# design 1

`src/rtl/restoring_divider.sv`:
```
// Signed W-bit restoring divider: one quotient bit per clock on operand magnitudes,
// with the signs fixed up afterwards. Divide-by-zero and overflow are flagged with the result.
module restoring_divider #(
  parameter int W = 8
) (
  input  logic                clk,
  input  logic                rst,
  input  logic                start,
  input  logic signed [W-1:0] X,
  input  logic signed [W-1:0] Y,
  output logic signed [W-1:0] Q,
  output logic signed [W-1:0] R,
  output logic                valid,
  output logic                busy,
  output logic                dz,
  output logic                ovf
);

  localparam int CW = $clog2(W) + 1;

  typedef enum logic [1:0] {
    IDLE = 2'd0,
    CALC = 2'd1,
    SIGN = 2'd2,
    DONE = 2'd3
  } state_t;

  state_t         state_r;
  state_t         state_s;
  logic           sx_r;
  logic           sy_r;
  logic           dz_path_r;
  logic           ovf_cand_r;
  logic [W-1:0]   m_r;
  logic [W-1:0]   q_r;
  logic [W-1:0]   ymag_r;
  logic [W-1:0]   x_r;
  logic [W:0]     a_r;
  logic [CW-1:0]  cnt_r;
  logic [W:0]     a_sh_s;
  logic [W:0]     diff_s;
  logic           last_s;

  function automatic logic [W-1:0] neg2(input logic [W-1:0] v);
    return ~v + {{(W-1){1'b0}}, 1'b1};
  endfunction

  // The most negative value maps to its unsigned magnitude 2^(W-1).
  function automatic logic [W-1:0] mag(input logic [W-1:0] v);
    return v[W-1] ? neg2(v) : v;
  endfunction

  // One restoring step: shift dividend bit into A, trial-subtract the divisor.
  always_comb begin
    a_sh_s = {a_r[W-1:0], m_r[W-1]};
    diff_s = a_sh_s - {1'b0, ymag_r};
    last_s = (cnt_r == CW'(W - 1));
  end

  // State register.
  always_ff @(posedge clk or negedge rst) begin
    if (!rst) begin
      state_r <= IDLE;
    end else begin
      state_r <= state_s;
    end
  end

  // Next-state logic.
  always_comb begin
    state_s = state_r;
    case (state_r)
      IDLE: begin
        if (start) begin
          if (Y == {W{1'b0}}) begin
            state_s = DONE;
          end else begin
            state_s = CALC;
          end
        end else begin
          state_s = IDLE;
        end
      end
      CALC: begin
        if (last_s) begin
          state_s = SIGN;
        end else begin
          state_s = CALC;
        end
      end
      SIGN:    state_s = DONE;
      DONE:    state_s = IDLE;
      default: state_s = IDLE;
    endcase
  end

  // Datapath and registered outputs.
  always_ff @(posedge clk or negedge rst) begin
    if (!rst) begin
      sx_r       <= 1'b0;
      sy_r       <= 1'b0;
      dz_path_r  <= 1'b0;
      ovf_cand_r <= 1'b0;
      m_r        <= {W{1'b0}};
      q_r        <= {W{1'b0}};
      ymag_r     <= {W{1'b0}};
      x_r        <= {W{1'b0}};
      a_r        <= {(W+1){1'b0}};
      cnt_r      <= {CW{1'b0}};
      Q          <= {W{1'b0}};
      R          <= {W{1'b0}};
      valid      <= 1'b0;
      busy       <= 1'b0;
      dz         <= 1'b0;
      ovf        <= 1'b0;
    end else begin
      valid <= 1'b0;
      busy  <= (state_s != IDLE);
      case (state_r)
        IDLE: begin
          if (start) begin
            sx_r       <= X[W-1];
            sy_r       <= Y[W-1];
            m_r        <= mag(X);
            ymag_r     <= mag(Y);
            x_r        <= X;
            q_r        <= {W{1'b0}};
            a_r        <= {(W+1){1'b0}};
            cnt_r      <= {CW{1'b0}};
            dz_path_r  <= (Y == {W{1'b0}});
            ovf_cand_r <= (X == {1'b1, {(W-1){1'b0}}}) && (Y == {W{1'b1}});
          end
        end
        CALC: begin
          a_r   <= diff_s[W] ? a_sh_s : diff_s;
          m_r   <= {m_r[W-2:0], 1'b0};
          q_r   <= {q_r[W-2:0], ~diff_s[W]};
          cnt_r <= cnt_r + CW'(1);
        end
        SIGN: begin
          Q     <= (sx_r ^ sy_r) ? neg2(q_r) : q_r;
          R     <= sx_r ? neg2(a_r[W-1:0]) : a_r[W-1:0];
          dz    <= 1'b0;
          ovf   <= ovf_cand_r;
          valid <= 1'b1;
        end
        DONE: begin
          // Divide-by-zero skips CALC/SIGN and publishes here instead.
          if (dz_path_r) begin
            Q         <= {W{1'b0}};
            R         <= x_r;
            dz        <= 1'b1;
            ovf       <= 1'b0;
            valid     <= 1'b1;
            dz_path_r <= 1'b0;
          end
        end
        default: begin
          cnt_r <= {CW{1'b0}};
        end
      endcase
    end
  end

endmodule
```
`config.mk`:
```
export PLATFORM = sky130hd
export DESIGN_NAME = restoring_divider
export DESIGN_NICKNAME = d
export VERILOG_FILES = /design/src/rtl/restoring_divider.sv
export SDC_FILE = /design/constraint.sdc
export NUM_CORES = 1
export LEC_CHECK = 0
export CAP_MARGIN = 20
export CORE_UTILIZATION = 60
export DETAILED_ROUTE_END_ITERATION = 7
export PLACE_DENSITY = 0.84
export SKIP_LAST_GASP = 1
export SLEW_MARGIN = 20
export SYNTH_ARGS = -nofsm -noshare
export SYNTH_HDL_FRONTEND = slang
export SYNTH_SLANG_ARGS = --single-unit
```
`constraint.sdc`:
```
create_clock -name clk -period 4.99 [get_ports clk]
set_input_delay 0.998 -clock clk [delete_from_list [all_inputs] [get_ports clk]]
set_output_delay 0.998 -clock clk [all_outputs]
set_load 0.03 [all_outputs]
```
# design 2

===== src/rtl/afu_port_rst_ctrl.sv =====
// Per-port FLR sequencer: drain TX, hold AFU reset, then report completion via one RR-arbitered response.
// Define AFU_PORT_RST_TIMEOUT_EN to bound the DRAIN phase by DRAIN_TIMEOUT cycles.

module afu_port_fsm #(
  parameter int RST_HOLD_CYCLES = 16,
  parameter int DRAIN_TIMEOUT   = 1024,
  parameter bit TO_EN           = 1'b0
) (
  input  logic clk,
  input  logic rst_n,
  input  logic start,
  input  logic tx_active,
  input  logic rsp_done,
  output logic idle,
  output logic pend,
  output logic in_rst,
  output logic to_flag
);
  typedef enum logic [1:0] {S_IDLE, S_DRAIN, S_RESET, S_RESP} state_t;

  localparam logic [15:0] HOLD_LAST = 16'(RST_HOLD_CYCLES - 1);
  localparam logic [15:0] TO_LAST   = 16'(DRAIN_TIMEOUT - 1);

  state_t      state, nxt;
  logic [15:0] cnt;
  logic        to_hit;

  // With TO_EN clear this folds to 0 and the DRAIN counting logic disappears.
  assign to_hit = TO_EN && (state == S_DRAIN) && (cnt == TO_LAST);

  always_ff @(posedge clk or negedge rst_n) begin
    if (!rst_n) state <= S_IDLE;
    else        state <= nxt;
  end

  always_comb begin
    nxt = state;
    case (state)
      S_IDLE:  if (start)                nxt = S_DRAIN;
      S_DRAIN: if (!tx_active || to_hit) nxt = S_RESET;
      S_RESET: if (cnt == HOLD_LAST)     nxt = S_RESP;
      S_RESP:  if (rsp_done)             nxt = S_IDLE;
      default:                           nxt = S_IDLE;
    endcase
  end

  // Saturating counter, cleared on every state entry.
  always_ff @(posedge clk or negedge rst_n) begin
    if (!rst_n)
      cnt <= '0;
    else if (nxt != state)
      cnt <= '0;
    else if ((state == S_RESET || (TO_EN && state == S_DRAIN)) && cnt != 16'hFFFF)
      cnt <= cnt + 16'd1;
  end

  generate
    if (TO_EN) begin : g_to
      always_ff @(posedge clk or negedge rst_n) begin
        if (!rst_n)                  to_flag <= 1'b0;
        else if (to_hit && tx_active) to_flag <= 1'b1;
      end
    end else begin : g_no_to
      assign to_flag = 1'b0;
    end
  endgenerate

  assign idle   = (state == S_IDLE);
  assign pend   = (state == S_RESP);
  assign in_rst = (state == S_RESET);
endmodule

module afu_port_rst_ctrl #(
  parameter int NUM_PORTS       = 4,
  parameter int RST_HOLD_CYCLES = 16,
  parameter int DRAIN_TIMEOUT   = 1024,
  localparam int PW = (NUM_PORTS > 1) ? $clog2(NUM_PORTS) : 1
) (
  input  logic                 clk,
  input  logic                 rst_n,
  input  logic                 flr_req_valid,
  input  logic [PW-1:0]        flr_req_port,
  input  logic [NUM_PORTS-1:0] port_tx_active,
  input  logic                 flr_rsp_ready,
  output logic                 flr_rsp_valid,
  output logic [PW-1:0]        flr_rsp_port,
  output logic [NUM_PORTS-1:0] port_tx_block,
  output logic [NUM_PORTS-1:0] port_rst_n,
  output logic                 err_dup_req,
  output logic [NUM_PORTS-1:0] drain_timeout
);
`ifdef AFU_PORT_RST_TIMEOUT_EN
  localparam bit TO_EN = 1'b1;
`else
  localparam bit TO_EN = 1'b0;
`endif

  logic                 rst_q;
  logic [NUM_PORTS-1:0] idle, pend, in_rst, start, rsp_done, to_flag;
  logic                 in_range, idle_sel, gnt_found;
  logic [PW-1:0]        ptr, gnt_idx;

  assign in_range = ({1'b0, flr_req_port} < (PW+1)'(NUM_PORTS));

  always_comb begin
    idle_sel = 1'b0;
    for (int p = 0; p < NUM_PORTS; p++)
      if (flr_req_port == PW'(p)) idle_sel = idle[p];
  end

  generate
    for (genvar g = 0; g < NUM_PORTS; g++) begin : g_port
      assign start[g]    = flr_req_valid & in_range & (flr_req_port == PW'(g)) & idle[g];
      assign rsp_done[g] = flr_rsp_valid & flr_rsp_ready & (flr_rsp_port == PW'(g));

      afu_port_fsm #(
        .RST_HOLD_CYCLES(RST_HOLD_CYCLES),
        .DRAIN_TIMEOUT  (DRAIN_TIMEOUT),
        .TO_EN          (TO_EN)
      ) u_fsm (
        .clk      (clk),
        .rst_n    (rst_n),
        .start    (start[g]),
        .tx_active(port_tx_active[g]),
        .rsp_done (rsp_done[g]),
        .idle     (idle[g]),
        .pend     (pend[g]),
        .in_rst   (in_rst[g]),
        .to_flag  (to_flag[g])
      );
    end
  endgenerate

  // Round robin: lowest pending port at or above ptr, else lowest pending overall.
  always_comb begin
    gnt_found = 1'b0;
    gnt_idx   = '0;
    for (int p = 0; p < NUM_PORTS; p++)
      if (!gnt_found && pend[p] && PW'(p) >= ptr) begin
        gnt_found = 1'b1;
        gnt_idx   = PW'(p);
      end
    for (int p = 0; p < NUM_PORTS; p++)
      if (!gnt_found && pend[p]) begin
        gnt_found = 1'b1;
        gnt_idx   = PW'(p);
      end
  end

  // Grants only while the response register is empty, so a handshake cycle never re-grants.
  always_ff @(posedge clk or negedge rst_n) begin
    if (!rst_n) begin
      flr_rsp_valid <= 1'b0;
      flr_rsp_port  <= '0;
      ptr           <= '0;
    end else if (flr_rsp_valid) begin
      if (flr_rsp_ready) begin
        flr_rsp_valid <= 1'b0;
        ptr <= (flr_rsp_port == PW'(NUM_PORTS - 1)) ? '0 : flr_rsp_port + PW'(1);
      end
    end else if (gnt_found) begin
      flr_rsp_valid <= 1'b1;
      flr_rsp_port  <= gnt_idx;
    end
  end

  always_ff @(posedge clk or negedge rst_n) begin
    if (!rst_n)                                          err_dup_req <= 1'b0;
    else if (flr_req_valid && (!in_range || !idle_sel)) err_dup_req <= 1'b1;
  end

  // Holds every port in reset until the first edge after rst_n releases.
  always_ff @(posedge clk or negedge rst_n) begin
    if (!rst_n) rst_q <= 1'b0;
    else        rst_q <= 1'b1;
  end

  assign port_tx_block = ~idle;
  assign port_rst_n    = {NUM_PORTS{rst_q}} & ~in_rst;
  assign drain_timeout = to_flag;
endmodule


===== config.mk =====
export PLATFORM = sky130hd
export DESIGN_NAME = afu_port_rst_ctrl
export DESIGN_NICKNAME = d
export VERILOG_FILES = /design/src/rtl/afu_port_rst_ctrl.sv
export SDC_FILE = /design/constraint.sdc
export NUM_CORES = 1
export LEC_CHECK = 0
export CAP_MARGIN = 20
export CORE_MARGIN = 2
export CORE_UTILIZATION = 55
export DETAILED_ROUTE_END_ITERATION = 16
export GPL_TIMING_DRIVEN = 0
export PLACE_DENSITY = 0.83
export SLEW_MARGIN = 40
export SYNTH_ARGS = -nofsm -noshare
export SYNTH_HDL_FRONTEND = slang
export SYNTH_HIERARCHICAL = 1
export SYNTH_SLANG_ARGS = --single-unit

===== constraint.sdc =====
create_clock -name clk -period 2.17 [get_ports clk]
set_clock_uncertainty 0.1 [all_clocks]
set_input_delay 0.434 -clock clk [delete_from_list [all_inputs] [get_ports clk]]
set_output_delay 0.434 -clock clk [all_outputs]
set_load 0.02 [all_outputs]

# design 3

===== config.mk =====
export PLATFORM = sky130hd
export DESIGN_NAME = wb_arbiter
export DESIGN_NICKNAME = d
export VERILOG_FILES = /design/src/rtl/wb_pkg.sv /design/src/rtl/wb_fifo.sv /design/src/rtl/wb_arbiter.sv
export SDC_FILE = /design/constraint.sdc
export NUM_CORES = 1
export LEC_CHECK = 0
export CELL_PAD_IN_SITES_DETAIL_PLACEMENT = 1
export CELL_PAD_IN_SITES_GLOBAL_PLACEMENT = 1
export CORE_MARGIN = 2
export CORE_UTILIZATION = 48
export DETAILED_ROUTE_END_ITERATION = 12
export PLACE_DENSITY = 0.91
export SKIP_CTS_REPAIR_TIMING = 1
export SYNTH_ARGS = -nofsm -noshare
export SYNTH_HDL_FRONTEND = slang
export SYNTH_SLANG_ARGS = --single-unit

===== constraint.sdc =====
create_clock -name clk -period 7.84 [get_ports clk]
set_input_delay 1.176 -clock clk [delete_from_list [all_inputs] [get_ports clk]]
set_output_delay 1.176 -clock clk [all_outputs]
set_load 0.01 [all_outputs]

===== src/rtl/wb_pkg.sv =====
// Shared writeback types: default widths, request struct, starve limit, onehot decode.
package wb_pkg;
  localparam int DEF_ADDR_W   = 5;
  localparam int DEF_DATA_W   = 32;
  localparam int STARVE_LIMIT = 15;

  typedef struct packed {
    logic [DEF_ADDR_W-1:0] addr;
    logic [DEF_DATA_W-1:0] data;
  } wb_req_t;

  function automatic logic [2**DEF_ADDR_W-1:0] onehot(input logic [DEF_ADDR_W-1:0] a);
    logic [2**DEF_ADDR_W-1:0] v;
    v    = '0;
    v[a] = 1'b1;
    return v;
  endfunction
endpackage


===== src/rtl/wb_fifo.sv =====
// Parameterised sync FIFO; also exposes every slot plus a per-slot valid mask so
// the owner can build a scoreboard over buffered entries.
module wb_fifo #(
  parameter int WIDTH = 37,
  parameter int DEPTH = 4,
  localparam int PTR_W = $clog2(DEPTH),
  localparam int CNT_W = PTR_W + 1
) (
  input  logic                         clk,
  input  logic                         rst_n,
  input  logic                         push,
  input  logic [WIDTH-1:0]             din,
  input  logic                         pop,
  output logic [WIDTH-1:0]             dout,
  output logic [CNT_W-1:0]             count,
  output logic                         full,
  output logic                         empty,
  output logic [DEPTH-1:0][WIDTH-1:0]  slots,
  output logic [DEPTH-1:0]             slot_vld
);
  logic [DEPTH-1:0][WIDTH-1:0] mem;
  logic [PTR_W-1:0]            rd_ptr, wr_ptr;

  always_ff @(posedge clk or negedge rst_n) begin
    if (!rst_n) begin
      mem    <= '0;
      rd_ptr <= '0;
      wr_ptr <= '0;
      count  <= '0;
    end else begin
      if (push) begin
        mem[wr_ptr] <= din;
        wr_ptr      <= wr_ptr + 1'b1;
      end
      if (pop) rd_ptr <= rd_ptr + 1'b1;
      case ({push, pop})
        2'b10:   count <= count + 1'b1;
        2'b01:   count <= count - 1'b1;
        default: count <= count;
      endcase
    end
  end

  assign dout  = mem[rd_ptr];
  assign full  = (count == CNT_W'(DEPTH));
  assign empty = (count == '0);
  assign slots = mem;

  // Slot i is live when its distance from the read pointer is below the occupancy.
  for (genvar i = 0; i < DEPTH; i++) begin : g_vld
    logic [PTR_W-1:0] off;
    assign off         = PTR_W'(i) - rd_ptr;
    assign slot_vld[i] = (CNT_W'(off) < count);
  end
endmodule


===== src/rtl/wb_arbiter.sv =====
// Register-file writeback arbiter: pipeline writes win, multi-cycle results drain
// from a FIFO. Optional starvation guard under WB_ARB_STARVE_GUARD_EN.
module wb_arbiter
  import wb_pkg::*;
#(
  parameter int DATA_W = DEF_DATA_W,
  parameter int ADDR_W = DEF_ADDR_W,
  parameter int DEPTH  = 4,
  localparam int CNT_W = $clog2(DEPTH) + 1,
  localparam int NREG  = 2**ADDR_W
) (
  input  logic              clk,
  input  logic              rst_n,
  input  logic              pipe_we,
  input  logic [ADDR_W-1:0] pipe_wr,
  input  logic [DATA_W-1:0] pipe_data,
  output logic              pipe_stall,
  input  logic              mc_valid,
  output logic              mc_ready,
  input  logic [ADDR_W-1:0] mc_wr,
  input  logic [DATA_W-1:0] mc_data,
  output logic [ADDR_W-1:0] wr,
  output logic [DATA_W-1:0] data_in,
  output logic              reg_write,
  output logic [NREG-1:0]   pending,
  output logic [CNT_W-1:0]  fifo_count
);
  localparam int REQ_W = $bits(wb_req_t);

  logic                        full, empty, push, pop, pipe_acc;
  wb_req_t                     mc_req, head;
  logic [DEPTH-1:0][REQ_W-1:0] slots;
  logic [DEPTH-1:0]            slot_vld;

  assign mc_req   = '{addr: mc_wr, data: mc_data};
  assign mc_ready = rst_n && !full;
  assign push     = mc_valid && mc_ready;

  wb_fifo #(.WIDTH(REQ_W), .DEPTH(DEPTH)) u_fifo (
    .clk      (clk),
    .rst_n    (rst_n),
    .push     (push),
    .din      (mc_req),
    .pop      (pop),
    .dout     (head),
    .count    (fifo_count),
    .full     (full),
    .empty    (empty),
    .slots    (slots),
    .slot_vld (slot_vld)
  );

`ifdef WB_ARB_STARVE_GUARD_EN
  logic [3:0] age;
  logic       force_pop;

  assign force_pop  = !empty && (age == 4'(STARVE_LIMIT));
  assign pipe_stall = force_pop;
  assign pipe_acc   = pipe_we && !force_pop;

  always_ff @(posedge clk or negedge rst_n) begin
    if (!rst_n)              age <= '0;
    else if (empty || pop)   age <= '0;
    else                     age <= age + 1'b1;
  end
`else
  assign pipe_stall = 1'b0;
  assign pipe_acc   = pipe_we;
`endif

  assign pop = !empty && !pipe_acc;

  // Register 0 writes still occupy the output stage but never assert the enable.
  always_ff @(posedge clk or negedge rst_n) begin
    if (!rst_n) begin
      reg_write <= 1'b0;
      wr        <= '0;
      data_in   <= '0;
    end else if (pipe_acc) begin
      reg_write <= (pipe_wr != '0);
      wr        <= pipe_wr;
      data_in   <= pipe_data;
    end else if (pop) begin
      reg_write <= (head.addr != '0);
      wr        <= head.addr;
      data_in   <= head.data;
    end else begin
      reg_write <= 1'b0;
    end
  end

  always_comb begin
    wb_req_t s;
    pending = '0;
    for (int i = 0; i < DEPTH; i++) begin
      s = wb_req_t'(slots[i]);
      if (slot_vld[i]) pending |= onehot(s.addr);
    end
    if (reg_write) pending |= onehot(wr);
    pending[0] = 1'b0;
  end
endmodule


Fig. 1: design 1, wiring heat map
Drawn at 4 px/um. The die is cut into 16 by 16 equal tiles; white is low, dark blue is high, scaled to the fullest tile. Values are wire area over tile area, all layers added.
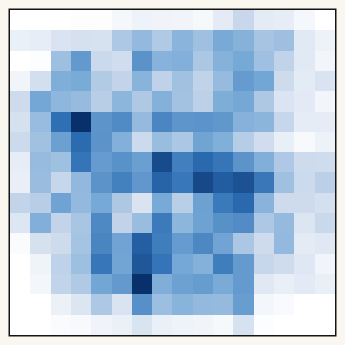
tiles over half the peak: 27%
mean over tiles: 0.20
nearly empty tiles: 7.8%
fullest tile: 0.59
densest ninth of the die: centre

==> results.txt, design 1 <==
Reports from this run.

- The run finished with clean final reports.
- The first detailed-routing pass took 4 iterations.
- Gates resized during post-CTS repair numbered 0.
- Detailed routing placed a total of between 500 and 600 um of wire on met3.
- The final power report lists total power as 2.92 mW.
- The largest fanout on the critical path is 10.
- The antenna diode count is 0.
- The end of the worst register-to-register path is a_r[5]$_DFFE_PN0P_.
- The floorplan core density is 62.9%.
- Row generation in the floorplan step produced 28 rows.
- The synthesized design spends more area on one cell type than any other, namely dfrtp_1.
- From the final report, the count of setup violators was given as 0.
- For this design, the slowest cell found on the critical path is fa_1.
- Endpoints failing hold in the final report were tallied at 0.
- The number of placed instances, taps included is 513.
- The setup path with the least slack is of type reg2reg.
- STA reports the tightest min-delay check as being of type reg2reg.
- The capture point of the critical path is a_r[5]$_DFFE_PN0P_.
- The cell repeated most along the worst path reads mux2i_1.
- The chip area is 6600 um^2.
- The global router reports that the layer with the highest usage is met2.
- The largest net degree at the start of global routing reads 37.
- The post-route minimum period reads 2650 ps.
- Cells with a size suffix above 1 make up about 6% of the layout.
- The number of violations of the max-capacitance limit reads 0.
- The number of fill cells is between 400 and 500.
[design 1: area by class of cell]
cell class,count,area [um^2],share of cell area (%)
Multi-Input combinational cell,306,1860,42.9
Sequential cell,69,1730,39.9
Timing Repair Buffer,42,405,9.36
Clock buffer,9,124,2.86
Tap cell,75,93.8,2.17
Inverter,21,78.8,1.82
Clock inverter,7,42.5,0.982
[design 1: power breakdown]
part / switching [mW] / internal (mW)
combinational: 0.870 / 0.650
sequential: 0.221 / 0.785
clock: 0.212 / 0.176
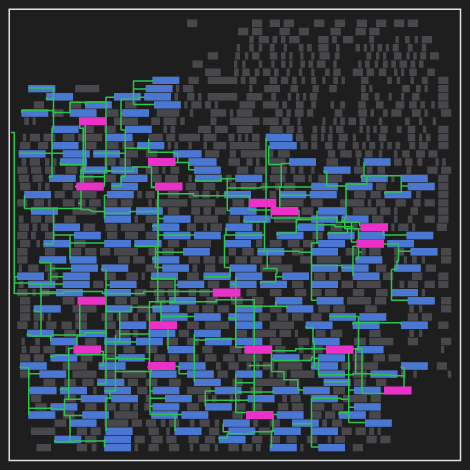
Fig. 2. Routed clock nets over the placement (design 3).
Drawn at 3 px/um.
[cells driving clock nets] magenta | count: 17
[flip-flops] blue | count: 193
[clock wires] green | length: 2380 um
routed clock nets: 18

==> results.txt, design 3 <==
Reports from this run.

- The longest individual stage delay on the worst path is approximately 1100 ps.
- The detailed-route via count reads roughly 7700.
- By area, logic gates come first.
- Warnings reported by Yosys during synthesis add up to 0.
- According to the Yosys statistics, the synthesized design has a chip area of slightly above 10000 um^2.
- The quantity of I/O buffers inserted on ports reads roughly 150.
- The top-level I/O count is 153.
- The sum of net half-perimeters after detailed placement is around 20000 um.
- The core region is 21000 um^2.
- After Yosys synthesis, full adders, half adders and majority gates account for under 10% of the synthesized area.
- The buffers plus inverters on the worst setup path is 2.
- The post-detailed-route DRC marker count reads 0.
- The fraction of layout instances using a drive strength above 1 reads ~14%.
- The power per cell area reads around 440 nW/um^2.
- The average cell area after synthesis is 12.4 um^2.
- The run finished with clean final reports.
- The final hold violation count is 0.
- In this run the core area contains 53 standard-cell rows.
- TritonCTS built the clock tree.
- The first global-routing pass estimated a little under 50000 um of wire.
- The most instantiated library cell after synthesis is dfrtp_1.
- The antenna diode count reads 3.
- The share of the final layout cell area in multi-input gates reads approximately two fifths.
- The switching power reads 2.15 mW.
- The portion of the layout cell area used by non-clock buffers reads between 10% and 20%.
- RePlAce ended its routability-driven mode at a weighted congestion of ~0.92.
- The nature of the critical path endpoint reads an output port.
- The fraction of area in registers is between 30% and 40%.
- The number of OpenROAD warnings is 30.
- The internal portion of the total power is around 3.3 mW.
==> design 3: registers in the layout, summed over array words and instances (netlist names) <==
register and count:
u_fifo.wr_ptr 2, wr 5, data_in 32, u_fifo.slots 148
u_fifo.count 3, u_fifo.rd_ptr 2, reg_write 1
==> design 3: metal layers <==
layer	routed length (um)	global-route usage [%]
met5	13	0
met4	1040	12.4
met3	1980	6.37
met2	15900	49.1
met1	12100	35.2
==> design 3: through the flow <==
step | std cells | setup WS (ps)
finish | 1237 | 2910
global route | 1237 | 2720
CTS | 1234 | 2950
detailed placement | 1202 | 3430
global placement | 1202 | 3470
floorplan | 826 | 4140
Fig. 3: design 2, routed clock nets over the placement
Drawn at 4 px/um.
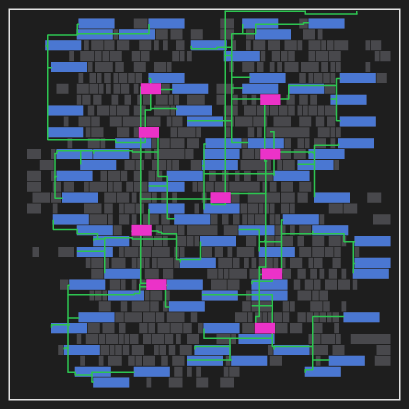
[cells driving clock nets] magenta | count: 9
[flip-flops] blue | count: 79
[clock wires] green | length: 996 um
flops lie: all over the die

==> results.txt, design 2 <==
Reports from this run.

- The sequential share of the synthesized area is approximately two fifths.
- g_port.u_fsm/cnt holds more flip-flops than any other register.
- The number of vias per cell after detailed routing is around 6.
- Summed over all layers, the routed wires come to ~10000 um.
- The final core utilization reads between 60% and 70%.
- After the first detailed-routing iteration, the DRC count stood at between 150 and 200.
- The run finished with clean final reports.
- The number of fill cells is 730.
- The chip area in the Yosys report reads 4780 um^2.
- The end of the worst register-to-register path reads g_port[3].u_fsm/cnt[3]$_DFFE_PN0P_.
- The worst hold path belongs to the class in2async.
- The pre-CTS setup slack reads -107 ps.
- In this run the post-CTS setup repair buffer count came out at 0.
- The number of rows in the core area reads 34.
- The number of gates resized after CTS was 8.
- The antenna diode count reads 0.
- Summed over its instances, the top area cell type makes up between 40% and 50% of the synthesized netlist area.
- The total power of the final layout reads about 5.3 mW.
- The number of pins with negative max-slew slack in the final report reads 0.
- Looking at the clock tree report, the maximum root-to-sink buffer count equals 2.
- The antenna violation net count after detailed routing reads 0.
- In the final layout, the share of cells above drive strength 1 is 11.0%.
- The beginning of the worst register-to-register path reads g_port[3].u_fsm/cnt[6]$_DFFE_PN0P_.
- The count of hold-fix buffers inserted at cts is 1.
- The dominant register cell in the synthesized netlist is dfrtp_1.
- The number of antenna violations at the first check in global routing reads 0.
- Yosys reported that registers with async set or reset make up 100%.
- The number of placed instances, taps included is 646.
==> design 2: where the power goes <==
group          total, mW  leakage, nW  switching [mW]  internal (mW)
registers           2.14         1.04           0.384           1.76
clock network       1.11       0.0916           0.544          0.561
logic               2.08         1.19            1.17          0.917
==> design 2: metal layers <==
metal | track usage [%] | up-vias | wire length (um)
met5 | 0 | - | 0
met1 | 30.4 | 1884 | 4650
met4 | 8.87 | 0 | 215
li1 | - | 1876 | -
met3 | 2.66 | 18 | 363
met2 | 35.2 | 108 | 4790

# design 4

Fig. 4: design 4, port wiring
Drawn at 3 px/um.
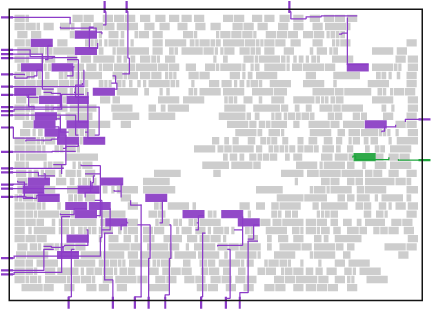

===== config.mk =====
export PLATFORM = sky130hd
export DESIGN_NAME = axi4_lite_master
export DESIGN_NICKNAME = d
export VERILOG_FILES = /design/src/rtl/axi4_lite_master.sv
export SDC_FILE = /design/constraint.sdc
export NUM_CORES = 1
export LEC_CHECK = 0
export ABC_AREA = 0
export CAP_MARGIN = 20
export CORE_ASPECT_RATIO = 0.7
export CORE_UTILIZATION = 40
export DETAILED_ROUTE_END_ITERATION = 10
export PLACE_DENSITY = 0.81
export SYNTH_ARGS = -nofsm -noshare
export SYNTH_HDL_FRONTEND = slang
export SYNTH_SLANG_ARGS = --single-unit

===== constraint.sdc =====
create_clock -name aclk -period 2.06 [get_ports aclk]
set_clock_uncertainty 0.1 [all_clocks]
set_input_delay 0.515 -clock aclk [delete_from_list [all_inputs] [get_ports aclk]]
set_output_delay 0.515 -clock aclk [all_outputs]
set_load 0.01 [all_outputs]

===== src/rtl/axi4_lite_master.sv =====
// AXI4-Lite initiator: turns single-beat local commands into AXI4-Lite write or read
// transactions. Only one transaction is in flight at a time. A saturating counter
// raises a sticky timeout flag when a transaction stalls for too long.
//
// Ports:
//   aclk, aresetn           clock, synchronous active-low reset
//   cmd_*                   local command channel (valid/ready, write, addr, wdata, wstrb, prot)
//   rsp_*                   local response channel (valid/ready, write echo, rdata, resp)
//   timeout_flag            sticky hang indicator, cleared on command acceptance
//   aw*/w*/b*/ar*/r*        AXI4-Lite master interface
//
// DATA_WIDTH must be 32 or 64. TIMEOUT_CYCLES = 0 disables the hang counter.
module axi4_lite_master #(
    parameter int unsigned DATA_WIDTH     = 32,
    parameter int unsigned ADDR_WIDTH     = 32,
    parameter int unsigned TIMEOUT_CYCLES = 256
) (
    input  logic                    aclk,
    input  logic                    aresetn,
    // Local command / response
    input  logic                    cmd_valid,
    output logic                    cmd_ready,
    input  logic                    cmd_write,
    input  logic [ADDR_WIDTH-1:0]   cmd_addr,
    input  logic [DATA_WIDTH-1:0]   cmd_wdata,
    input  logic [DATA_WIDTH/8-1:0] cmd_wstrb,
    input  logic [2:0]              cmd_prot,
    output logic                    rsp_valid,
    input  logic                    rsp_ready,
    output logic                    rsp_write,
    output logic [DATA_WIDTH-1:0]   rsp_rdata,
    output logic [1:0]              rsp_resp,
    output logic                    timeout_flag,
    // AXI write address
    output logic [ADDR_WIDTH-1:0]   awaddr,
    output logic [2:0]              awprot,
    output logic                    awvalid,
    input  logic                    awready,
    // AXI write data
    output logic [DATA_WIDTH-1:0]   wdata,
    output logic [DATA_WIDTH/8-1:0] wstrb,
    output logic                    wvalid,
    input  logic                    wready,
    // AXI write response
    input  logic [1:0]              bresp,
    input  logic                    bvalid,
    output logic                    bready,
    // AXI read address
    output logic [ADDR_WIDTH-1:0]   araddr,
    output logic [2:0]              arprot,
    output logic                    arvalid,
    input  logic                    arready,
    // AXI read data
    input  logic [DATA_WIDTH-1:0]   rdata,
    input  logic [1:0]              rresp,
    input  logic                    rvalid,
    output logic                    rready
);

    localparam int unsigned STRB_WIDTH = DATA_WIDTH / 8;
    localparam int unsigned CNT_WIDTH  = (TIMEOUT_CYCLES > 0) ? $clog2(TIMEOUT_CYCLES + 1) : 1;
    localparam logic [CNT_WIDTH-1:0] CNT_MAX = CNT_WIDTH'(TIMEOUT_CYCLES);

    typedef enum logic [2:0] {
        StIdle,
        StWrReq,
        StWrResp,
        StRdReq,
        StRdData,
        StRsp
    } state_e;

    state_e                  state_q, state_d;
    logic                    cmd_ready_q, cmd_ready_d;
    logic [ADDR_WIDTH-1:0]   addr_q, addr_d;
    logic [DATA_WIDTH-1:0]   wdata_q, wdata_d;
    logic [STRB_WIDTH-1:0]   wstrb_q, wstrb_d;
    logic [2:0]              prot_q, prot_d;
    logic                    write_q, write_d;
    logic                    aw_done_q, aw_done_d;
    logic                    w_done_q, w_done_d;
    logic [DATA_WIDTH-1:0]   rsp_rdata_q, rsp_rdata_d;
    logic [1:0]              rsp_resp_q, rsp_resp_d;
    logic [CNT_WIDTH-1:0]    cnt_q, cnt_d;
    logic                    flag_q, flag_d;
    logic                    busy;

    always_comb begin
        state_d     = state_q;
        addr_d      = addr_q;
        wdata_d     = wdata_q;
        wstrb_d     = wstrb_q;
        prot_d      = prot_q;
        write_d     = write_q;
        aw_done_d   = aw_done_q;
        w_done_d    = w_done_q;
        rsp_rdata_d = rsp_rdata_q;
        rsp_resp_d  = rsp_resp_q;
        cnt_d       = cnt_q;
        flag_d      = flag_q;
        awvalid     = 1'b0;
        wvalid      = 1'b0;
        bready      = 1'b0;
        arvalid     = 1'b0;
        rready      = 1'b0;
        rsp_valid   = 1'b0;
        busy        = 1'b0;

        unique case (state_q)
            StIdle: begin
                // cmd_ready_q is only ever high in StIdle
                if (cmd_valid && cmd_ready_q) begin
                    addr_d    = cmd_addr;
                    wdata_d   = cmd_wdata;
                    wstrb_d   = cmd_wstrb;
                    prot_d    = cmd_prot;
                    write_d   = cmd_write;
                    aw_done_d = 1'b0;
                    w_done_d  = 1'b0;
                    cnt_d     = '0;
                    flag_d    = 1'b0;
                    state_d   = cmd_write ? StWrReq : StRdReq;
                end
            end
            StWrReq: begin
                busy      = 1'b1;
                // Each valid stays up until its own handshake, independently of the other
                awvalid   = !aw_done_q;
                wvalid    = !w_done_q;
                aw_done_d = aw_done_q | awready;
                w_done_d  = w_done_q | wready;
                if (aw_done_d && w_done_d) begin
                    state_d = StWrResp;
                end
            end
            StWrResp: begin
                busy   = 1'b1;
                bready = 1'b1;
                if (bvalid) begin
                    rsp_resp_d  = bresp;
                    rsp_rdata_d = '0;
                    state_d     = StRsp;
                end
            end
            StRdReq: begin
                busy    = 1'b1;
                arvalid = 1'b1;
                if (arready) begin
                    state_d = StRdData;
                end
            end
            StRdData: begin
                busy   = 1'b1;
                rready = 1'b1;
                if (rvalid) begin
                    rsp_resp_d  = rresp;
                    rsp_rdata_d = rdata;
                    state_d     = StRsp;
                end
            end
            StRsp: begin
                rsp_valid = 1'b1;
                if (rsp_ready) begin
                    state_d = StIdle;
                end
            end
            default: state_d = StIdle;
        endcase

        // Hang counter saturates at CNT_MAX; the transaction itself carries on.
        if (TIMEOUT_CYCLES != 0 && busy && cnt_q != CNT_MAX) begin
            cnt_d = cnt_q + CNT_WIDTH'(1);
            if (cnt_d == CNT_MAX) begin
                flag_d = 1'b1;
            end
        end

        // Registered so cmd_ready stays low during reset and rises the cycle after
        // the response handshake.
        cmd_ready_d = (state_d == StIdle);
    end

    always_ff @(posedge aclk) begin
        if (!aresetn) begin
            state_q     <= StIdle;
            cmd_ready_q <= 1'b0;
            addr_q      <= '0;
            wdata_q     <= '0;
            wstrb_q     <= '0;
            prot_q      <= '0;
            write_q     <= 1'b0;
            aw_done_q   <= 1'b0;
            w_done_q    <= 1'b0;
            rsp_rdata_q <= '0;
            rsp_resp_q  <= '0;
            cnt_q       <= '0;
            flag_q      <= 1'b0;
        end else begin
            state_q     <= state_d;
            cmd_ready_q <= cmd_ready_d;
            addr_q      <= addr_d;
            wdata_q     <= wdata_d;
            wstrb_q     <= wstrb_d;
            prot_q      <= prot_d;
            write_q     <= write_d;
            aw_done_q   <= aw_done_d;
            w_done_q    <= w_done_d;
            rsp_rdata_q <= rsp_rdata_d;
            rsp_resp_q  <= rsp_resp_d;
            cnt_q       <= cnt_d;
            flag_q      <= flag_d;
        end
    end

    assign cmd_ready    = cmd_ready_q;
    assign rsp_write    = write_q;
    assign rsp_rdata    = rsp_rdata_q;
    assign rsp_resp     = rsp_resp_q;
    assign timeout_flag = flag_q;
    assign awaddr       = addr_q;
    assign araddr       = addr_q;
    assign awprot       = prot_q;
    assign arprot       = prot_q;
    assign wdata        = wdata_q;
    assign wstrb        = wstrb_q;

endmodule

# design 5

<file path="config.mk">
export PLATFORM = sky130hd
export DESIGN_NAME = dlatch_input_conditioner
export DESIGN_NICKNAME = d
export VERILOG_FILES = /design/src/rtl/dlatch_input_conditioner.sv
export SDC_FILE = /design/constraint.sdc
export NUM_CORES = 1
export LEC_CHECK = 0
export ABC_AREA = 0
export CORE_MARGIN = 2
export CORE_UTILIZATION = 33
export CTS_CLUSTER_DIAMETER = 50
export DETAILED_ROUTE_END_ITERATION = 16
export PLACE_DENSITY = 0.6
export SKIP_CTS_REPAIR_TIMING = 1
export SLEW_MARGIN = 10
export SYNTH_ARGS = -nofsm -noshare
export SYNTH_HDL_FRONTEND = slang
export SYNTH_SLANG_ARGS = --single-unit
</file>
<file path="constraint.sdc">
create_clock -name i_clk -period 2.6 [get_ports i_clk]
set_clock_uncertainty 0.2 [all_clocks]
set_input_delay 0.52 -clock i_clk [delete_from_list [all_inputs] [get_ports i_clk]]
set_output_delay 0.52 -clock i_clk [all_outputs]
set_load 0.03 [all_outputs]
</file>
<file path="src/rtl/dlatch_input_conditioner.sv">
// Conditions the raw data/enable pads for the D-latch block: it synchronizes and
// debounces both pads, then drives the latch EN as a level or a fixed-width strobe.
module dlatch_cond_chan #(
  parameter int SYNC_STAGES     = 2,
  parameter int DEBOUNCE_CYCLES = 1000
) (
  input  logic i_clk,
  input  logic i_rst_n,
  input  logic i_raw,
  output logic o_stable
);
  localparam int CW = $clog2(DEBOUNCE_CYCLES) + 1;

  logic [SYNC_STAGES-1:0] r_sync;
  logic [CW-1:0]          r_cnt;
  logic                   r_stable;
  logic                   w_sync;

  assign w_sync   = r_sync[SYNC_STAGES-1];
  assign o_stable = r_stable;

  always_ff @(posedge i_clk or negedge i_rst_n) begin
    if (!i_rst_n) begin
      r_sync   <= '0;
      r_cnt    <= '0;
      r_stable <= 1'b0;
    end else begin
      r_sync <= {r_sync[SYNC_STAGES-2:0], i_raw};
      // Any matching cycle restarts the count, so glitches never accumulate.
      if (w_sync == r_stable) begin
        r_cnt <= '0;
      end else if (r_cnt == CW'(DEBOUNCE_CYCLES - 1)) begin
        r_stable <= w_sync;
        r_cnt    <= '0;
      end else begin
        r_cnt <= r_cnt + 1'b1;
      end
    end
  end
endmodule

module dlatch_input_conditioner #(
  parameter int SYNC_STAGES     = 2,
  parameter int DEBOUNCE_CYCLES = 1000,
  parameter int EN_PULSE_CYCLES = 1,
  parameter int EN_MODE         = 1
) (
  input  logic       i_clk,
  input  logic       i_rst_n,
  input  logic       i_ena,
  input  logic       i_raw_d,
  input  logic       i_raw_en,
  output logic       o_d_out,
  output logic       o_en_out,
  output logic       o_busy,
  output logic [7:0] o_strobe_cnt
);
  localparam int NUM_CH = 2;
  localparam int CH_D   = 0;
  localparam int CH_EN  = 1;
  localparam int PW     = $clog2(EN_PULSE_CYCLES + 1);

  typedef enum logic [1:0] {S_IDLE, S_PULSE, S_WAIT_LOW} state_t;

  logic [NUM_CH-1:0] w_raw;
  logic [NUM_CH-1:0] w_stable;
  state_t            r_state, w_nxt;
  logic [PW-1:0]     r_pcnt;
  logic              r_en_prev, r_d_hold, r_d_out, r_en_out, r_busy;
  logic [7:0]        r_strobe_cnt;
  logic              w_rise, w_load;

  assign w_raw = {i_raw_en, i_raw_d};

  for (genvar g_ch = 0; g_ch < NUM_CH; g_ch++) begin : g_chan
    dlatch_cond_chan #(
      .SYNC_STAGES    (SYNC_STAGES),
      .DEBOUNCE_CYCLES(DEBOUNCE_CYCLES)
    ) u_chan (
      .i_clk   (i_clk),
      .i_rst_n (i_rst_n),
      .i_raw   (w_raw[g_ch]),
      .o_stable(w_stable[g_ch])
    );
  end

  // The previous level is tracked even while disabled, so a level that is already
  // high when ena returns does not count as a fresh press.
  assign w_rise = w_stable[CH_EN] & ~r_en_prev;

  always_comb begin
    w_nxt  = r_state;
    w_load = 1'b0;
    if (EN_MODE != 0) begin
      case (r_state)
        S_IDLE:     if (i_ena && w_rise) begin
                      w_nxt  = S_PULSE;
                      w_load = 1'b1;
                    end
        S_PULSE:    if (r_pcnt == '0) w_nxt = S_WAIT_LOW;
        S_WAIT_LOW: if (!w_stable[CH_EN]) w_nxt = S_IDLE;
        default:    w_nxt = S_IDLE;
      endcase
      if (!i_ena) w_nxt = S_IDLE;
    end
  end

  always_ff @(posedge i_clk or negedge i_rst_n) begin
    if (!i_rst_n) begin
      r_state      <= S_IDLE;
      r_pcnt       <= '0;
      r_en_prev    <= 1'b0;
      r_d_hold     <= 1'b0;
      r_d_out      <= 1'b0;
      r_en_out     <= 1'b0;
      r_busy       <= 1'b0;
      r_strobe_cnt <= '0;
    end else begin
      r_state   <= w_nxt;
      r_busy    <= (w_nxt != S_IDLE);
      r_en_prev <= w_stable[CH_EN];
      if (w_load) begin
        r_d_hold     <= w_stable[CH_D];
        r_pcnt       <= PW'(EN_PULSE_CYCLES - 1);
        r_strobe_cnt <= r_strobe_cnt + 1'b1;
      end else if (r_state == S_PULSE && r_pcnt != '0) begin
        r_pcnt <= r_pcnt - 1'b1;
      end
      if (EN_MODE == 0) begin
        r_d_out  <= w_stable[CH_D];
        r_en_out <= w_stable[CH_EN] & i_ena;
      end else begin
        // Outputs are decoded from the next state so they change with the state.
        r_en_out <= (w_nxt == S_PULSE);
        r_d_out  <= (w_nxt == S_IDLE || w_load) ? w_stable[CH_D] : r_d_hold;
      end
    end
  end

  assign o_d_out      = r_d_out;
  assign o_en_out     = r_en_out;
  assign o_busy       = r_busy;
  assign o_strobe_cnt = r_strobe_cnt;
endmodule

</file>
# design 6

===== config.mk =====
export PLATFORM = sky130hd
export DESIGN_NAME = dram_arbiter
export DESIGN_NICKNAME = d
export VERILOG_FILES = /design/src/rtl/dram_pkg.sv /design/src/rtl/dram_arbiter_tag_fifo.sv /design/src/rtl/dram_arbiter.sv
export SDC_FILE = /design/constraint.sdc
export NUM_CORES = 1
export LEC_CHECK = 0
export CORE_AREA = 2 2 335 337
export DETAILED_ROUTE_END_ITERATION = 8
export DIE_AREA = 0 0 337 339
export SLEW_MARGIN = 20
export SYNTH_ARGS = -nofsm -noshare
export SYNTH_HDL_FRONTEND = slang
export SYNTH_SLANG_ARGS = --single-unit

===== constraint.sdc =====
create_clock -name clk -period 13 [get_ports clk]
set_clock_uncertainty 0.15 [all_clocks]
set_input_delay 2.6 -clock clk [delete_from_list [all_inputs] [get_ports clk]]
set_output_delay 2.6 -clock clk [all_outputs]
set_load 0.005 [all_outputs]

===== src/rtl/dram_pkg.sv =====
// Shared types and default widths for the DRAM front-end arbiter.
// Latency: n/a (declarations only).
// Backpressure: n/a.
package dram_pkg;

  // Defaults match app_addr and app_wdf_data / app_rd_data of the controller.
  localparam int ADDR_W = 27;
  localparam int DATA_W = 128;

  typedef enum logic {
    CMD_WRITE = 1'b0,
    CMD_READ  = 1'b1
  } dram_cmd_e;

  // Master identifier carried in the tag FIFO: 0 = instruction fetch, 1 = data.
  typedef logic port_id_t;

  localparam port_id_t PORT_IFETCH = 1'b0;
  localparam port_id_t PORT_DATA   = 1'b1;

endpackage


===== src/rtl/dram_arbiter_tag_fifo.sv =====
// In-order FIFO of master IDs for reads still awaiting data from the controller.
// Latency: head is combinational from storage; push/pop take effect at the next edge.
// Backpressure: none internally; the caller keeps push off when full and pop off when empty.
//
// Ports:
//   i_clk, i_rst_n      clock, synchronous active-low reset (empties the FIFO)
//   i_push, i_push_dat  write one entry at the tail
//   i_pop               retire the head entry
//   o_head_dat          oldest entry (valid while !o_empty)
//   o_full, o_empty     occupancy flags
//   o_count             number of stored entries, 0..DEPTH
module tag_fifo #(
  parameter int WIDTH = 1,
  parameter int DEPTH = 4
) (
  input  logic                     i_clk,
  input  logic                     i_rst_n,
  input  logic                     i_push,
  input  logic [WIDTH-1:0]         i_push_dat,
  input  logic                     i_pop,
  output logic [WIDTH-1:0]         o_head_dat,
  output logic                     o_full,
  output logic                     o_empty,
  output logic [$clog2(DEPTH):0]   o_count
);

  localparam int PTR_W = $clog2(DEPTH);

  logic [WIDTH-1:0] r_mem [DEPTH];
  logic [PTR_W-1:0] r_wr_ptr;
  logic [PTR_W-1:0] r_rd_ptr;
  logic [PTR_W:0]   r_count;

  // DEPTH is a power of two, so the pointers wrap by plain overflow.
  always_ff @(posedge i_clk) begin
    if (!i_rst_n) begin
      r_wr_ptr <= '0;
      r_rd_ptr <= '0;
      r_count  <= '0;
    end else begin
      if (i_push) r_wr_ptr <= r_wr_ptr + PTR_W'(1);
      if (i_pop)  r_rd_ptr <= r_rd_ptr + PTR_W'(1);
      case ({i_push, i_pop})
        2'b10:   r_count <= r_count + (PTR_W+1)'(1);
        2'b01:   r_count <= r_count - (PTR_W+1)'(1);
        default: r_count <= r_count;
      endcase
    end
  end

  // Storage needs no reset; entries are only read once counted.
  always_ff @(posedge i_clk) begin
    if (i_push) r_mem[r_wr_ptr] <= i_push_dat;
  end

  assign o_head_dat = r_mem[r_rd_ptr];
  assign o_full     = (r_count == (PTR_W+1)'(DEPTH));
  assign o_empty    = (r_count == '0);
  assign o_count    = r_count;

endmodule


===== src/rtl/dram_arbiter.sv =====
// Round-robin arbiter sharing the DRAM controller port between ifetch (m0) and data (m1).
// Latency: accept -> s_req_en 1 cycle; s_rsp_en -> m*_rsp_en 1 cycle.
// Backpressure: s_req_rdy low holds the output stage and withdraws m*_req_rdy; reads
//   also stall once TAG_DEPTH are outstanding. Responses have no backpressure.
//
// Ports:
//   clk, sys_rst           ui_clk, synchronous active-low reset
//   mX_req_en/rdy          master request handshake (rdy may depend on both req_en)
//   mX_req_addr/cmd/data   master request payload, cmd 1 = read, 0 = write
//   mX_rsp_en/data         read return to master, single-cycle pulse
//   s_req_*                request to the controller, s_req_en = stage occupied
//   s_rsp_en/data          in-order read data from the controller
//   err_unexpected_rsp     sticky: a response arrived with nothing outstanding
module dram_arbiter #(
  parameter int ADDR_W    = dram_pkg::ADDR_W,
  parameter int DATA_W    = dram_pkg::DATA_W,
  parameter int TAG_DEPTH = 4
) (
  input  logic              clk,
  input  logic              sys_rst,
  input  logic              m0_req_en,
  output logic              m0_req_rdy,
  input  logic [ADDR_W-1:0] m0_req_addr,
  input  logic              m0_req_cmd,
  input  logic [DATA_W-1:0] m0_req_data,
  output logic              m0_rsp_en,
  output logic [DATA_W-1:0] m0_rsp_data,
  input  logic              m1_req_en,
  output logic              m1_req_rdy,
  input  logic [ADDR_W-1:0] m1_req_addr,
  input  logic              m1_req_cmd,
  input  logic [DATA_W-1:0] m1_req_data,
  output logic              m1_rsp_en,
  output logic [DATA_W-1:0] m1_rsp_data,
  output logic              s_req_en,
  input  logic              s_req_rdy,
  output logic [ADDR_W-1:0] s_req_addr,
  output logic              s_req_cmd,
  output logic [DATA_W-1:0] s_req_data,
  input  logic              s_rsp_en,
  input  logic [DATA_W-1:0] s_rsp_data,
  output logic              err_unexpected_rsp
);

  import dram_pkg::*;

  localparam int CNT_W = $clog2(TAG_DEPTH) + 1;

  // Output stage and arbitration state
  logic              r_out_vld;
  logic [ADDR_W-1:0] r_out_addr;
  dram_cmd_e         r_out_cmd;
  logic [DATA_W-1:0] r_out_dat;
  port_id_t          r_rr_last;

  // Response stage
  logic              r_rsp_en0;
  logic              r_rsp_en1;
  logic [DATA_W-1:0] r_rsp_dat;
  logic              r_err;

  // Tag FIFO interface
  logic              w_tag_push;
  logic              w_tag_pop;
  port_id_t          w_tag_head;
  logic              w_tag_full;
  logic              w_tag_empty;
  logic [CNT_W-1:0]  w_tag_cnt;

  logic              w_stage_free;
  logic [CNT_W-1:0]  w_cnt_eff;
  logic              w_room;
  logic              w_elig0;
  logic              w_elig1;
  logic              w_gnt0;
  logic              w_gnt1;
  logic              w_gnt_any;
  port_id_t          w_gnt_port;
  logic [ADDR_W-1:0] w_sel_addr;
  dram_cmd_e         w_sel_cmd;
  logic [DATA_W-1:0] w_sel_dat;

  assign w_stage_free = !r_out_vld || s_req_rdy;

  // A response popping this cycle frees its slot for a read granted this cycle.
  assign w_tag_pop = s_rsp_en && !w_tag_empty;
  assign w_cnt_eff = w_tag_cnt - CNT_W'(w_tag_pop);
  assign w_room    = (w_cnt_eff < CNT_W'(TAG_DEPTH));

  assign w_elig0 = m0_req_en && ((m0_req_cmd == CMD_WRITE) || w_room);
  assign w_elig1 = m1_req_en && ((m1_req_cmd == CMD_WRITE) || w_room);

  // Contended cycles go to the port that did not win last; reset leaves
  // r_rr_last at the data port so ifetch wins first. Grants are held off while
  // in reset so a master never sees an accept that gets discarded.
  assign w_gnt0 = sys_rst && w_stage_free && w_elig0 && (!w_elig1 || (r_rr_last == PORT_DATA));
  assign w_gnt1 = sys_rst && w_stage_free && w_elig1 && (!w_elig0 || (r_rr_last == PORT_IFETCH));

  assign w_gnt_any  = w_gnt0 || w_gnt1;
  assign w_gnt_port = port_id_t'(w_gnt1);

  assign w_sel_addr = w_gnt1 ? m1_req_addr : m0_req_addr;
  assign w_sel_cmd  = dram_cmd_e'(w_gnt1 ? m1_req_cmd : m0_req_cmd);
  assign w_sel_dat  = w_gnt1 ? m1_req_data : m0_req_data;

  // Tag is pushed at acceptance so the read parked in the output stage already
  // counts against TAG_DEPTH. The full check only matters if eligibility and
  // FIFO state ever disagree; it keeps the head from being overwritten.
  assign w_tag_push = w_gnt_any && (w_sel_cmd == CMD_READ) && (!w_tag_full || w_tag_pop);

  tag_fifo #(
    .WIDTH (1),
    .DEPTH (TAG_DEPTH)
  ) u_tag_fifo (
    .i_clk      (clk),
    .i_rst_n    (sys_rst),
    .i_push     (w_tag_push),
    .i_push_dat (w_gnt_port),
    .i_pop      (w_tag_pop),
    .o_head_dat (w_tag_head),
    .o_full     (w_tag_full),
    .o_empty    (w_tag_empty),
    .o_count    (w_tag_cnt)
  );

  always_ff @(posedge clk) begin
    if (!sys_rst) begin
      r_out_vld <= 1'b0;
      r_rr_last <= PORT_DATA;
      r_rsp_en0 <= 1'b0;
      r_rsp_en1 <= 1'b0;
      r_err     <= 1'b0;
    end else begin
      if (w_gnt_any) begin
        r_out_vld <= 1'b1;
        r_rr_last <= w_gnt_port;
      end else if (s_req_rdy) begin
        // Handshake (or an already-empty stage) with nothing new to load.
        r_out_vld <= 1'b0;
      end
      r_rsp_en0 <= w_tag_pop && (w_tag_head == PORT_IFETCH);
      r_rsp_en1 <= w_tag_pop && (w_tag_head == PORT_DATA);
      if (s_rsp_en && w_tag_empty) r_err <= 1'b1;
    end
  end

  // Payload registers are qualified by r_out_vld / r_rsp_en*, so no reset.
  always_ff @(posedge clk) begin
    if (w_gnt_any) begin
      r_out_addr <= w_sel_addr;
      r_out_cmd  <= w_sel_cmd;
      r_out_dat  <= w_sel_dat;
    end
    if (w_tag_pop) r_rsp_dat <= s_rsp_data;
  end

  assign m0_req_rdy = w_gnt0;
  assign m1_req_rdy = w_gnt1;

  assign s_req_en   = r_out_vld;
  assign s_req_addr = r_out_addr;
  assign s_req_cmd  = r_out_cmd;
  assign s_req_data = r_out_dat;

  assign m0_rsp_en   = r_rsp_en0;
  assign m1_rsp_en   = r_rsp_en1;
  assign m0_rsp_data = r_rsp_dat;
  assign m1_rsp_data = r_rsp_dat;

  assign err_unexpected_rsp = r_err;

endmodule



## Gallery

Wiring heat map.
panel A
Drawn at 4 px/um. The die is cut into 16 by 16 equal tiles; white is low, dark blue is high, scaled to the fullest tile. Values are wire area over tile area, all layers added.
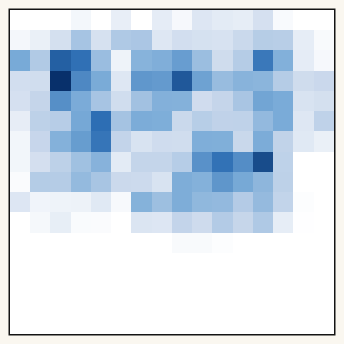
panel B
Drawn at 1 px/um. The die is cut into 34 by 34 equal tiles; white is low, dark blue is high, scaled to the fullest tile. Values are wire area over tile area, all layers added.
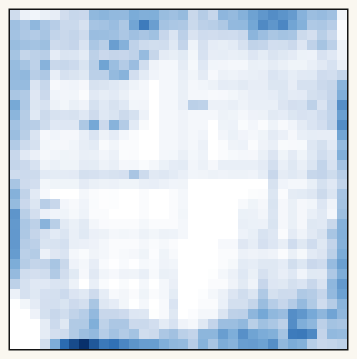
panel C
Drawn at 3 px/um. The die is cut into 27 by 19 equal tiles; white is low, dark blue is high, scaled to the fullest tile. Values are wire area over tile area, all layers added.
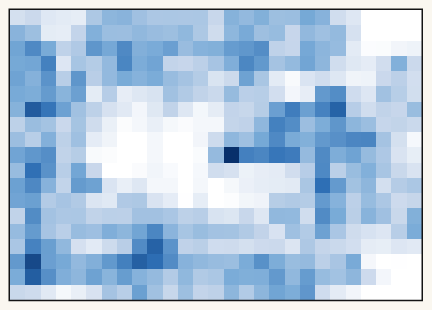
The one with the largest die is panel B.
panel B -> design 6
panel C -> design 4
panel A -> design 5

Key to panel C:
fullest tile: 0.56
mean over tiles: 0.18
tiles over half the peak: 19%

Fig. 5: design 4, congestion heat map
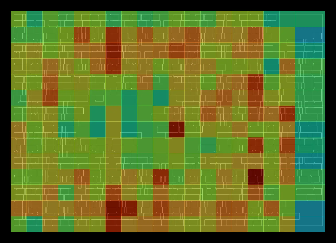
met2 Track Usage GR: 38.5%
met3 GRT Util: 8.49%

About Fig. 4:
| port | colour | bits | direction | end cells | buffers | wire |
|---|---|---|---|---|---|---|
| `timeout_flag` | green | 1 | output | 1 | 1 | 21.6 um |
| `wdata` | purple | 32 | output | 32 | 32 | 1130 um |

==> results.txt, design 4 <==
Reports from this run.

- The number of buffers created by CTS is 17.
- Sorting the synthesis cell report by count puts at the top nand2_1.
- Per the GRT congestion report, total overflow comes to 0.
- The insertion delay of the later-clocked pin in the worst-skew pair reads about 400 ps.
- The number of fill cells reads 1006.
- Combinational cells consume a total of about 1.8 mW.
- The number of cell instances after yosys synthesis is 603.
- The top-level I/O count reads roughly 270.
- Entering global routing, the biggest net connects a little over 70 pins.
- The run finished with clean final reports.
- The internal power of the cells is between 5 and 6 mW.
- The tally of clock buffers in the finished layout reads 17.
- Dividing the final minimum period by the clock period gives 97.2%.
- The adder-cell share of the synthesized area is less than 1%.
- The share of synthesized registers carrying an async set or reset reads 0%.
- The end of the worst register-to-register path is timeout_flag$_SDFF_PN0_.
- Synthesis produced a netlist with a net count of a little over 700.
- The count of cells along the worst register-to-register path is 5.
- In this run the cell area measured after placement is between 7000 and 8000 um^2.
- The count of TritonRoute iterations in the first routing pass reads 4.
- Yosys attributes the largest share of cell area to dfxtp_1, nand2_1, a21oi_1.
- The biggest slice of the total power is consumed by the clock network.
- The cell area after synthesis reads approximately 5000 um^2.
- Sequential cells account for 36.6% of the total power.
- The buffers plus inverters on the worst setup path is 2.
- The die width reads 137 um.
- The floorplan step defined a core boundary enclosing about 12000 um^2.
- The number of different library cells used by synthesis comes to approximately 50.
- The count of library flops with an enable pin is 0.
design 4: registers in the layout, summed over array words and instances, names as in the netlist:
| signal | flops |
|---|---|
| araddr | 32 |
| rsp_rdata | 32 |
| wdata | 32 |
| cnt_q | 9 |
| wstrb | 4 |
| arprot | 3 |
| state_q | 3 |
| rsp_resp | 2 |
| aw_done_q | 1 |
| cmd_ready | 1 |
| rsp_write | 1 |
| timeout_flag | 1 |
| w_done_q | 1 |
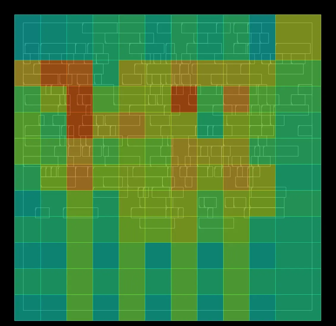
Fig. 6. Congestion heat map (design 5).
most used routing layer in global routing: met2
overall fraction of global-route tracks in use: 10.6%

==> results.txt, design 5 <==
Reports from this run.

- The nature of the critical path endpoint reads an output port.
- The antenna violation net count after detailed routing reads 0.
- The signal on the critical path passes through clkdlybuf4s50_1.
- Checking max transition, the worst relative margin is approximately two thirds.
- In this run the cell area measured after placement is ~2200 um^2.
- The most critical setup path has its endpoint at o_strobe_cnt[0].
- The share of synthesized cell area in and, or, nand and nor gates is approximately 20%.
- The routed layout reports a DRC error count of 0.
- The run finished with clean final reports.
- The logic depth of the worst path, buffers included reads 1.
- The chip area is roughly 6600 um^2.
- The first global-routing pass estimated ~5500 um of wire.
- The via count of the first global-routing pass reads ~1300.
- The sequential share of the synthesized area reads between 50 and 60%.
- The plain and repair buffers instantiated in the layout total 17.
- The number of buffers created by CTS is 5.
- The critical setup path kind is reg2out.
- The clock tree buffer depth reads 2.
- The count of library flops with an enable pin reads 0.
- The yosys synthesis warning count reads 0.
[design 5: routing by layer]
layer | share of wire (%) | vias up
met2 | 46 | 18
li1 | - | 641
met4 | 0.43 | 0
met5 | 0 | -
met3 | 3.4 | 2
met1 | 50 | 611
[design 5: stage by stage]
step	total power, mW	hold WS (ps)
final	1.19	89.6
after global routing	1.25	147
after CTS	1.21	111
after detailed placement	0.769	140
after global placement	0.769	133
after floorplan	0.741	24.4
[design 5: where the power goes]
part	switching, mW	total (mW)	internal (mW)	leakage, nW
Clock	0.218	0.434	0.216	0.0445
Combinational	0.0287	0.0468	0.0181	0.343
Sequential	0.0107	0.707	0.696	0.597
Fig. 7: design 6, congestion heat map
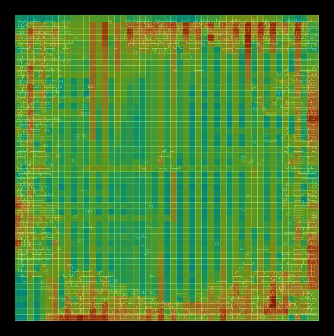
met3 GRT Util: 4.39%
met2 Track Usage GR: 21.5%
most used routing layer in global routing: met2
core occupancy in the finished layout: 21.3%
routed wire length per instance: 24.5 um

==> results.txt, design 6 <==
Reports from this run.

- For reference, the final report shows the max-slew violation count at 0.
- Gates resized during post-CTS repair numbered 0.
- The combinational-cell power consumption reads about 0.80 mW.
- The clock network power reported by the tool is 1.10 mW.
- The run finished with clean final reports.
- The buffer count from post-CTS setup fixing is 0.
- The fraction of layout instances using a drive strength above 1 reads approximately 16%.
- The worst min-delay path category is reg2reg.
- For this run the aggregate overflow at the end of global routing stands at 0.
- The detailed route wirelength on metal2 reads about 36000 um.
- The end of the worst register-to-register path reads s_req_data[127]$_DFFE_PP_.
- The global routing met1 resource utilization is 14.2%.
- The group drawing the most power reads registers.
- The part of the power in the clock network is between 30% and 40%.
- The dominant register cell in the synthesized netlist reads edfxtp_1.
- The quantity of I/O buffers inserted on ports reads roughly 860.
- The post-layout instance count excluding filler cells is 2963.
- The DRC violation total after the first TritonRoute iteration is roughly 410.
- CTS placed an instance of clkbuf_16 at the clock tree root.
- The top-level I/O count is ~860.
- The post-synth net total reads 1130.
- The global-route wire length before repair reads about 90000 um.
[design 6: worst max-delay path, cell delays in order]
cell and delay, ps:
clkdlybuf4s50_1 530, nand2b_1 270, nand2_1 160, or2_1 160, a21o_4 610, inv_1 230
clkdlybuf4s50_1 530
[design 6: stage by stage]
step,setup slack [ps],util (%),cell area [um^2]
finish,5150,21.3,23500
global route,5010,21.3,23500
CTS,5110,21.3,23500
detailed placement,5110,20.1,22200
global placement,5160,20.1,22200
floorplan,1590,-,12900

# design 7

$ cat src/rtl/memarbiter.sv
// memarbiter: shares one external-memory port among the write buffer (WB),
// the data cache (D) and the instruction cache (I).
//
// It picks the owner of the bus, drives memen/memrwb and the one-hot grant
// that steers the address/data/byte-enable muxes, and inserts one idle
// turnaround cycle when a read follows a write. It also returns memdone to
// the owner as a per-requester done pulse, aborts hung transfers with buserr,
// and promotes a cache above the WB once that cache has waited too long.
//
// Ports
//   ph1      in   system clock, rising edge
//   reset    in   synchronous active-high reset
//   wbreq    in   WB request (always a write), held until wbdone
//   dreq     in   D request, held until ddone; drwb: 1 read / 0 write
//   ireq     in   I request, held until idone; irwb: 1 read / 0 write
//   memdone  in   memory transfer complete
//   grant    out  one-hot owner {I,D,WB}, 000 when idle
//   memen    out  memory enable (high only while the transfer is on the bus)
//   memrwb   out  memory direction, 1 read / 0 write (1 when idle)
//   wbdone/ddone/idone out  one-cycle complete/abort pulse to the owner
//   buserr   out  one-cycle pulse when a transfer is aborted by timeout
module memarbiter #(
    parameter int TIMEOUT = 255,
    parameter int STARVE  = 15
) (
    input  logic       ph1,
    input  logic       reset,
    input  logic       wbreq,
    input  logic       dreq,
    input  logic       drwb,
    input  logic       ireq,
    input  logic       irwb,
    input  logic       memdone,
    output logic [2:0] grant,
    output logic       memen,
    output logic       memrwb,
    output logic       wbdone,
    output logic       ddone,
    output logic       idone,
    output logic       buserr
);

    localparam logic [7:0] HITCNT   = 8'(TIMEOUT - 1);
    localparam logic [3:0] STARVE_C = 4'(STARVE);

    typedef enum logic [1:0] {IDLE, TURN, BUSY} state_t;

    state_t     state, state_nxt;
    logic [2:0] grant_nxt;
    logic       memrwb_nxt;
    logic       lastwr, lastwr_nxt;
    logic [7:0] waitcnt, waitcnt_nxt;
    logic [3:0] scnt_d, scnt_i;
    logic       promo_d, promo_i;
    logic       hit, finish;
    logic [2:0] winner;
    logic       winrd;

    assign promo_d = (scnt_d == STARVE_C);
    assign promo_i = (scnt_i == STARVE_C);

    // Promoted caches beat the WB; otherwise WB > D > I.
    always_comb begin
        winner = 3'b000;
        winrd  = 1'b1;
        if (promo_d && dreq) begin
            winner = 3'b010;
            winrd  = drwb;
        end else if (promo_i && ireq) begin
            winner = 3'b100;
            winrd  = irwb;
        end else if (wbreq) begin
            winner = 3'b001;
            winrd  = 1'b0;
        end else if (dreq) begin
            winner = 3'b010;
            winrd  = drwb;
        end else if (ireq) begin
            winner = 3'b100;
            winrd  = irwb;
        end
    end

    assign memen  = (state == BUSY);
    assign hit    = (state == BUSY) && (waitcnt == HITCNT);
    assign finish = (state == BUSY) && (memdone || hit);

    // memdone on the timeout cycle counts as a normal completion.
    assign buserr = hit && !memdone;
    assign wbdone = grant[0] && finish;
    assign ddone  = grant[1] && finish;
    assign idone  = grant[2] && finish;

    always_comb begin
        state_nxt   = state;
        grant_nxt   = grant;
        memrwb_nxt  = memrwb;
        lastwr_nxt  = lastwr;
        waitcnt_nxt = waitcnt;
        case (state)
            IDLE: begin
                if (winner != 3'b000) begin
                    grant_nxt   = winner;
                    memrwb_nxt  = winrd;
                    waitcnt_nxt = 8'd0;
                    // A read right after a write needs a dead cycle so the
                    // memory data drivers can swap direction.
                    state_nxt   = (lastwr && winrd) ? TURN : BUSY;
                end
            end
            TURN: begin
                state_nxt = BUSY;
            end
            BUSY: begin
                if (finish) begin
                    state_nxt   = IDLE;
                    grant_nxt   = 3'b000;
                    memrwb_nxt  = 1'b1;
                    waitcnt_nxt = 8'd0;
                    lastwr_nxt  = !memrwb;
                end else begin
                    waitcnt_nxt = waitcnt + 8'd1;
                end
            end
            default: begin
                state_nxt  = IDLE;
                grant_nxt  = 3'b000;
                memrwb_nxt = 1'b1;
            end
        endcase
    end

    always_ff @(posedge ph1) begin
        if (reset) begin
            state   <= IDLE;
            grant   <= 3'b000;
            memrwb  <= 1'b1;
            lastwr  <= 1'b0;
            waitcnt <= 8'd0;
        end else begin
            state   <= state_nxt;
            grant   <= grant_nxt;
            memrwb  <= memrwb_nxt;
            lastwr  <= lastwr_nxt;
            waitcnt <= waitcnt_nxt;
        end
    end

    // Starvation counters run in every state and saturate at STARVE.
    always_ff @(posedge ph1) begin
        if (reset || !dreq || grant[1]) begin
            scnt_d <= 4'd0;
        end else if (scnt_d != STARVE_C) begin
            scnt_d <= scnt_d + 4'd1;
        end
        if (reset || !ireq || grant[2]) begin
            scnt_i <= 4'd0;
        end else if (scnt_i != STARVE_C) begin
            scnt_i <= scnt_i + 4'd1;
        end
    end

endmodule

$ cat config.mk
export PLATFORM = sky130hd
export DESIGN_NAME = memarbiter
export DESIGN_NICKNAME = d
export VERILOG_FILES = /design/src/rtl/memarbiter.sv
export SDC_FILE = /design/constraint.sdc
export NUM_CORES = 1
export LEC_CHECK = 0
export ABC_AREA = 1
export CAP_MARGIN = 40
export CORE_MARGIN = 5
export CORE_UTILIZATION = 48
export DETAILED_ROUTE_END_ITERATION = 12
export PLACE_DENSITY_LB_ADDON = 0.15
export SYNTH_ARGS = -nofsm -noshare
export SYNTH_HDL_FRONTEND = slang
export SYNTH_SLANG_ARGS = --single-unit
$ cat constraint.sdc
create_clock -name ph1 -period 1.31 [get_ports ph1]
set_input_delay 0.262 -clock ph1 [delete_from_list [all_inputs] [get_ports ph1]]
set_output_delay 0.262 -clock ph1 [all_outputs]
set_load 0.03 [all_outputs]
# design 8

--- config.mk ---
export PLATFORM = sky130hd
export DESIGN_NAME = uart_rx_par_unit
export DESIGN_NICKNAME = d
export VERILOG_FILES = /design/src/rtl/uart_pkg.sv /design/src/rtl/sat_counter.sv /design/src/rtl/uart_rx_par_unit.sv
export SDC_FILE = /design/constraint.sdc
export NUM_CORES = 1
export LEC_CHECK = 0
export CORE_MARGIN = 5
export CORE_UTILIZATION = 45
export CTS_BUF_LIST = sky130_fd_sc_hd__clkbuf_2 sky130_fd_sc_hd__clkbuf_4 sky130_fd_sc_hd__clkbuf_8
export CTS_CLUSTER_SIZE = 16
export DETAILED_ROUTE_END_ITERATION = 16
export DONT_BUFFER_PORTS = 1
export SLEW_MARGIN = 20
export SYNTH_ARGS = -nofsm -noshare
export SYNTH_HDL_FRONTEND = slang
export SYNTH_SLANG_ARGS = --single-unit
--- constraint.sdc ---
create_clock -name clk -period 4.9 [get_ports clk]
set_input_delay 0.98 -clock clk [delete_from_list [all_inputs] [get_ports clk]]
set_output_delay 0.98 -clock clk [all_outputs]
set_load 0.01 [all_outputs]
--- src/rtl/uart_pkg.sv ---
// Shared UART receive-path types: parity modes, parity-unit FSM states and
// the expected-parity rule.
package uart_pkg;

  typedef enum logic [1:0] {
    PAR_EVEN  = 2'b00,
    PAR_ODD   = 2'b01,
    PAR_MARK  = 2'b10,
    PAR_SPACE = 2'b11
  } par_typ_e;

  typedef enum logic [1:0] {
    IDLE     = 2'b00,
    ACC      = 2'b01,
    WAIT_PAR = 2'b10
  } par_state_e;

  // acc is the XOR of all data bits received so far.
  function automatic logic expected_parity(input par_typ_e typ, input logic acc);
    case (typ)
      PAR_EVEN:  return acc;
      PAR_ODD:   return ~acc;
      PAR_MARK:  return 1'b1;
      default:   return 1'b0;
    endcase
  endfunction

endpackage

--- src/rtl/sat_counter.sv ---
// Saturating event counter; a clear coinciding with an increment yields 1 so
// the newest event is never lost.
module sat_counter #(
  parameter int WIDTH = 8
) (
  input  logic             clk,
  input  logic             rst,
  input  logic             inc,
  input  logic             clr,
  output logic [WIDTH-1:0] cnt
);

  logic [WIDTH-1:0] cnt_q, cnt_d;

  always_comb begin
    cnt_d = cnt_q;
    if (clr && inc)             cnt_d = WIDTH'(1);
    else if (clr)               cnt_d = '0;
    else if (inc && ~&cnt_q)    cnt_d = cnt_q + WIDTH'(1);
  end

  // NOTE: state registers use <= so every flop samples pre-edge values.
  always_ff @(posedge clk or negedge rst) begin
    if (!rst) cnt_q <= '0;
    else      cnt_q <= cnt_d;
  end

  assign cnt = cnt_q;

endmodule

--- src/rtl/uart_rx_par_unit.sv ---
// Serial parity accumulator/checker for the UART RX path: per-frame result
// pulses, sticky error flag and saturating error count, all registered.
module uart_rx_par_unit
  import uart_pkg::*;
#(
  parameter int DATA_WIDTH = 8,
  parameter int CNT_WIDTH  = 8
) (
  input  logic                 clk,
  input  logic                 rst,
  input  logic                 frame_start,
  input  logic                 data_bit_valid,
  input  logic                 par_bit_valid,
  input  logic                 sampled_bit,
  input  logic                 par_en,
  input  logic [1:0]           par_typ,
  input  logic                 err_clr,
  output logic                 par_done,
  output logic                 par_err,
  output logic                 seq_err,
  output logic                 par_err_sticky,
  output logic [CNT_WIDTH-1:0] err_cnt
);

  localparam int                   BIT_CNT_W = $clog2(DATA_WIDTH + 1);
  localparam logic [BIT_CNT_W-1:0] LAST_BIT  = BIT_CNT_W'(DATA_WIDTH - 1);

  par_state_e           state_q, state_d;
  logic                 acc_q, acc_d;
  logic [BIT_CNT_W-1:0] bit_cnt_q, bit_cnt_d;
  logic                 par_en_q, par_en_d;
  par_typ_e             par_typ_q, par_typ_d;
  logic                 done_q, done_d;
  logic                 perr_q, perr_d;
  logic                 serr_q, serr_d;
  logic                 sticky_q, sticky_d;

  always_comb begin
    // NOTE: every always_comb output gets a default first so no path infers a latch.
    state_d   = state_q;
    acc_d     = acc_q;
    bit_cnt_d = bit_cnt_q;
    par_en_d  = par_en_q;
    par_typ_d = par_typ_q;
    done_d    = 1'b0;
    perr_d    = 1'b0;
    serr_d    = 1'b0;

    if (frame_start) begin
      // A restart silently drops whatever frame was in flight.
      state_d   = ACC;
      acc_d     = 1'b0;
      bit_cnt_d = '0;
      par_en_d  = par_en;
      par_typ_d = par_typ_e'(par_typ);
    end else if (data_bit_valid && par_bit_valid) begin
      serr_d  = 1'b1;
      state_d = IDLE;
    end else begin
      case (state_q)
        ACC: begin
          if (par_bit_valid) begin
            serr_d  = 1'b1;
            state_d = IDLE;
          end else if (data_bit_valid) begin
            acc_d     = acc_q ^ sampled_bit;
            bit_cnt_d = bit_cnt_q + BIT_CNT_W'(1);
            if (bit_cnt_q == LAST_BIT) begin
              if (par_en_q) begin
                state_d = WAIT_PAR;
              end else begin
                done_d  = 1'b1;
                state_d = IDLE;
              end
            end
          end
        end
        WAIT_PAR: begin
          if (data_bit_valid) begin
            serr_d  = 1'b1;
            state_d = IDLE;
          end else if (par_bit_valid) begin
            done_d  = 1'b1;
            perr_d  = sampled_bit != expected_parity(par_typ_q, acc_q);
            state_d = IDLE;
          end
        end
        default: begin
          if (data_bit_valid || par_bit_valid) serr_d = 1'b1;
          state_d = IDLE;
        end
      endcase
    end
  end

  // A new error outranks a coincident clear.
  assign sticky_d = perr_d ? 1'b1 : (err_clr ? 1'b0 : sticky_q);

  always_ff @(posedge clk or negedge rst) begin
    if (!rst) begin
      state_q   <= IDLE;
      acc_q     <= 1'b0;
      bit_cnt_q <= '0;
      par_en_q  <= 1'b0;
      par_typ_q <= PAR_EVEN;
      done_q    <= 1'b0;
      perr_q    <= 1'b0;
      serr_q    <= 1'b0;
      sticky_q  <= 1'b0;
    end else begin
      state_q   <= state_d;
      acc_q     <= acc_d;
      bit_cnt_q <= bit_cnt_d;
      par_en_q  <= par_en_d;
      par_typ_q <= par_typ_d;
      done_q    <= done_d;
      perr_q    <= perr_d;
      serr_q    <= serr_d;
      sticky_q  <= sticky_d;
    end
  end

  // Fed from the next-state error so the count lands with the par_err pulse.
  sat_counter #(
    .WIDTH(CNT_WIDTH)
  ) u_err_cnt (
    .clk (clk),
    .rst (rst),
    .inc (perr_d),
    .clr (err_clr),
    .cnt (err_cnt)
  );

  assign par_done       = done_q;
  assign par_err        = perr_q;
  assign seq_err        = serr_q;
  assign par_err_sticky = sticky_q;

endmodule

# design 9

**src/rtl/hazard_pkg.sv**
```systemverilog
// hazard_pkg: shared select encodings and tag-slot type for the EXE hazard controller
// Contents: TAG_W (register tag width), SEL_* forwarding select codes, tag_slot_t
//           (one pipeline stage's destination tag: valid, wb_en, mem_r, dest).
package hazard_pkg;
    localparam int TAG_W = 4;
    localparam logic [1:0] SEL_REG     = 2'd0;
    localparam logic [1:0] SEL_ALU_MEM = 2'd1;
    localparam logic [1:0] SEL_WB      = 2'd2;
    typedef struct packed {
        logic             valid;
        logic             wb_en;
        logic             mem_r;
        logic [TAG_W-1:0] dest;
    } tag_slot_t;
endpackage

```
**src/rtl/hazard_cmp.sv**
```systemverilog
// hazard_cmp: compares one ID source register against one pipeline tag slot
// Ports: valid_i/wb_en_i/dest_i  slot fields
//        src_i                   source register number
//        en_i                    source is actually read
//        hit_o                   slot will write the register this source reads
module hazard_cmp
    import hazard_pkg::*;
(
    input  logic             valid_i,
    input  logic             wb_en_i,
    input  logic [TAG_W-1:0] dest_i,
    input  logic [TAG_W-1:0] src_i,
    input  logic             en_i,
    output logic             hit_o
);
    assign hit_o = en_i & valid_i & wb_en_i & (dest_i == src_i);
endmodule

```
**src/rtl/exe_hazard_ctrl.sv**
```systemverilog
// exe_hazard_ctrl: EXE-stage forwarding select, load-use stall and memory-wait freeze control
// Ports: clk, rst (async, active-high)
//        id_*_i         instruction currently in ID
//        flush_i        squash the ID instruction (branch taken in EXE)
//        mem_ready_i    data memory finished; mem_busy_i MEM stage is a memory access
//        sel_src1_o/2_o registered EXE operand selects (SEL_REG/SEL_ALU_MEM/SEL_WB)
//        stall_front_o  hold PC and IF/ID; bubble_o insert NOP into ID/EXE
//        freeze_back_o  hold ID/EXE, EXE/MEM, MEM/WB
// Build option: EXE_HAZARD_FORWARDING_EN enables forwarding; without it every
// EXE/MEM dependency stalls and the selects are tied to SEL_REG.
// The WB slot is not stored: the register file writes in the first half-cycle,
// so an instruction in WB never affects a select or a stall.
module exe_hazard_ctrl
    import hazard_pkg::*;
#(
    parameter int NREG = 16
) (
    input  logic                    clk,
    input  logic                    rst,
    input  logic                    id_valid_i,
    input  logic [$clog2(NREG)-1:0] id_src1_i,
    input  logic [$clog2(NREG)-1:0] id_src2_i,
    input  logic                    id_two_src_i,
    input  logic                    id_wb_en_i,
    input  logic                    id_mem_r_en_i,
    input  logic [$clog2(NREG)-1:0] id_dest_i,
    input  logic                    flush_i,
    input  logic                    mem_ready_i,
    input  logic                    mem_busy_i,
    output logic [1:0]              sel_src1_o,
    output logic [1:0]              sel_src2_o,
    output logic                    stall_front_o,
    output logic                    bubble_o,
    output logic                    freeze_back_o
);
    tag_slot_t exe_q, mem_q, exe_d;
    logic flush_pend_q, flush_eff, hazard, enter;
    logic h1e, h2e, h1m, h2m;
    logic [TAG_W-1:0] src1, src2;
    assign src1 = TAG_W'(id_src1_i);
    assign src2 = TAG_W'(id_src2_i);
    hazard_cmp u_c1e (.valid_i(exe_q.valid), .wb_en_i(exe_q.wb_en), .dest_i(exe_q.dest), .src_i(src1), .en_i(1'b1),         .hit_o(h1e));
    hazard_cmp u_c2e (.valid_i(exe_q.valid), .wb_en_i(exe_q.wb_en), .dest_i(exe_q.dest), .src_i(src2), .en_i(id_two_src_i), .hit_o(h2e));
    hazard_cmp u_c1m (.valid_i(mem_q.valid), .wb_en_i(mem_q.wb_en), .dest_i(mem_q.dest), .src_i(src1), .en_i(1'b1),         .hit_o(h1m));
    hazard_cmp u_c2m (.valid_i(mem_q.valid), .wb_en_i(mem_q.wb_en), .dest_i(mem_q.dest), .src_i(src2), .en_i(id_two_src_i), .hit_o(h2m));
    assign freeze_back_o = mem_busy_i & ~mem_ready_i;
    // a flush seen during a freeze squashes the ID instruction at the next advance
    assign flush_eff = flush_i | flush_pend_q;
`ifdef EXE_HAZARD_FORWARDING_EN
    assign hazard = id_valid_i & ~flush_eff & exe_q.mem_r & (h1e | h2e);
`else
    assign hazard = id_valid_i & ~flush_eff & (h1e | h2e | h1m | h2m);
`endif
    assign stall_front_o = freeze_back_o | hazard;
    assign bubble_o      = ~freeze_back_o & hazard;
    assign enter         = id_valid_i & ~flush_eff & ~hazard;
    assign exe_d = enter ? tag_slot_t'{valid: 1'b1, wb_en: id_wb_en_i, mem_r: id_mem_r_en_i, dest: TAG_W'(id_dest_i)}
                         : tag_slot_t'('0);
    always_ff @(posedge clk or posedge rst) begin
        if (rst) begin
            exe_q        <= '0;
            mem_q        <= '0;
            flush_pend_q <= 1'b0;
        end else if (freeze_back_o) begin
            flush_pend_q <= flush_pend_q | flush_i;
        end else begin
            exe_q        <= exe_d;
            mem_q        <= exe_q;
            flush_pend_q <= 1'b0;
        end
    end
`ifdef EXE_HAZARD_FORWARDING_EN
    logic [1:0] sel1_q, sel2_q, sel1_d, sel2_d;
    logic       unused_ld;
    // EXE hit means the producer is in MEM next cycle; the younger producer wins
    assign sel1_d = !enter ? SEL_REG : h1e ? SEL_ALU_MEM : h1m ? SEL_WB : SEL_REG;
    assign sel2_d = !enter ? SEL_REG : h2e ? SEL_ALU_MEM : h2m ? SEL_WB : SEL_REG;
    always_ff @(posedge clk or posedge rst) begin
        if (rst) begin
            sel1_q <= SEL_REG;
            sel2_q <= SEL_REG;
        end else if (!freeze_back_o) begin
            sel1_q <= sel1_d;
            sel2_q <= sel2_d;
        end
    end
    assign sel_src1_o = sel1_q;
    assign sel_src2_o = sel2_q;
    assign unused_ld  = mem_q.mem_r;
`else
    logic unused_ld;
    assign sel_src1_o = SEL_REG;
    assign sel_src2_o = SEL_REG;
    assign unused_ld  = ^{mem_q.mem_r, exe_q.mem_r, id_mem_r_en_i};
`endif
endmodule

```
**config.mk**
```make
export PLATFORM = sky130hd
export DESIGN_NAME = exe_hazard_ctrl
export DESIGN_NICKNAME = d
export VERILOG_FILES = /design/src/rtl/hazard_pkg.sv /design/src/rtl/hazard_cmp.sv /design/src/rtl/exe_hazard_ctrl.sv
export SDC_FILE = /design/constraint.sdc
export NUM_CORES = 1
export LEC_CHECK = 0
export CORE_UTILIZATION = 45
export DETAILED_ROUTE_END_ITERATION = 10
export GPL_ROUTABILITY_DRIVEN = 0
export PLACE_DENSITY = 0.83
export SLEW_MARGIN = 20
export SYNTH_ARGS = -nofsm -noshare
export SYNTH_HDL_FRONTEND = slang
export SYNTH_SLANG_ARGS = --single-unit
```
**constraint.sdc**
```tcl
create_clock -name clk -period 3 [get_ports clk]
set_input_delay 0.6 -clock clk [delete_from_list [all_inputs] [get_ports clk]]
set_output_delay 0.6 -clock clk [all_outputs]
set_load 0.02 [all_outputs]
```

## Gallery

Wiring heat map.
shot_01.png
Drawn at 10 px/um. The die is cut into 8 by 8 equal tiles; white is low, dark blue is high, scaled to the fullest tile. Values are wire area over tile area, all layers added.
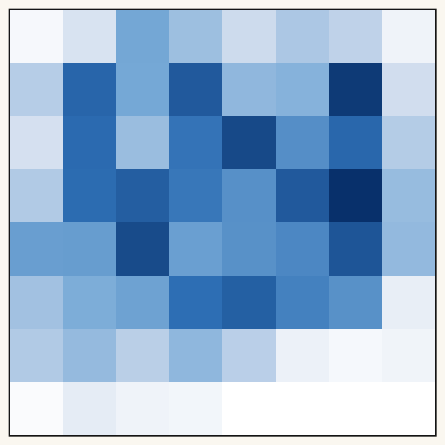
shot_02.png
Drawn at 6 px/um. The die is cut into 12 by 12 equal tiles; white is low, dark blue is high, scaled to the fullest tile. Values are wire area over tile area, all layers added.
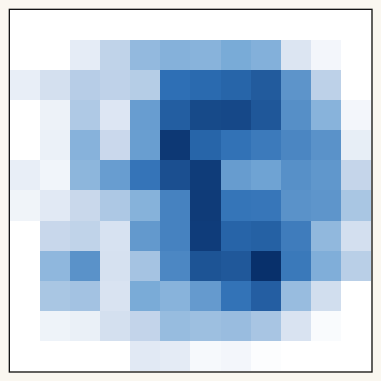
shot_03.png
Drawn at 6 px/um. The die is cut into 12 by 12 equal tiles; white is low, dark blue is high, scaled to the fullest tile. Values are wire area over tile area, all layers added.
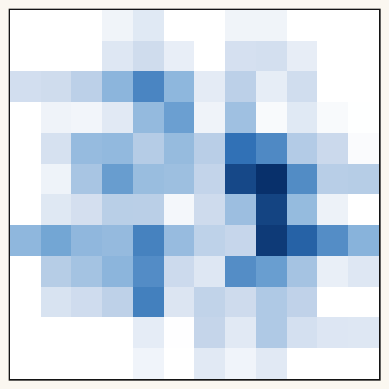
shot_03.png -> design 8
shot_02.png -> design 7
shot_01.png -> design 9

Key to shot_01.png:
fullest tile: 0.32
emptiest ninth of the die: south-east
nearly empty tiles: 6.2%
mean over tiles: 0.14
tiles over half the peak: 44%

Fig. 8: design 7, logic cells by family
Drawn at 6 px/um.
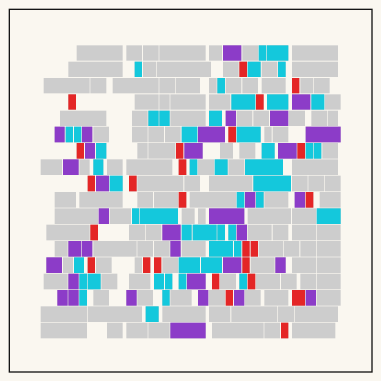
| family | colour | cells | most used |
|---|---|---|---|
| inverting AOI/OAI gates | purple | 34 | a21oi_1 |
| NAND gates | cyan | 49 | nand2_1 |
| inverters | red | 25 | inv_1 |

Fig. 9: design 7, port wiring
Drawn at 8 px/um.
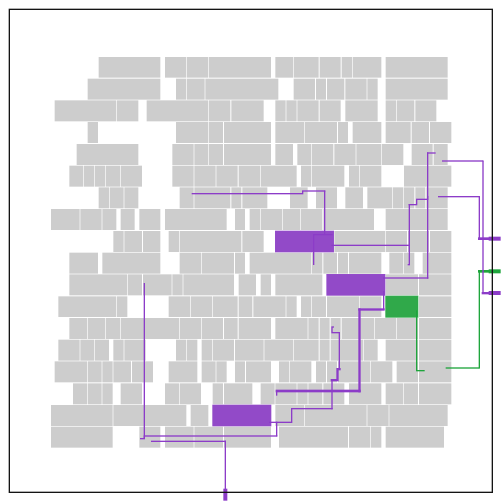
| port | colour | bits | direction | end cells | buffers | wire |
|---|---|---|---|---|---|---|
| `grant` | purple | 3 | output | 3 | 3 | 206 um |
| `idone` | green | 1 | output | 1 | 1 | 25.8 um |

==> results.txt, design 7 <==
Reports from this run.

- The flow ran to the end, but the final reports show violations.
- The final reports fail on negative setup slack.
- The die width reads 60.2 um.
- The total area inside the core boundary comes to approximately 2500 um^2.
- The final worst-path setup slack reads -445 ps.
- On the critical path, the stage with the largest delay is an instance of dfxtp_2.
- The top cell type's share of synthesized area is a little under two fifths.
- In this run the full chip footprint comes out at 3620 um^2.
- The insertion delay of the later-clocked pin in the worst-skew pair is roughly 330 ps.
- The longest individual stage delay on the worst path is ~350 ps.
- The design draws about 1.6 mW.
- The aggregate global routing overflow reads 0.
- The final setup violation count reads 18.
- After synthesis the netlist holds a flip-flop and latch count of 23.
- Hold-check failures listed in the final report amount to 0.
- The switching share of power is between 30 and 40%.
- Once the floorplan was initialized, standard cells occupied roughly 49% of the core.
==> design 7: layer usage <==
metal	routed length, um	up-vias	GRT usage [%]	share of wire (%)
met5	0	-	0	0
met4	208	0	12.3	4.8
met3	161	24	3.24	3.8
met2	2170	50	36.4	51
met1	1750	692	22.8	41
li1	-	688	-	-
==> design 7: layout make-up <==
type / count / area [um^2]
inverters: 25 / 96.3
flip-flops and latches: 23 / 480
well taps: 30 / 37.5
fillers: 116 / 344
multi-input cells: 116 / 917
clock inverters: 1 / 5.00
clock buffers: 3 / 22.5
repair buffers: 66 / 552
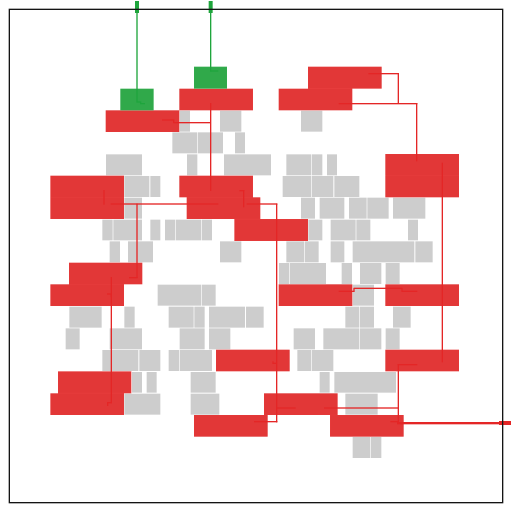
Fig. 10. Port wiring (design 8).
Drawn at 8 px/um.
| port | colour | bits | direction | end cells | buffers | wire |
|---|---|---|---|---|---|---|
| `rst` | red | 1 | input | 22 | 0 | 190 um |
| `par_typ` | green | 2 | input | 2 | 0 | 20.6 um |

==> results.txt, design 8 <==
Reports from this run.

- The core box area reads around 2500 um^2.
- As logged by OpenROAD, the buffers inserted on ports number 0.
- The via count of the first global-routing pass reads between 700 and 800.
- The number of H-tree branching levels reads 1.
- The count of library flops with an enable pin is 0.
- The launch point of the critical path reads sampled_bit.
- The transition at the pin with the smallest max-transition slack reads about 700 ps.
- The portion of the layout cell area used by non-clock buffers is 0%.
- On the critical path, the stage with the largest delay is an instance of xnor2_2.
- The flow ran to the end, and the final reports show no timing, DRC or antenna violations.
- The number of sequential cells in the layout is 22.
- The nature of the critical path endpoint is a register.
- The sequential share of the synthesized area reads between 40% and 50%.
- The switching power reads approximately 0.072 mW.
- The floorplan core density reads a little under half.
- Once layout is complete, the utilization of the core stands at 48.9%.
- The share of synthesized cell area in and, or, nand and nor gates reads a little over 20%.
- The leakage dissipation is ~0.56 nW.
- The fraction of layout instances using a drive strength above 1 reads between 10% and 20%.
- Leaving out buffers and inverters, the combinational logic in the layout accounts for 579 um^2.
- The post-synthesis share of cell area spent on xor and xnor gates reads 4.40%.
-- design 8: cells in the final DEF (no fill, tap or decap), types with 3 or more instances in the layout --
master    count
or4_1         3
dfrtp_1      22
nand3_1       4
nor2b_1       3
xor2_1        3
ha_1          4
nand2_1       4
inv_1         9
o31ai_1       4
clkbuf_4      3
a21oi_1       5
mux2_2        4
nor2_1        8
-- design 8: per-layer routing --
| layer | track usage [%] | wire length (um) |
|---|---|---|
| met4 | 6.36 | 19 |
| met5 | 0 | 0 |
| met3 | 2.52 | 107 |
| met1 | 15.2 | 908 |
| met2 | 20.0 | 1030 |
Fig. 11: design 9, port wiring
Drawn at 12 px/um.
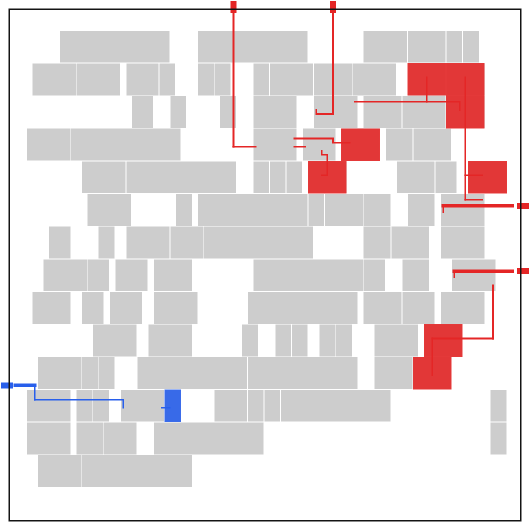
| port | colour | bits | direction | end cells | buffers | wire |
|---|---|---|---|---|---|---|
| `id_src2_i` | red | 4 | input | 8 | 5 | 80.5 um |
| `rst` | blue | 1 | input | 1 | 1 | 11.5 um |

Fig. 12: design 9, congestion heat map
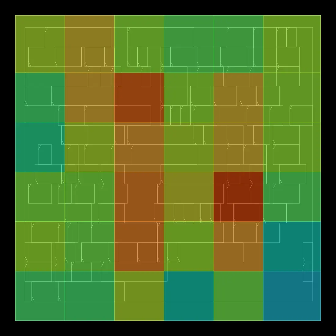
core occupancy in the finished layout: 66.6%
routed wire length per instance: 12.8 um

==> results.txt, design 9 <==
Reports from this run.

- The fraction of area in registers reads 32.1%.
- The maximum clock rate reads 348 MHz.
- The dominant register cell in the synthesized netlist is dfrtp_1.
- In the hold report, the worst path ends at flush_pend_q$_DFF_PP0_.
- The number of placed instances, taps included is 119.
- The share of synthesized registers carrying an async set or reset reads 100%.
- The number of buffers created by CTS reads 3.
- The run finished with clean final reports.
- Of all the cell area in the finished design, non-clock buffers hold approximately a quarter.
- After the first detailed-routing iteration, the DRC count stood at 4.
- The post-CTS clock slew at the launch and capture registers of the worst setup and hold paths reads approximately 80 ps.
- The end of the worst register-to-register path is exe_q[1]$_DFFE_PP0N_.
- The leakage dissipation is between 0.4 and 0.5 nW.
- Summed over all nets, the half-perimeter wirelength after detailed placement is between 1000 and 1500 um.
- The slowest cell on the critical path is clkdlybuf4s50_1.
- In this run the register-to-register setup slack is between 1000 and 1500 ps.
- The pre-CTS setup slack reads -151 ps.
- The antenna diode count reads 0.
- The synth_stat.txt file lists the number of cells as roughly 79.
- The first global-routing pass estimated between 2000 and 3000 um of wire.
-- design 9: worst register-to-register path, delay by kind of cell, from the launching register on --
kind	cells	cell delay (ps)
compound gates	1	240
xor+xnor	1	180
buf+inv	1	180
simple gates	3	540
flops	1	440
-- design 9: report_power, final --
part / switching, mW / total (mW) / internal (mW)
Sequential: 0.0120 / 0.197 / 0.185
Clock: 0.0564 / 0.106 / 0.0495
Combinational: 0.0367 / 0.0826 / 0.0459
-- design 9: registers in the layout (all words and copies together), names as in the netlist --
register,cells
mem_q,6
flush_pend_q,1
exe_q,6

# design 10

Fig. 13: design 10, congestion heat map
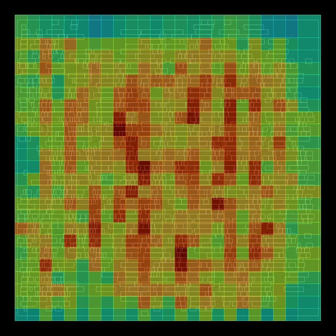

## src/rtl/match_event_pkg.sv

```systemverilog
// -----------------------------------------------------------------------------
// match_event_pkg
// Shared definitions for the match event logger:
//   - default widths for the timestamp, run length, FIFO depth and counters
//   - match_evt_t : one logged event {start timestamp, run length}
//   - run_state_t : state of the run-coalescing FSM
// -----------------------------------------------------------------------------
package match_event_pkg;

    localparam int DEF_TS_W  = 16;
    localparam int DEF_RUN_W = 8;
    localparam int DEF_DEPTH = 8;
    localparam int DEF_CNT_W = 16;

    typedef struct packed {
        logic [DEF_TS_W-1:0]  ts;
        logic [DEF_RUN_W-1:0] run;
    } match_evt_t;

    typedef enum logic {
        S_IDLE = 1'b0,
        S_RUN  = 1'b1
    } run_state_t;

endpackage

```

## src/rtl/match_event_logger_sync_fifo.sv

```systemverilog
// -----------------------------------------------------------------------------
// sync_fifo
// Single-clock FIFO with a registered head output.
//   clk, reset : clock, asynchronous active-high reset
//   flush      : synchronous flush, same effect as reset
//   push, din  : write request and data; accepted when not full, or when full
//                and a pop happens at the same edge
//   pop        : remove the head; ignored while empty
//   dout       : registered head entry, all zeros while empty
//   full/empty : occupancy flags
//   level      : number of stored entries (0..DEPTH)
// -----------------------------------------------------------------------------
module sync_fifo #(
    parameter int WIDTH = 24,
    parameter int DEPTH = 8
) (
    input  logic                     clk,
    input  logic                     reset,
    input  logic                     flush,
    input  logic                     push,
    input  logic                     pop,
    input  logic [WIDTH-1:0]         din,
    output logic [WIDTH-1:0]         dout,
    output logic                     full,
    output logic                     empty,
    output logic [$clog2(DEPTH):0]   level
);

    localparam int               AW       = $clog2(DEPTH);
    localparam logic [AW:0]      FULL_LVL = (AW + 1)'(DEPTH);

    logic [WIDTH-1:0] mem [DEPTH];
    logic [AW-1:0]    wr_ptr;
    logic [AW-1:0]    rd_ptr;
    logic [AW-1:0]    rd_next;
    logic [AW:0]      count;
    logic [AW:0]      count_next;
    logic [WIDTH-1:0] head_next;
    logic             do_push;
    logic             do_pop;

    assign empty   = (count == '0);
    assign full    = (count == FULL_LVL);
    assign level   = count;

    // A pop frees a slot at the same edge, so a full FIFO can still accept.
    assign do_pop  = pop && !empty;
    assign do_push = push && (!full || do_pop);
    assign rd_next = do_pop ? rd_ptr + 1'b1 : rd_ptr;

    // NOTE: every combinational output gets a default first so no path
    // leaves it unassigned, which would infer a latch.
    always_comb begin
        count_next = count;
        if (do_push && !do_pop) begin
            count_next = count + 1'b1;
        end else if (!do_push && do_pop) begin
            count_next = count - 1'b1;
        end
    end

    // The next head is the entry at the new read pointer; when that slot is
    // the one being written this edge (FIFO empty after the pop), bypass din.
    always_comb begin
        head_next = '0;
        if (count_next != '0) begin
            if (do_push && (wr_ptr == rd_next)) begin
                head_next = din;
            end else begin
                head_next = mem[rd_next];
            end
        end
    end

    // NOTE: state registers use non-blocking assignments so every register
    // samples the pre-edge values regardless of statement order.
    always_ff @(posedge clk or posedge reset) begin
        if (reset) begin
            wr_ptr <= '0;
            rd_ptr <= '0;
            count  <= '0;
            dout   <= '0;
        end else if (flush) begin
            wr_ptr <= '0;
            rd_ptr <= '0;
            count  <= '0;
            dout   <= '0;
        end else begin
            if (do_push) begin
                wr_ptr <= wr_ptr + 1'b1;
            end
            rd_ptr <= rd_next;
            count  <= count_next;
            dout   <= head_next;
        end
    end

    // NOTE: the storage array is deliberately not reset; the pointers and
    // count define which entries are meaningful, so stale contents are never
    // observed.
    always_ff @(posedge clk) begin
        if (do_push && !flush) begin
            mem[wr_ptr] <= din;
        end
    end

endmodule

```

## src/rtl/match_event_logger.sv

```systemverilog
// -----------------------------------------------------------------------------
// match_event_logger
// Coalesces runs of consecutive detector matches into {start ts, run length}
// events, queues them in a FIFO drained over valid/ready, and keeps saturating
// statistics.
//   clk, reset   : clock, asynchronous active-high reset
//   clear        : synchronous flush with the same effect as reset
//   match_in     : detector output, sampled every cycle
//   evt_valid    : FIFO head holds an event
//   evt_ready    : consumer accepts the head when high with evt_valid
//   evt_ts       : start timestamp of the head event (0 while empty)
//   evt_run      : run length of the head event (0 while empty)
//   match_count  : total cycles with match_in=1, saturating
//   drop_count   : events lost to a full FIFO, saturating
//   overflow     : sticky, set on the first drop
//   fifo_level   : number of queued events
// -----------------------------------------------------------------------------
module match_event_logger
    import match_event_pkg::*;
#(
    parameter int TS_W  = DEF_TS_W,
    parameter int RUN_W = DEF_RUN_W,
    parameter int DEPTH = DEF_DEPTH,
    parameter int CNT_W = DEF_CNT_W
) (
    input  logic                     clk,
    input  logic                     reset,
    input  logic                     clear,
    input  logic                     match_in,
    output logic                     evt_valid,
    input  logic                     evt_ready,
    output logic [TS_W-1:0]          evt_ts,
    output logic [RUN_W-1:0]         evt_run,
    output logic [CNT_W-1:0]         match_count,
    output logic [CNT_W-1:0]         drop_count,
    output logic                     overflow,
    output logic [$clog2(DEPTH):0]   fifo_level
);

    localparam int EVT_W = TS_W + RUN_W;

    run_state_t       state;
    logic [TS_W-1:0]  ts_cnt;
    logic [TS_W-1:0]  start_ts;
    logic [RUN_W-1:0] run_len;
    logic [EVT_W-1:0] fifo_dout;
    logic             fifo_full;
    logic             fifo_empty;
    logic             push_req;
    logic             do_pop;
    logic             drop;

    // A run ends at the first edge that samples match_in low.
    assign push_req  = (state == S_RUN) && !match_in;
    assign evt_valid = !fifo_empty;
    assign do_pop    = evt_valid && evt_ready;
    assign drop      = push_req && fifo_full && !do_pop;

    assign evt_ts    = fifo_dout[EVT_W-1:RUN_W];
    assign evt_run   = fifo_dout[RUN_W-1:0];

    // Timestamp counter and run FSM. Clear abandons any partial run.
    always_ff @(posedge clk or posedge reset) begin
        if (reset) begin
            ts_cnt   <= '0;
            state    <= S_IDLE;
            start_ts <= '0;
            run_len  <= '0;
        end else if (clear) begin
            ts_cnt   <= '0;
            state    <= S_IDLE;
            start_ts <= '0;
            run_len  <= '0;
        end else begin
            ts_cnt <= ts_cnt + 1'b1;
            case (state)
                S_IDLE: begin
                    if (match_in) begin
                        state    <= S_RUN;
                        start_ts <= ts_cnt;
                        run_len  <= RUN_W'(1);
                    end
                end
                S_RUN: begin
                    if (match_in) begin
                        // Long runs keep going but the length sticks at max.
                        if (run_len != '1) begin
                            run_len <= run_len + 1'b1;
                        end
                    end else begin
                        state <= S_IDLE;
                    end
                end
                default: state <= S_IDLE;
            endcase
        end
    end

    // Saturating statistics and the sticky overflow flag.
    always_ff @(posedge clk or posedge reset) begin
        if (reset) begin
            match_count <= '0;
            drop_count  <= '0;
            overflow    <= 1'b0;
        end else if (clear) begin
            match_count <= '0;
            drop_count  <= '0;
            overflow    <= 1'b0;
        end else begin
            if (match_in && (match_count != '1)) begin
                match_count <= match_count + 1'b1;
            end
            if (drop) begin
                overflow <= 1'b1;
                if (drop_count != '1) begin
                    drop_count <= drop_count + 1'b1;
                end
            end
        end
    end

    sync_fifo #(
        .WIDTH (EVT_W),
        .DEPTH (DEPTH)
    ) u_fifo (
        .clk   (clk),
        .reset (reset),
        .flush (clear),
        .push  (push_req),
        .pop   (evt_ready),
        .din   ({start_ts, run_len}),
        .dout  (fifo_dout),
        .full  (fifo_full),
        .empty (fifo_empty),
        .level (fifo_level)
    );

endmodule

```

## config.mk

```make
export PLATFORM = sky130hd
export DESIGN_NAME = match_event_logger
export DESIGN_NICKNAME = d
export VERILOG_FILES = /design/src/rtl/match_event_pkg.sv /design/src/rtl/match_event_logger_sync_fifo.sv /design/src/rtl/match_event_logger.sv
export SDC_FILE = /design/constraint.sdc
export NUM_CORES = 1
export LEC_CHECK = 0
export CAP_MARGIN = 30
export CORE_UTILIZATION = 50
export CTS_BUF_LIST = sky130_fd_sc_hd__clkbuf_16
export CTS_CLUSTER_DIAMETER = 150
export DETAILED_ROUTE_END_ITERATION = 10
export PLACE_DENSITY = 0.68
export SYNTH_ARGS = -nofsm -noshare
export SYNTH_HDL_FRONTEND = slang
export SYNTH_SLANG_ARGS = --single-unit
```

## constraint.sdc

```tcl
create_clock -name clk -period 4.8 [get_ports clk]
set_clock_uncertainty 0.15 [all_clocks]
set_input_delay 0.96 -clock clk [delete_from_list [all_inputs] [get_ports clk]]
set_output_delay 0.96 -clock clk [all_outputs]
set_load 0.05 [all_outputs]
```

# design 11

<file path="src/rtl/add16_arbiter.sv">
// add16_arbiter: two requesters share a single 16-bit adder through a 2:1 operand
// mux. A single-entry output register holds the sum. Round-robin arbitration
// applies when both requesters are valid. Per-requester counters track how many
// results have been delivered.
//
// Ports
//   clk, rst                    clock and synchronous active-high reset
//   reqN_valid/a/b/cin/ready    requester N operand handshake (N = 0, 1)
//   res_valid/sum/cout/id       result register and the requester that produced it
//   res_ready                   consumer accepts the result
//   done_cnt0/done_cnt1         delivered-result counters, wrap at 2^CNT_W
module add16_arbiter #(
  parameter int unsigned CNT_W = 8
) (
  input  logic             clk,
  input  logic             rst,
  input  logic             req0_valid,
  input  logic [15:0]      req0_a,
  input  logic [15:0]      req0_b,
  input  logic             req0_cin,
  output logic             req0_ready,
  input  logic             req1_valid,
  input  logic [15:0]      req1_a,
  input  logic [15:0]      req1_b,
  input  logic             req1_cin,
  output logic             req1_ready,
  output logic             res_valid,
  output logic [15:0]      res_sum,
  output logic             res_cout,
  output logic             res_id,
  input  logic             res_ready,
  output logic [CNT_W-1:0] done_cnt0,
  output logic [CNT_W-1:0] done_cnt1
);

  typedef enum logic [0:0] {StEmpty, StFull} state_e;

  state_e             state_q, state_d;
  logic [15:0]        sum_q, sum_d;
  logic               cout_q, cout_d;
  logic               id_q, id_d;
  logic               last_grant_q, last_grant_d;
  logic [CNT_W-1:0]   cnt0_q, cnt0_d;
  logic [CNT_W-1:0]   cnt1_q, cnt1_d;

  logic        gnt_valid;
  logic        gnt_id;
  logic        can_accept;
  logic        accept;
  logic        drain;
  logic [15:0] op_a;
  logic [15:0] op_b;
  logic        op_cin;
  logic [16:0] add_res;

  // Grant: a lone requester wins; on contention the one not granted last time wins.
  always_comb begin
    gnt_valid = req0_valid | req1_valid;
    gnt_id    = 1'b0;
    if (req0_valid && req1_valid) begin
      gnt_id = ~last_grant_q;
    end else if (req1_valid) begin
      gnt_id = 1'b1;
    end
  end

  assign drain      = (state_q == StFull) && res_ready;
  assign can_accept = !rst && ((state_q == StEmpty) || drain);
  assign accept     = can_accept && gnt_valid;
  assign req0_ready = can_accept && gnt_valid && (gnt_id == 1'b0);
  assign req1_ready = can_accept && gnt_valid && (gnt_id == 1'b1);

  // The one shared adder.
  assign op_a    = gnt_id ? req1_a : req0_a;
  assign op_b    = gnt_id ? req1_b : req0_b;
  assign op_cin  = gnt_id ? req1_cin : req0_cin;
  assign add_res = {1'b0, op_a} + {1'b0, op_b} + {16'd0, op_cin};

  always_comb begin
    state_d      = state_q;
    sum_d        = sum_q;
    cout_d       = cout_q;
    id_d         = id_q;
    last_grant_d = last_grant_q;
    cnt0_d       = cnt0_q;
    cnt1_d       = cnt1_q;

    if (drain) begin
      if (id_q) cnt1_d = cnt1_q + 1'b1;
      else      cnt0_d = cnt0_q + 1'b1;
    end

    unique case (state_q)
      StEmpty: if (accept) state_d = StFull;
      StFull:  if (drain && !accept) state_d = StEmpty;
      default: state_d = StEmpty;
    endcase

    if (accept) begin
      sum_d        = add_res[15:0];
      cout_d       = add_res[16];
      id_d         = gnt_id;
      last_grant_d = gnt_id;
    end
  end

  always_ff @(posedge clk) begin
    if (rst) begin
      state_q      <= StEmpty;
      sum_q        <= '0;
      cout_q       <= 1'b0;
      id_q         <= 1'b0;
      // Starting at 1 makes requester 0 win the first contention.
      last_grant_q <= 1'b1;
      cnt0_q       <= '0;
      cnt1_q       <= '0;
    end else begin
      state_q      <= state_d;
      sum_q        <= sum_d;
      cout_q       <= cout_d;
      id_q         <= id_d;
      last_grant_q <= last_grant_d;
      cnt0_q       <= cnt0_d;
      cnt1_q       <= cnt1_d;
    end
  end

  assign res_valid = (state_q == StFull);
  assign res_sum   = sum_q;
  assign res_cout  = cout_q;
  assign res_id    = id_q;
  assign done_cnt0 = cnt0_q;
  assign done_cnt1 = cnt1_q;

endmodule

</file>
<file path="config.mk">
export PLATFORM = sky130hd
export DESIGN_NAME = add16_arbiter
export DESIGN_NICKNAME = d
export VERILOG_FILES = /design/src/rtl/add16_arbiter.sv
export SDC_FILE = /design/constraint.sdc
export NUM_CORES = 1
export LEC_CHECK = 0
export ABC_AREA = 1
export CORE_AREA = 2 2 99 101
export CTS_CLUSTER_SIZE = 25
export DETAILED_ROUTE_END_ITERATION = 16
export DIE_AREA = 0 0 101 103
export PLACE_DENSITY = 0.63
export SYNTH_ARGS = -nofsm -noshare
export SYNTH_HDL_FRONTEND = slang
export SYNTH_SLANG_ARGS = --single-unit
</file>
<file path="constraint.sdc">
create_clock -name clk -period 2.7 [get_ports clk]
set_clock_uncertainty 0.05 [all_clocks]
set_input_delay 0.54 -clock clk [delete_from_list [all_inputs] [get_ports clk]]
set_output_delay 0.54 -clock clk [all_outputs]
set_load 0.01 [all_outputs]
</file>
# design 12

File: src/rtl/brightness_scheduler_pkg.sv
// Shared types and constants for the brightness scheduler: FSM state encoding
// and the default channel-index width.
package brightness_scheduler_pkg;

   typedef enum logic [1:0] {
      ST_INIT  = 2'd0,
      ST_IDLE  = 2'd1,
      ST_WRITE = 2'd2
   } state_t;

   localparam int CHANNELS_DEF = 4;
   localparam int CH_W         = $clog2(CHANNELS_DEF);

endpackage

File: src/rtl/brightness_scheduler_step_accumulator.sv
// Signed saturating count of encoder steps not yet turned into PWM writes.
// clear drops the backlog; consume moves it one step toward zero.
module step_accumulator #(
   parameter int PEND_W = 4
) (
   input  logic                     clk_i,
   input  logic                     rst_n_i,
   input  logic                     inc_i,
   input  logic                     dec_i,
   input  logic                     clear_i,
   input  logic                     consume_i,
   output logic signed [PEND_W-1:0] pending_o
);

   localparam int SUM_W = PEND_W + 2;
   localparam int LIM_I = (2 ** (PEND_W - 1)) - 1;

   logic signed [SUM_W-1:0] lim_pos;
   logic signed [SUM_W-1:0] lim_neg;
   logic signed [SUM_W-1:0] base;
   logic signed [SUM_W-1:0] delta;
   logic signed [SUM_W-1:0] toward;
   logic signed [SUM_W-1:0] sum;
   logic signed [SUM_W-1:0] sat;

   assign lim_pos = SUM_W'(LIM_I);
   assign lim_neg = -lim_pos;

   always_comb begin
      delta  = '0;
      toward = '0;
      base   = '0;
      sat    = '0;
      if (inc_i && !dec_i) begin
         delta = SUM_W'(1);
      end else if (dec_i && !inc_i) begin
         delta = '1;
      end
      // A strobe in the same cycle as a clear counts toward the fresh backlog.
      if (!clear_i) begin
         base = {{2{pending_o[PEND_W-1]}}, pending_o};
         if (consume_i && (pending_o != '0)) begin
            toward = pending_o[PEND_W-1] ? SUM_W'(1) : '1;
         end
      end
      sum = base + delta + toward;
      if (sum > lim_pos) begin
         sat = lim_pos;
      end else if (sum < lim_neg) begin
         sat = lim_neg;
      end else begin
         sat = sum;
      end
   end

   always_ff @(posedge clk_i) begin
      if (!rst_n_i) begin
         pending_o <= '0;
      end else begin
         pending_o <= sat[PEND_W-1:0];
      end
   end

endmodule

File: src/rtl/brightness_scheduler.sv
// Turns encoder inc/dec/select strobes into per-channel brightness updates and
// sequences them, after a zeroing pass over all channels, onto one PWM write port.
module brightness_scheduler
   import brightness_scheduler_pkg::*;
#(
   parameter int PWM_VALUE_SIZE = 8,
   parameter int BRIGHTNESS_INC = 5,
   parameter int CHANNELS       = CHANNELS_DEF,
   parameter int PEND_W         = 4
) (
   input  logic                        clk_i,
   input  logic                        rst_n_i,
   input  logic                        inc_stb_i,
   input  logic                        dec_stb_i,
   input  logic                        sel_stb_i,
   output logic                        pwm_wr_valid_o,
   input  logic                        pwm_wr_ready_i,
   output logic [$clog2(CHANNELS)-1:0] pwm_wr_ch_o,
   output logic [PWM_VALUE_SIZE-1:0]   pwm_wr_value_o,
   output logic [$clog2(CHANNELS)-1:0] sel_ch_o,
   output logic                        busy_o
);

   // Write port: valid rises with ch/value loaded; all three stay frozen until
   // the cycle valid && ready, which is the one and only transfer edge.
   localparam int SEL_W = $clog2(CHANNELS);
   localparam int VW    = PWM_VALUE_SIZE;
   localparam logic [VW:0]    INC_X = (VW + 1)'(BRIGHTNESS_INC);
   localparam logic [VW-1:0]  VMAX  = '1;
   localparam logic [SEL_W-1:0] LAST_CH = SEL_W'(CHANNELS - 1);

   state_t                    state;
   logic [SEL_W-1:0]          init_idx;
   logic                      sel_req;
   logic [VW-1:0]             bright [CHANNELS];
   logic signed [PEND_W-1:0]  pending;

   logic                      sel_act;
   logic                      step_act;
   logic [VW-1:0]             cur;
   logic [VW:0]               up_x;
   logic [VW:0]               dn_x;
   logic [VW-1:0]             nv;

   assign sel_act  = (state == ST_IDLE) && sel_req;
   assign step_act = (state == ST_IDLE) && !sel_req && (pending != '0);
   assign cur      = bright[sel_ch_o];
   assign busy_o   = (state != ST_IDLE) || (pending != '0);

   always_comb begin
      up_x = {1'b0, cur} + INC_X;
      dn_x = {1'b0, cur} - INC_X;
      nv   = cur;
      // The extra top bit flags overflow on the way up and borrow on the way down.
      if (!pending[PEND_W-1]) begin
         nv = up_x[VW] ? VMAX : up_x[VW-1:0];
      end else begin
         nv = dn_x[VW] ? '0 : dn_x[VW-1:0];
      end
   end

   step_accumulator #(
      .PEND_W (PEND_W)
   ) u_step_acc (
      .clk_i     (clk_i),
      .rst_n_i   (rst_n_i),
      .inc_i     (inc_stb_i),
      .dec_i     (dec_stb_i),
      .clear_i   (sel_act),
      .consume_i (step_act),
      .pending_o (pending)
   );

   always_ff @(posedge clk_i) begin
      if (!rst_n_i) begin
         state          <= ST_INIT;
         init_idx       <= '0;
         sel_req        <= 1'b0;
         sel_ch_o       <= '0;
         pwm_wr_valid_o <= 1'b0;
         pwm_wr_ch_o    <= '0;
         pwm_wr_value_o <= '0;
         for (int i = 0; i < CHANNELS; i++) begin
            bright[i] <= '0;
         end
      end else begin
         if (sel_stb_i) begin
            sel_req <= 1'b1;
         end else if (sel_act) begin
            sel_req <= 1'b0;
         end

         case (state)
            ST_INIT: begin
               if (!pwm_wr_valid_o) begin
                  pwm_wr_valid_o <= 1'b1;
                  pwm_wr_ch_o    <= init_idx;
                  pwm_wr_value_o <= '0;
               end else if (pwm_wr_ready_i) begin
                  bright[pwm_wr_ch_o] <= pwm_wr_value_o;
                  if (init_idx == LAST_CH) begin
                     pwm_wr_valid_o <= 1'b0;
                     state          <= ST_IDLE;
                  end else begin
                     init_idx    <= init_idx + 1'b1;
                     pwm_wr_ch_o <= init_idx + 1'b1;
                  end
               end
            end

            ST_IDLE: begin
               if (sel_req) begin
                  sel_ch_o <= (sel_ch_o == LAST_CH) ? '0 : sel_ch_o + 1'b1;
               end else if ((pending != '0) && (nv != cur)) begin
                  pwm_wr_ch_o    <= sel_ch_o;
                  pwm_wr_value_o <= nv;
                  pwm_wr_valid_o <= 1'b1;
                  state          <= ST_WRITE;
               end
            end

            ST_WRITE: begin
               if (pwm_wr_ready_i) begin
                  bright[pwm_wr_ch_o] <= pwm_wr_value_o;
                  pwm_wr_valid_o      <= 1'b0;
                  state               <= ST_IDLE;
               end
            end

            default: begin
               pwm_wr_valid_o <= 1'b0;
               state          <= ST_IDLE;
            end
         endcase
      end
   end

endmodule
File: config.mk
export PLATFORM = sky130hd
export DESIGN_NAME = brightness_scheduler
export DESIGN_NICKNAME = d
export VERILOG_FILES = /design/src/rtl/brightness_scheduler_pkg.sv /design/src/rtl/brightness_scheduler_step_accumulator.sv /design/src/rtl/brightness_scheduler.sv
export SDC_FILE = /design/constraint.sdc
export NUM_CORES = 1
export LEC_CHECK = 0
export CAP_MARGIN = 40
export CORE_UTILIZATION = 55
export DETAILED_ROUTE_END_ITERATION = 10
export PLACE_DENSITY = 0.82
export SYNTH_ARGS = -nofsm -noshare
export SYNTH_HDL_FRONTEND = slang
export SYNTH_SLANG_ARGS = --single-unit
File: constraint.sdc
create_clock -name clk_i -period 4.6 [get_ports clk_i]
set_input_delay 1.38 -clock clk_i [delete_from_list [all_inputs] [get_ports clk_i]]
set_output_delay 1.38 -clock clk_i [all_outputs]
set_load 0.05 [all_outputs]

==> gallery <==
Routed clock nets over the placement.
Plate I
Drawn at 6 px/um.
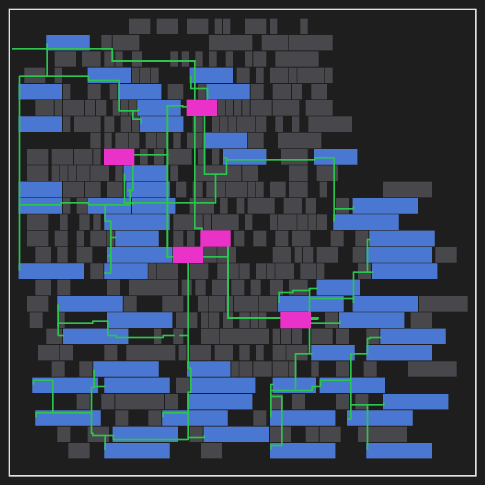
Plate II
Drawn at 3 px/um.
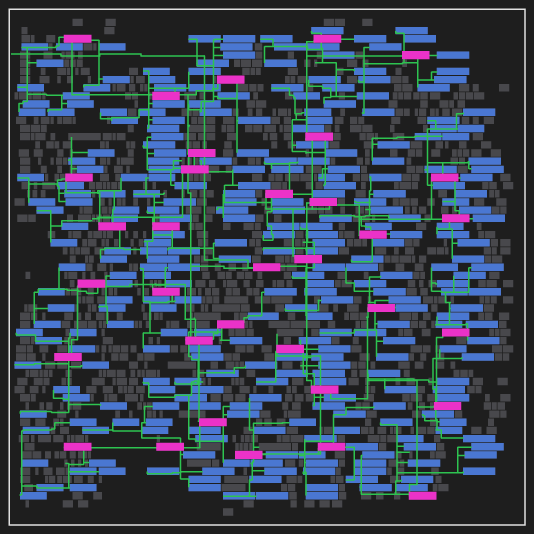
Plate III
Drawn at 4 px/um.
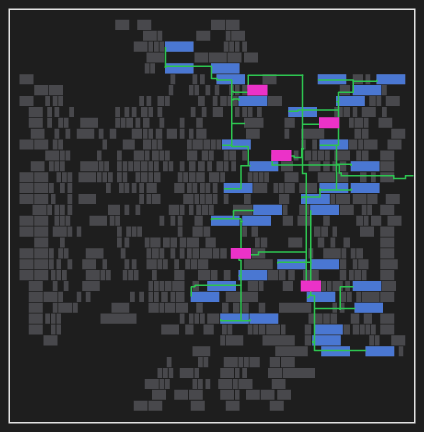
design 11 -> Plate III
design 12 -> Plate I
design 10 -> Plate II
Of these, fewest sequential cells: Plate III
Of these, largest die: Plate II

Key to Plate II:
[cells driving clock nets] magenta | count: 34
[clock wires] green | length: 3520 um
[flip-flops] blue | count: 300
routed clock nets: 35
flops lie: all over the die

Fig. 14: design 11, wiring heat map
Drawn at 4 px/um. The die is cut into 20 by 21 equal tiles; white is low, dark blue is high, scaled to the fullest tile. Values are wire area over tile area, all layers added.
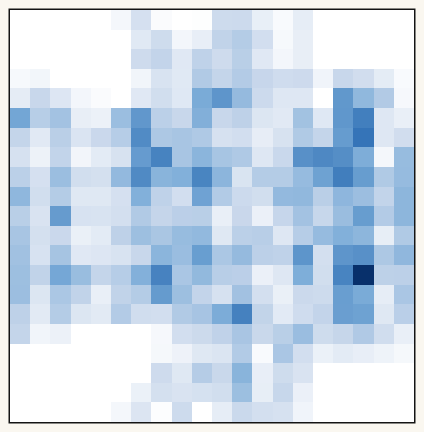
mean over tiles: 0.12
nearly empty tiles: 21%
tiles over half the peak: 8.3%
fullest tile: 0.52
densest ninth of the die: east

Fig. 15: design 11, port wiring
Drawn at 4 px/um.
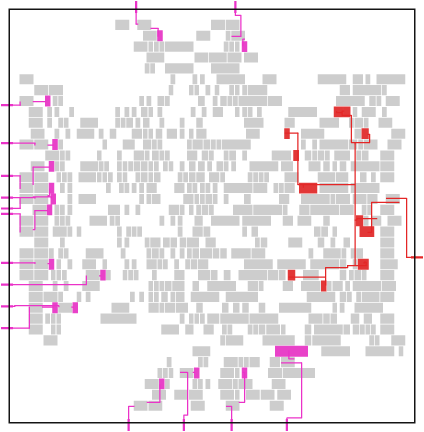
| port | colour | bits | direction | end cells | buffers | wire |
|---|---|---|---|---|---|---|
| `rst` | red | 1 | input | 11 | 2 | 150 um |
| `req0_a` | magenta | 16 | input | 16 | 16 | 202 um |

==> results.txt, design 11 <==
Reports from this run.

- The instance area at placement is roughly 4200 um^2.
- The OpenROAD report gives the critical path a required time of 2110 ps.
- The critical path in this run is classified as in2out.
- The final sum of negative setup slack is 0 ps.
- The post-cts sizing count is 4.
- The cell area after synthesis reads around 2800 um^2.
- The count of library flops with an enable pin is 0.
- The cell repeated most along the worst path reads nor2_1.
- The number of placed instances, taps included reads approximately 710.
- The relative slew slack reads around 72%.
- The beginning of the worst register-to-register path is last_grant_q$_SDFFE_PP1P_.
- The insertion delay of the later-clocked pin in the worst-skew pair is 290 ps.
- The core box area reads between 9000 and 10000 um^2.
- The cell family contributing the most delay on the critical path is buffers and inverters.
- The post-synth net total reads about 550.
- The area share of and-or/or-and cells after synthesis reads 9.15%.
- The chip area in the Yosys report is 2760 um^2.
- The number of cells produced by synthesis is between 400 and 500.
- The aggregate global routing overflow is 0.
- The chip area reads 10400 um^2.
- The worst hold margin reads about 420 ps.
- Based on the critical path, the design can be clocked at up to about 420 MHz.
- The leakage component of the power was reported as ~2.2 nW.
- The flow ran to the end, and the final reports show no timing, DRC or antenna violations.
- The end of the worst register-to-register path is res_sum[10]$_SDFFE_PP0P_.
- The switching share of power is between 30% and 40%.
- Per the cell usage report, the commonest logic cells after layout are nand2_1, clkdlybuf4s50_1, inv_1.
- The nature of the critical path endpoint reads an output port.
design 11: layer usage:
layer	wire (um)	up-vias	global-route usage (%)
met5	0	-	0
met4	68	0	3.53
met3	440	7	2.51
met2	3520	99	27.1
met1	3500	1333	18.5
li1	-	1710	-
design 11: area by class of cell:
cell class	count	area [um^2]	share of cell area [%]
inverters	65	244	5.60
flip-flops and latches	36	721	16.5
repair buffers	140	1330	30.6
multi-input cells	351	1820	41.8
clock buffers	7	96.3	2.21
well taps	114	143	3.27
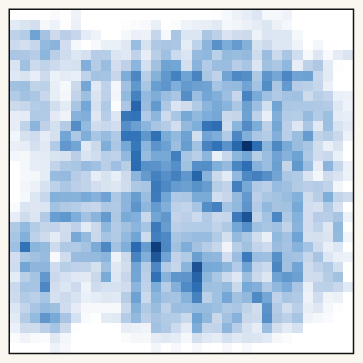
Fig. 16. Wiring heat map (design 10).
Drawn at 2 px/um. The die is cut into 34 by 34 equal tiles; white is low, dark blue is high, scaled to the fullest tile. Values are wire area over tile area, all layers added.
fullest tile: 0.64
densest ninth of the die: centre
mean over tiles: 0.19
nearly empty tiles: 11%
tiles over half the peak: 16%

Notes on Fig. 13 above:
routed wire length per instance: 20.4 um
overall fraction of global-route tracks in use: 24.0%
core occupancy in the finished layout: 59.2%
met2 Track Usage GR: 38.8%
fraction of met1 tracks used by global routing: 33.5%

==> results.txt, design 10 <==
Reports from this run.

- The gate family responsible for the most delay along the worst path is buffers and inverters.
- The detailed-route via count is 9936.
- The relative slew slack is a little over a third.
- Setup repair after global routing left no endpoint under its margin.
- The multi-input combinational cell count reads 809.
- The portion of the layout cell area used by non-clock buffers reads 5.90%.
- Per the timing report, the most critical flop-to-flop path finishes at u_fifo.dout[0]$_DFF_PP0_.
- Among logic cells in the layout, the one with the most instances is edfxtp_1.
- The aggregate global routing overflow is 0.
- For this floorplan the total number of well-tap instances is roughly 380.
- The final sum of negative setup slack is 0 ps.
- For the pin with the worst max-slew slack, the measured transition is 949 ps.
- The number of buffers created by CTS reads 34.
- The flow ran to the end, and the final reports show no timing, DRC or antenna violations.
- From left edge to right edge, the die measures ~170 um.
- The capture point of the critical path is evt_valid.
- The sum of net half-perimeters after detailed placement reads between 20000 and 25000 um.
- The number of violations of the max-capacitance limit is 0.
- The post-route standard cell area excluding fillers is between 15000 and 20000 um^2.
- The cell count of the worst hold path is 1.
- At the end of routability-driven placement, the weighted congestion stood at between 0.7 and 0.8.
- Entering global routing, the biggest net connects between 90 and 100 pins.
- The layer with the highest usage after global routing reads met2.
- The design draws ~8.0 mW.
==> design 10: power by group <==
part	total [mW]	switching [mW]	internal, mW	leakage [nW]
sequential	2.94	0.109	2.83	3.31
clock	2.47	0.984	1.49	0.572
combinational	2.57	1.62	0.951	2.17
==> design 10: sequential cells by signal, indices dropped and copies added, names as in the netlist <==
register,count
u_fifo.rd_ptr,3
u_fifo.level,4
start_ts,16
u_fifo.wr_ptr,3
u_fifo.mem,192
match_count,16
overflow,1
ts_cnt,16
state,1
run_len,8
u_fifo.dout,24
drop_count,16
Fig. 17: design 12, port wiring
Drawn at 6 px/um.
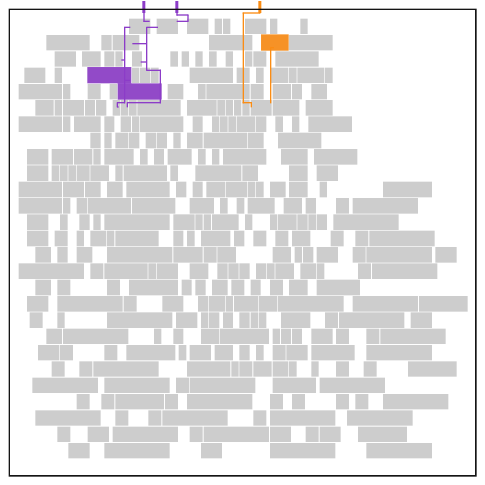
| port | colour | bits | direction | end cells | buffers | wire |
|---|---|---|---|---|---|---|
| `sel_ch_o` | purple | 2 | output | 2 | 2 | 50.7 um |
| `dec_stb_i` | orange | 1 | input | 1 | 1 | 29.6 um |

==> results.txt, design 12 <==
Reports from this run.

- The horizontal die dimension reported for this design is about 78 um.
- The number of clock sinks seen by CTS reads 56.
- The number of vias per cell after detailed routing reads a little under 6.
- The share of synthesized cell area in and, or, nand and nor gates reads 20.7%.
- The tally of clock buffers in the finished layout is 6.
- The aggregate global routing overflow reads 0.
- The sum of met3 wire segment lengths after detailed routing is about 300 um.
- The post-CTS clock slew at the launch and capture registers of the worst setup and hold paths is 100 ps.
- The run finished with clean final reports.
- The wire length the detailed router placed on met1 reads about 2700 um.
- The post-route minimum period is approximately 4000 ps.
- Summing the areas of all compound-gate instances in the mapped netlist gives 10.6% of the synthesized area.
- The count of cells along the worst register-to-register path is 10.
- Buffers inserted to repair hold after CTS numbered 0.
- The cell count of the worst hold path is 2.
- Across all stage logs, warnings added up to 27.
- The synthesis report gives the async set-or-reset register share as 0%.
- The footprint of the multi-input gates is 1580 um^2.
- The multi-input combinational cell count is 222.
- Ranked by total cell area, the synthesized netlist is headed by edfxtp_1, dfxtp_1, and2_1.
- The transition at the pin with the smallest max-transition slack reads around 600 ps.
-- design 12: worst max-delay path, cell delays in order --
cell and delay, ps:
clkdlybuf4s50_1 450, inv_1 40, ha_1 250, fa_1 480, ha_1 240, fa_1 410, a2111oi_0 460, a21oi_1 130
a31o_2 250, nand2_1 90, nor2_1 60
-- design 12: power breakdown --
group          switching [mW]  internal, mW  leakage (nW)  total (mW)
Sequential             0.0162         0.558         0.528       0.574
Combinational           0.160         0.108         0.748       0.267
Clock                   0.158         0.109        0.0456       0.267
Total                   0.334         0.775          1.32        1.11


==> gallery <==
Logic cells by family.
picture 1
Drawn at 6 px/um.
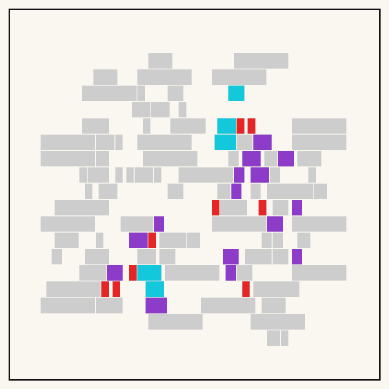
picture 2
Drawn at 3 px/um.
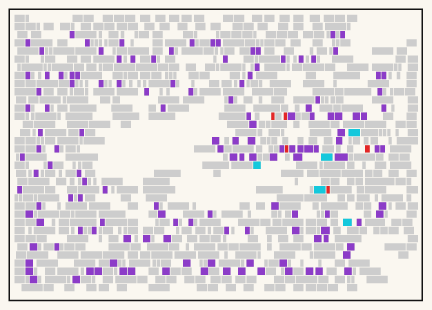
picture 3
Drawn at 4 px/um.
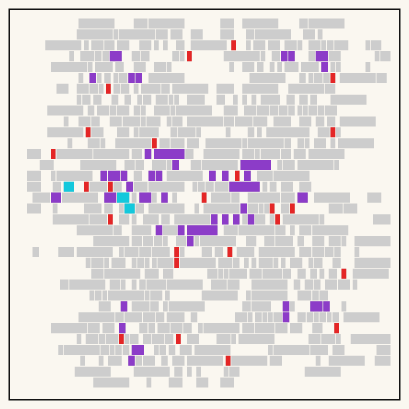
picture 4
Drawn at 4 px/um.
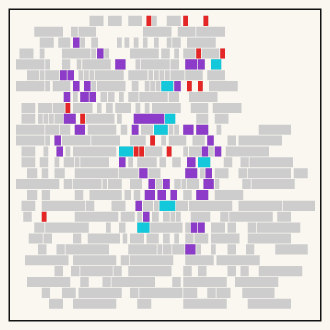
picture 5
Drawn at 4 px/um.
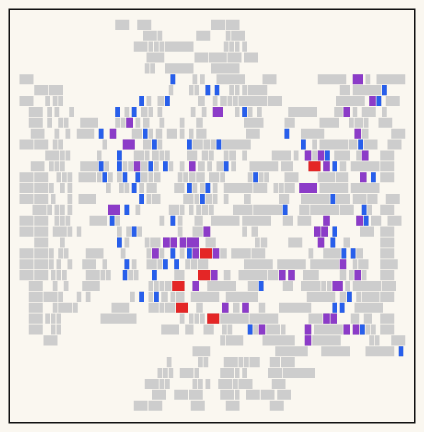
picture 6
Drawn at 2 px/um.
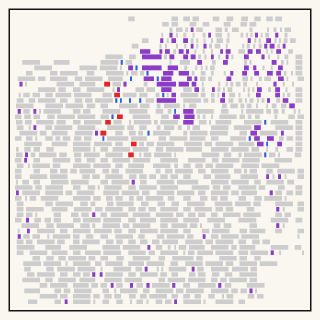
| picture | from |
|---|---|
| picture 2 | design 4 |
| picture 5 | design 11 |
| picture 4 | design 12 |
| picture 1 | design 8 |
| picture 6 | design 3 |
| picture 3 | design 2 |
The one with the most cells is picture 6.
The one with the smallest die is picture 1.

Key to picture 3:
| family | colour | cells |
|---|---|---|
| inverters | red | 24 |
| AND-OR and OR-AND gates | cyan | 3 |
| inverting AOI/OAI gates | purple | 44 |


==> gallery <==
Routed clock nets over the placement.
image #1
Drawn at 6 px/um.
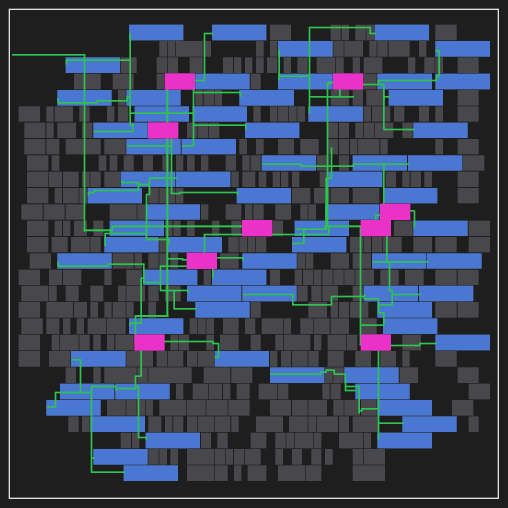
image #2
Drawn at 8 px/um.
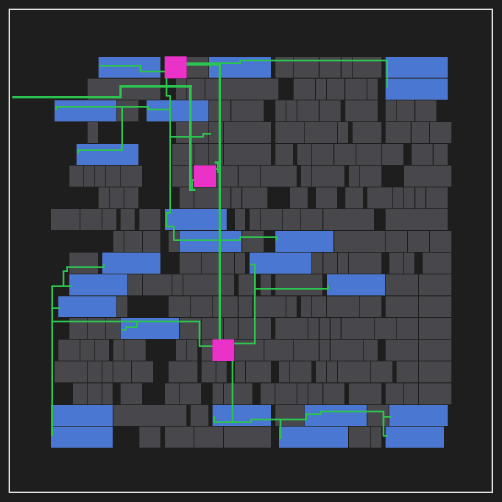
image #3
Drawn at 1.5 px/um.
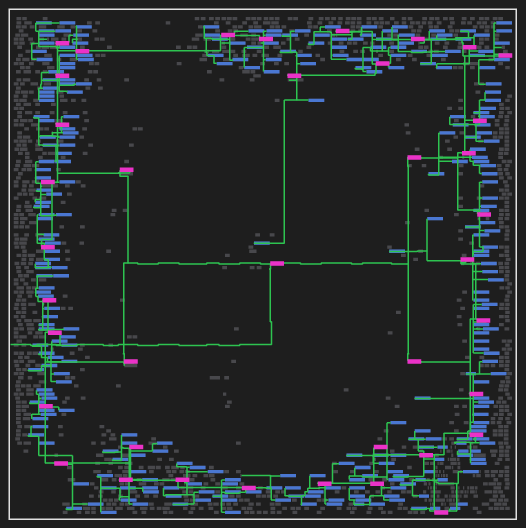
image #4
Drawn at 3 px/um.
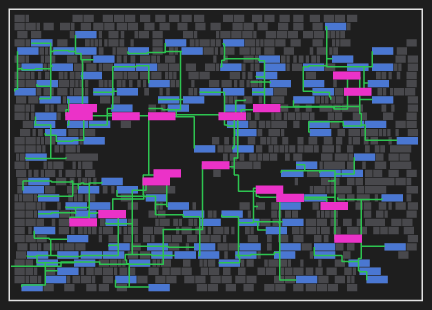
image #5
Drawn at 8 px/um.
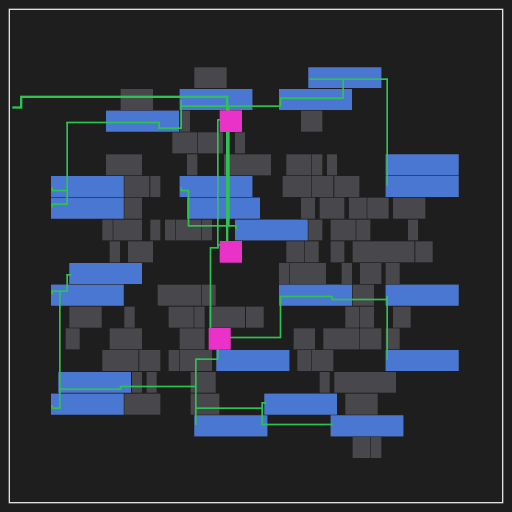
image #6
Drawn at 6 px/um.
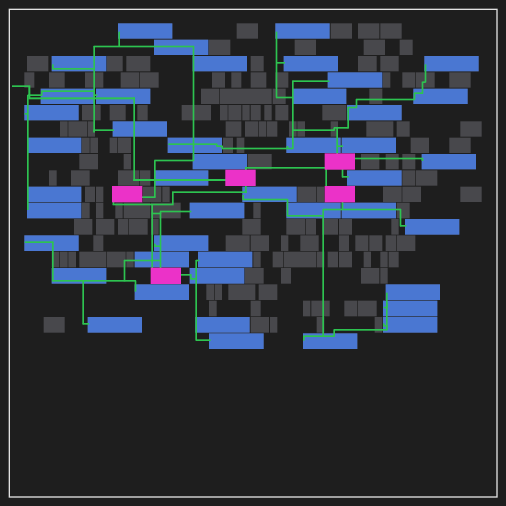
image #5 -> design 8
image #4 -> design 4
image #1 -> design 1
image #6 -> design 5
image #2 -> design 7
image #3 -> design 6

Power and IR drop assume default switching activity.
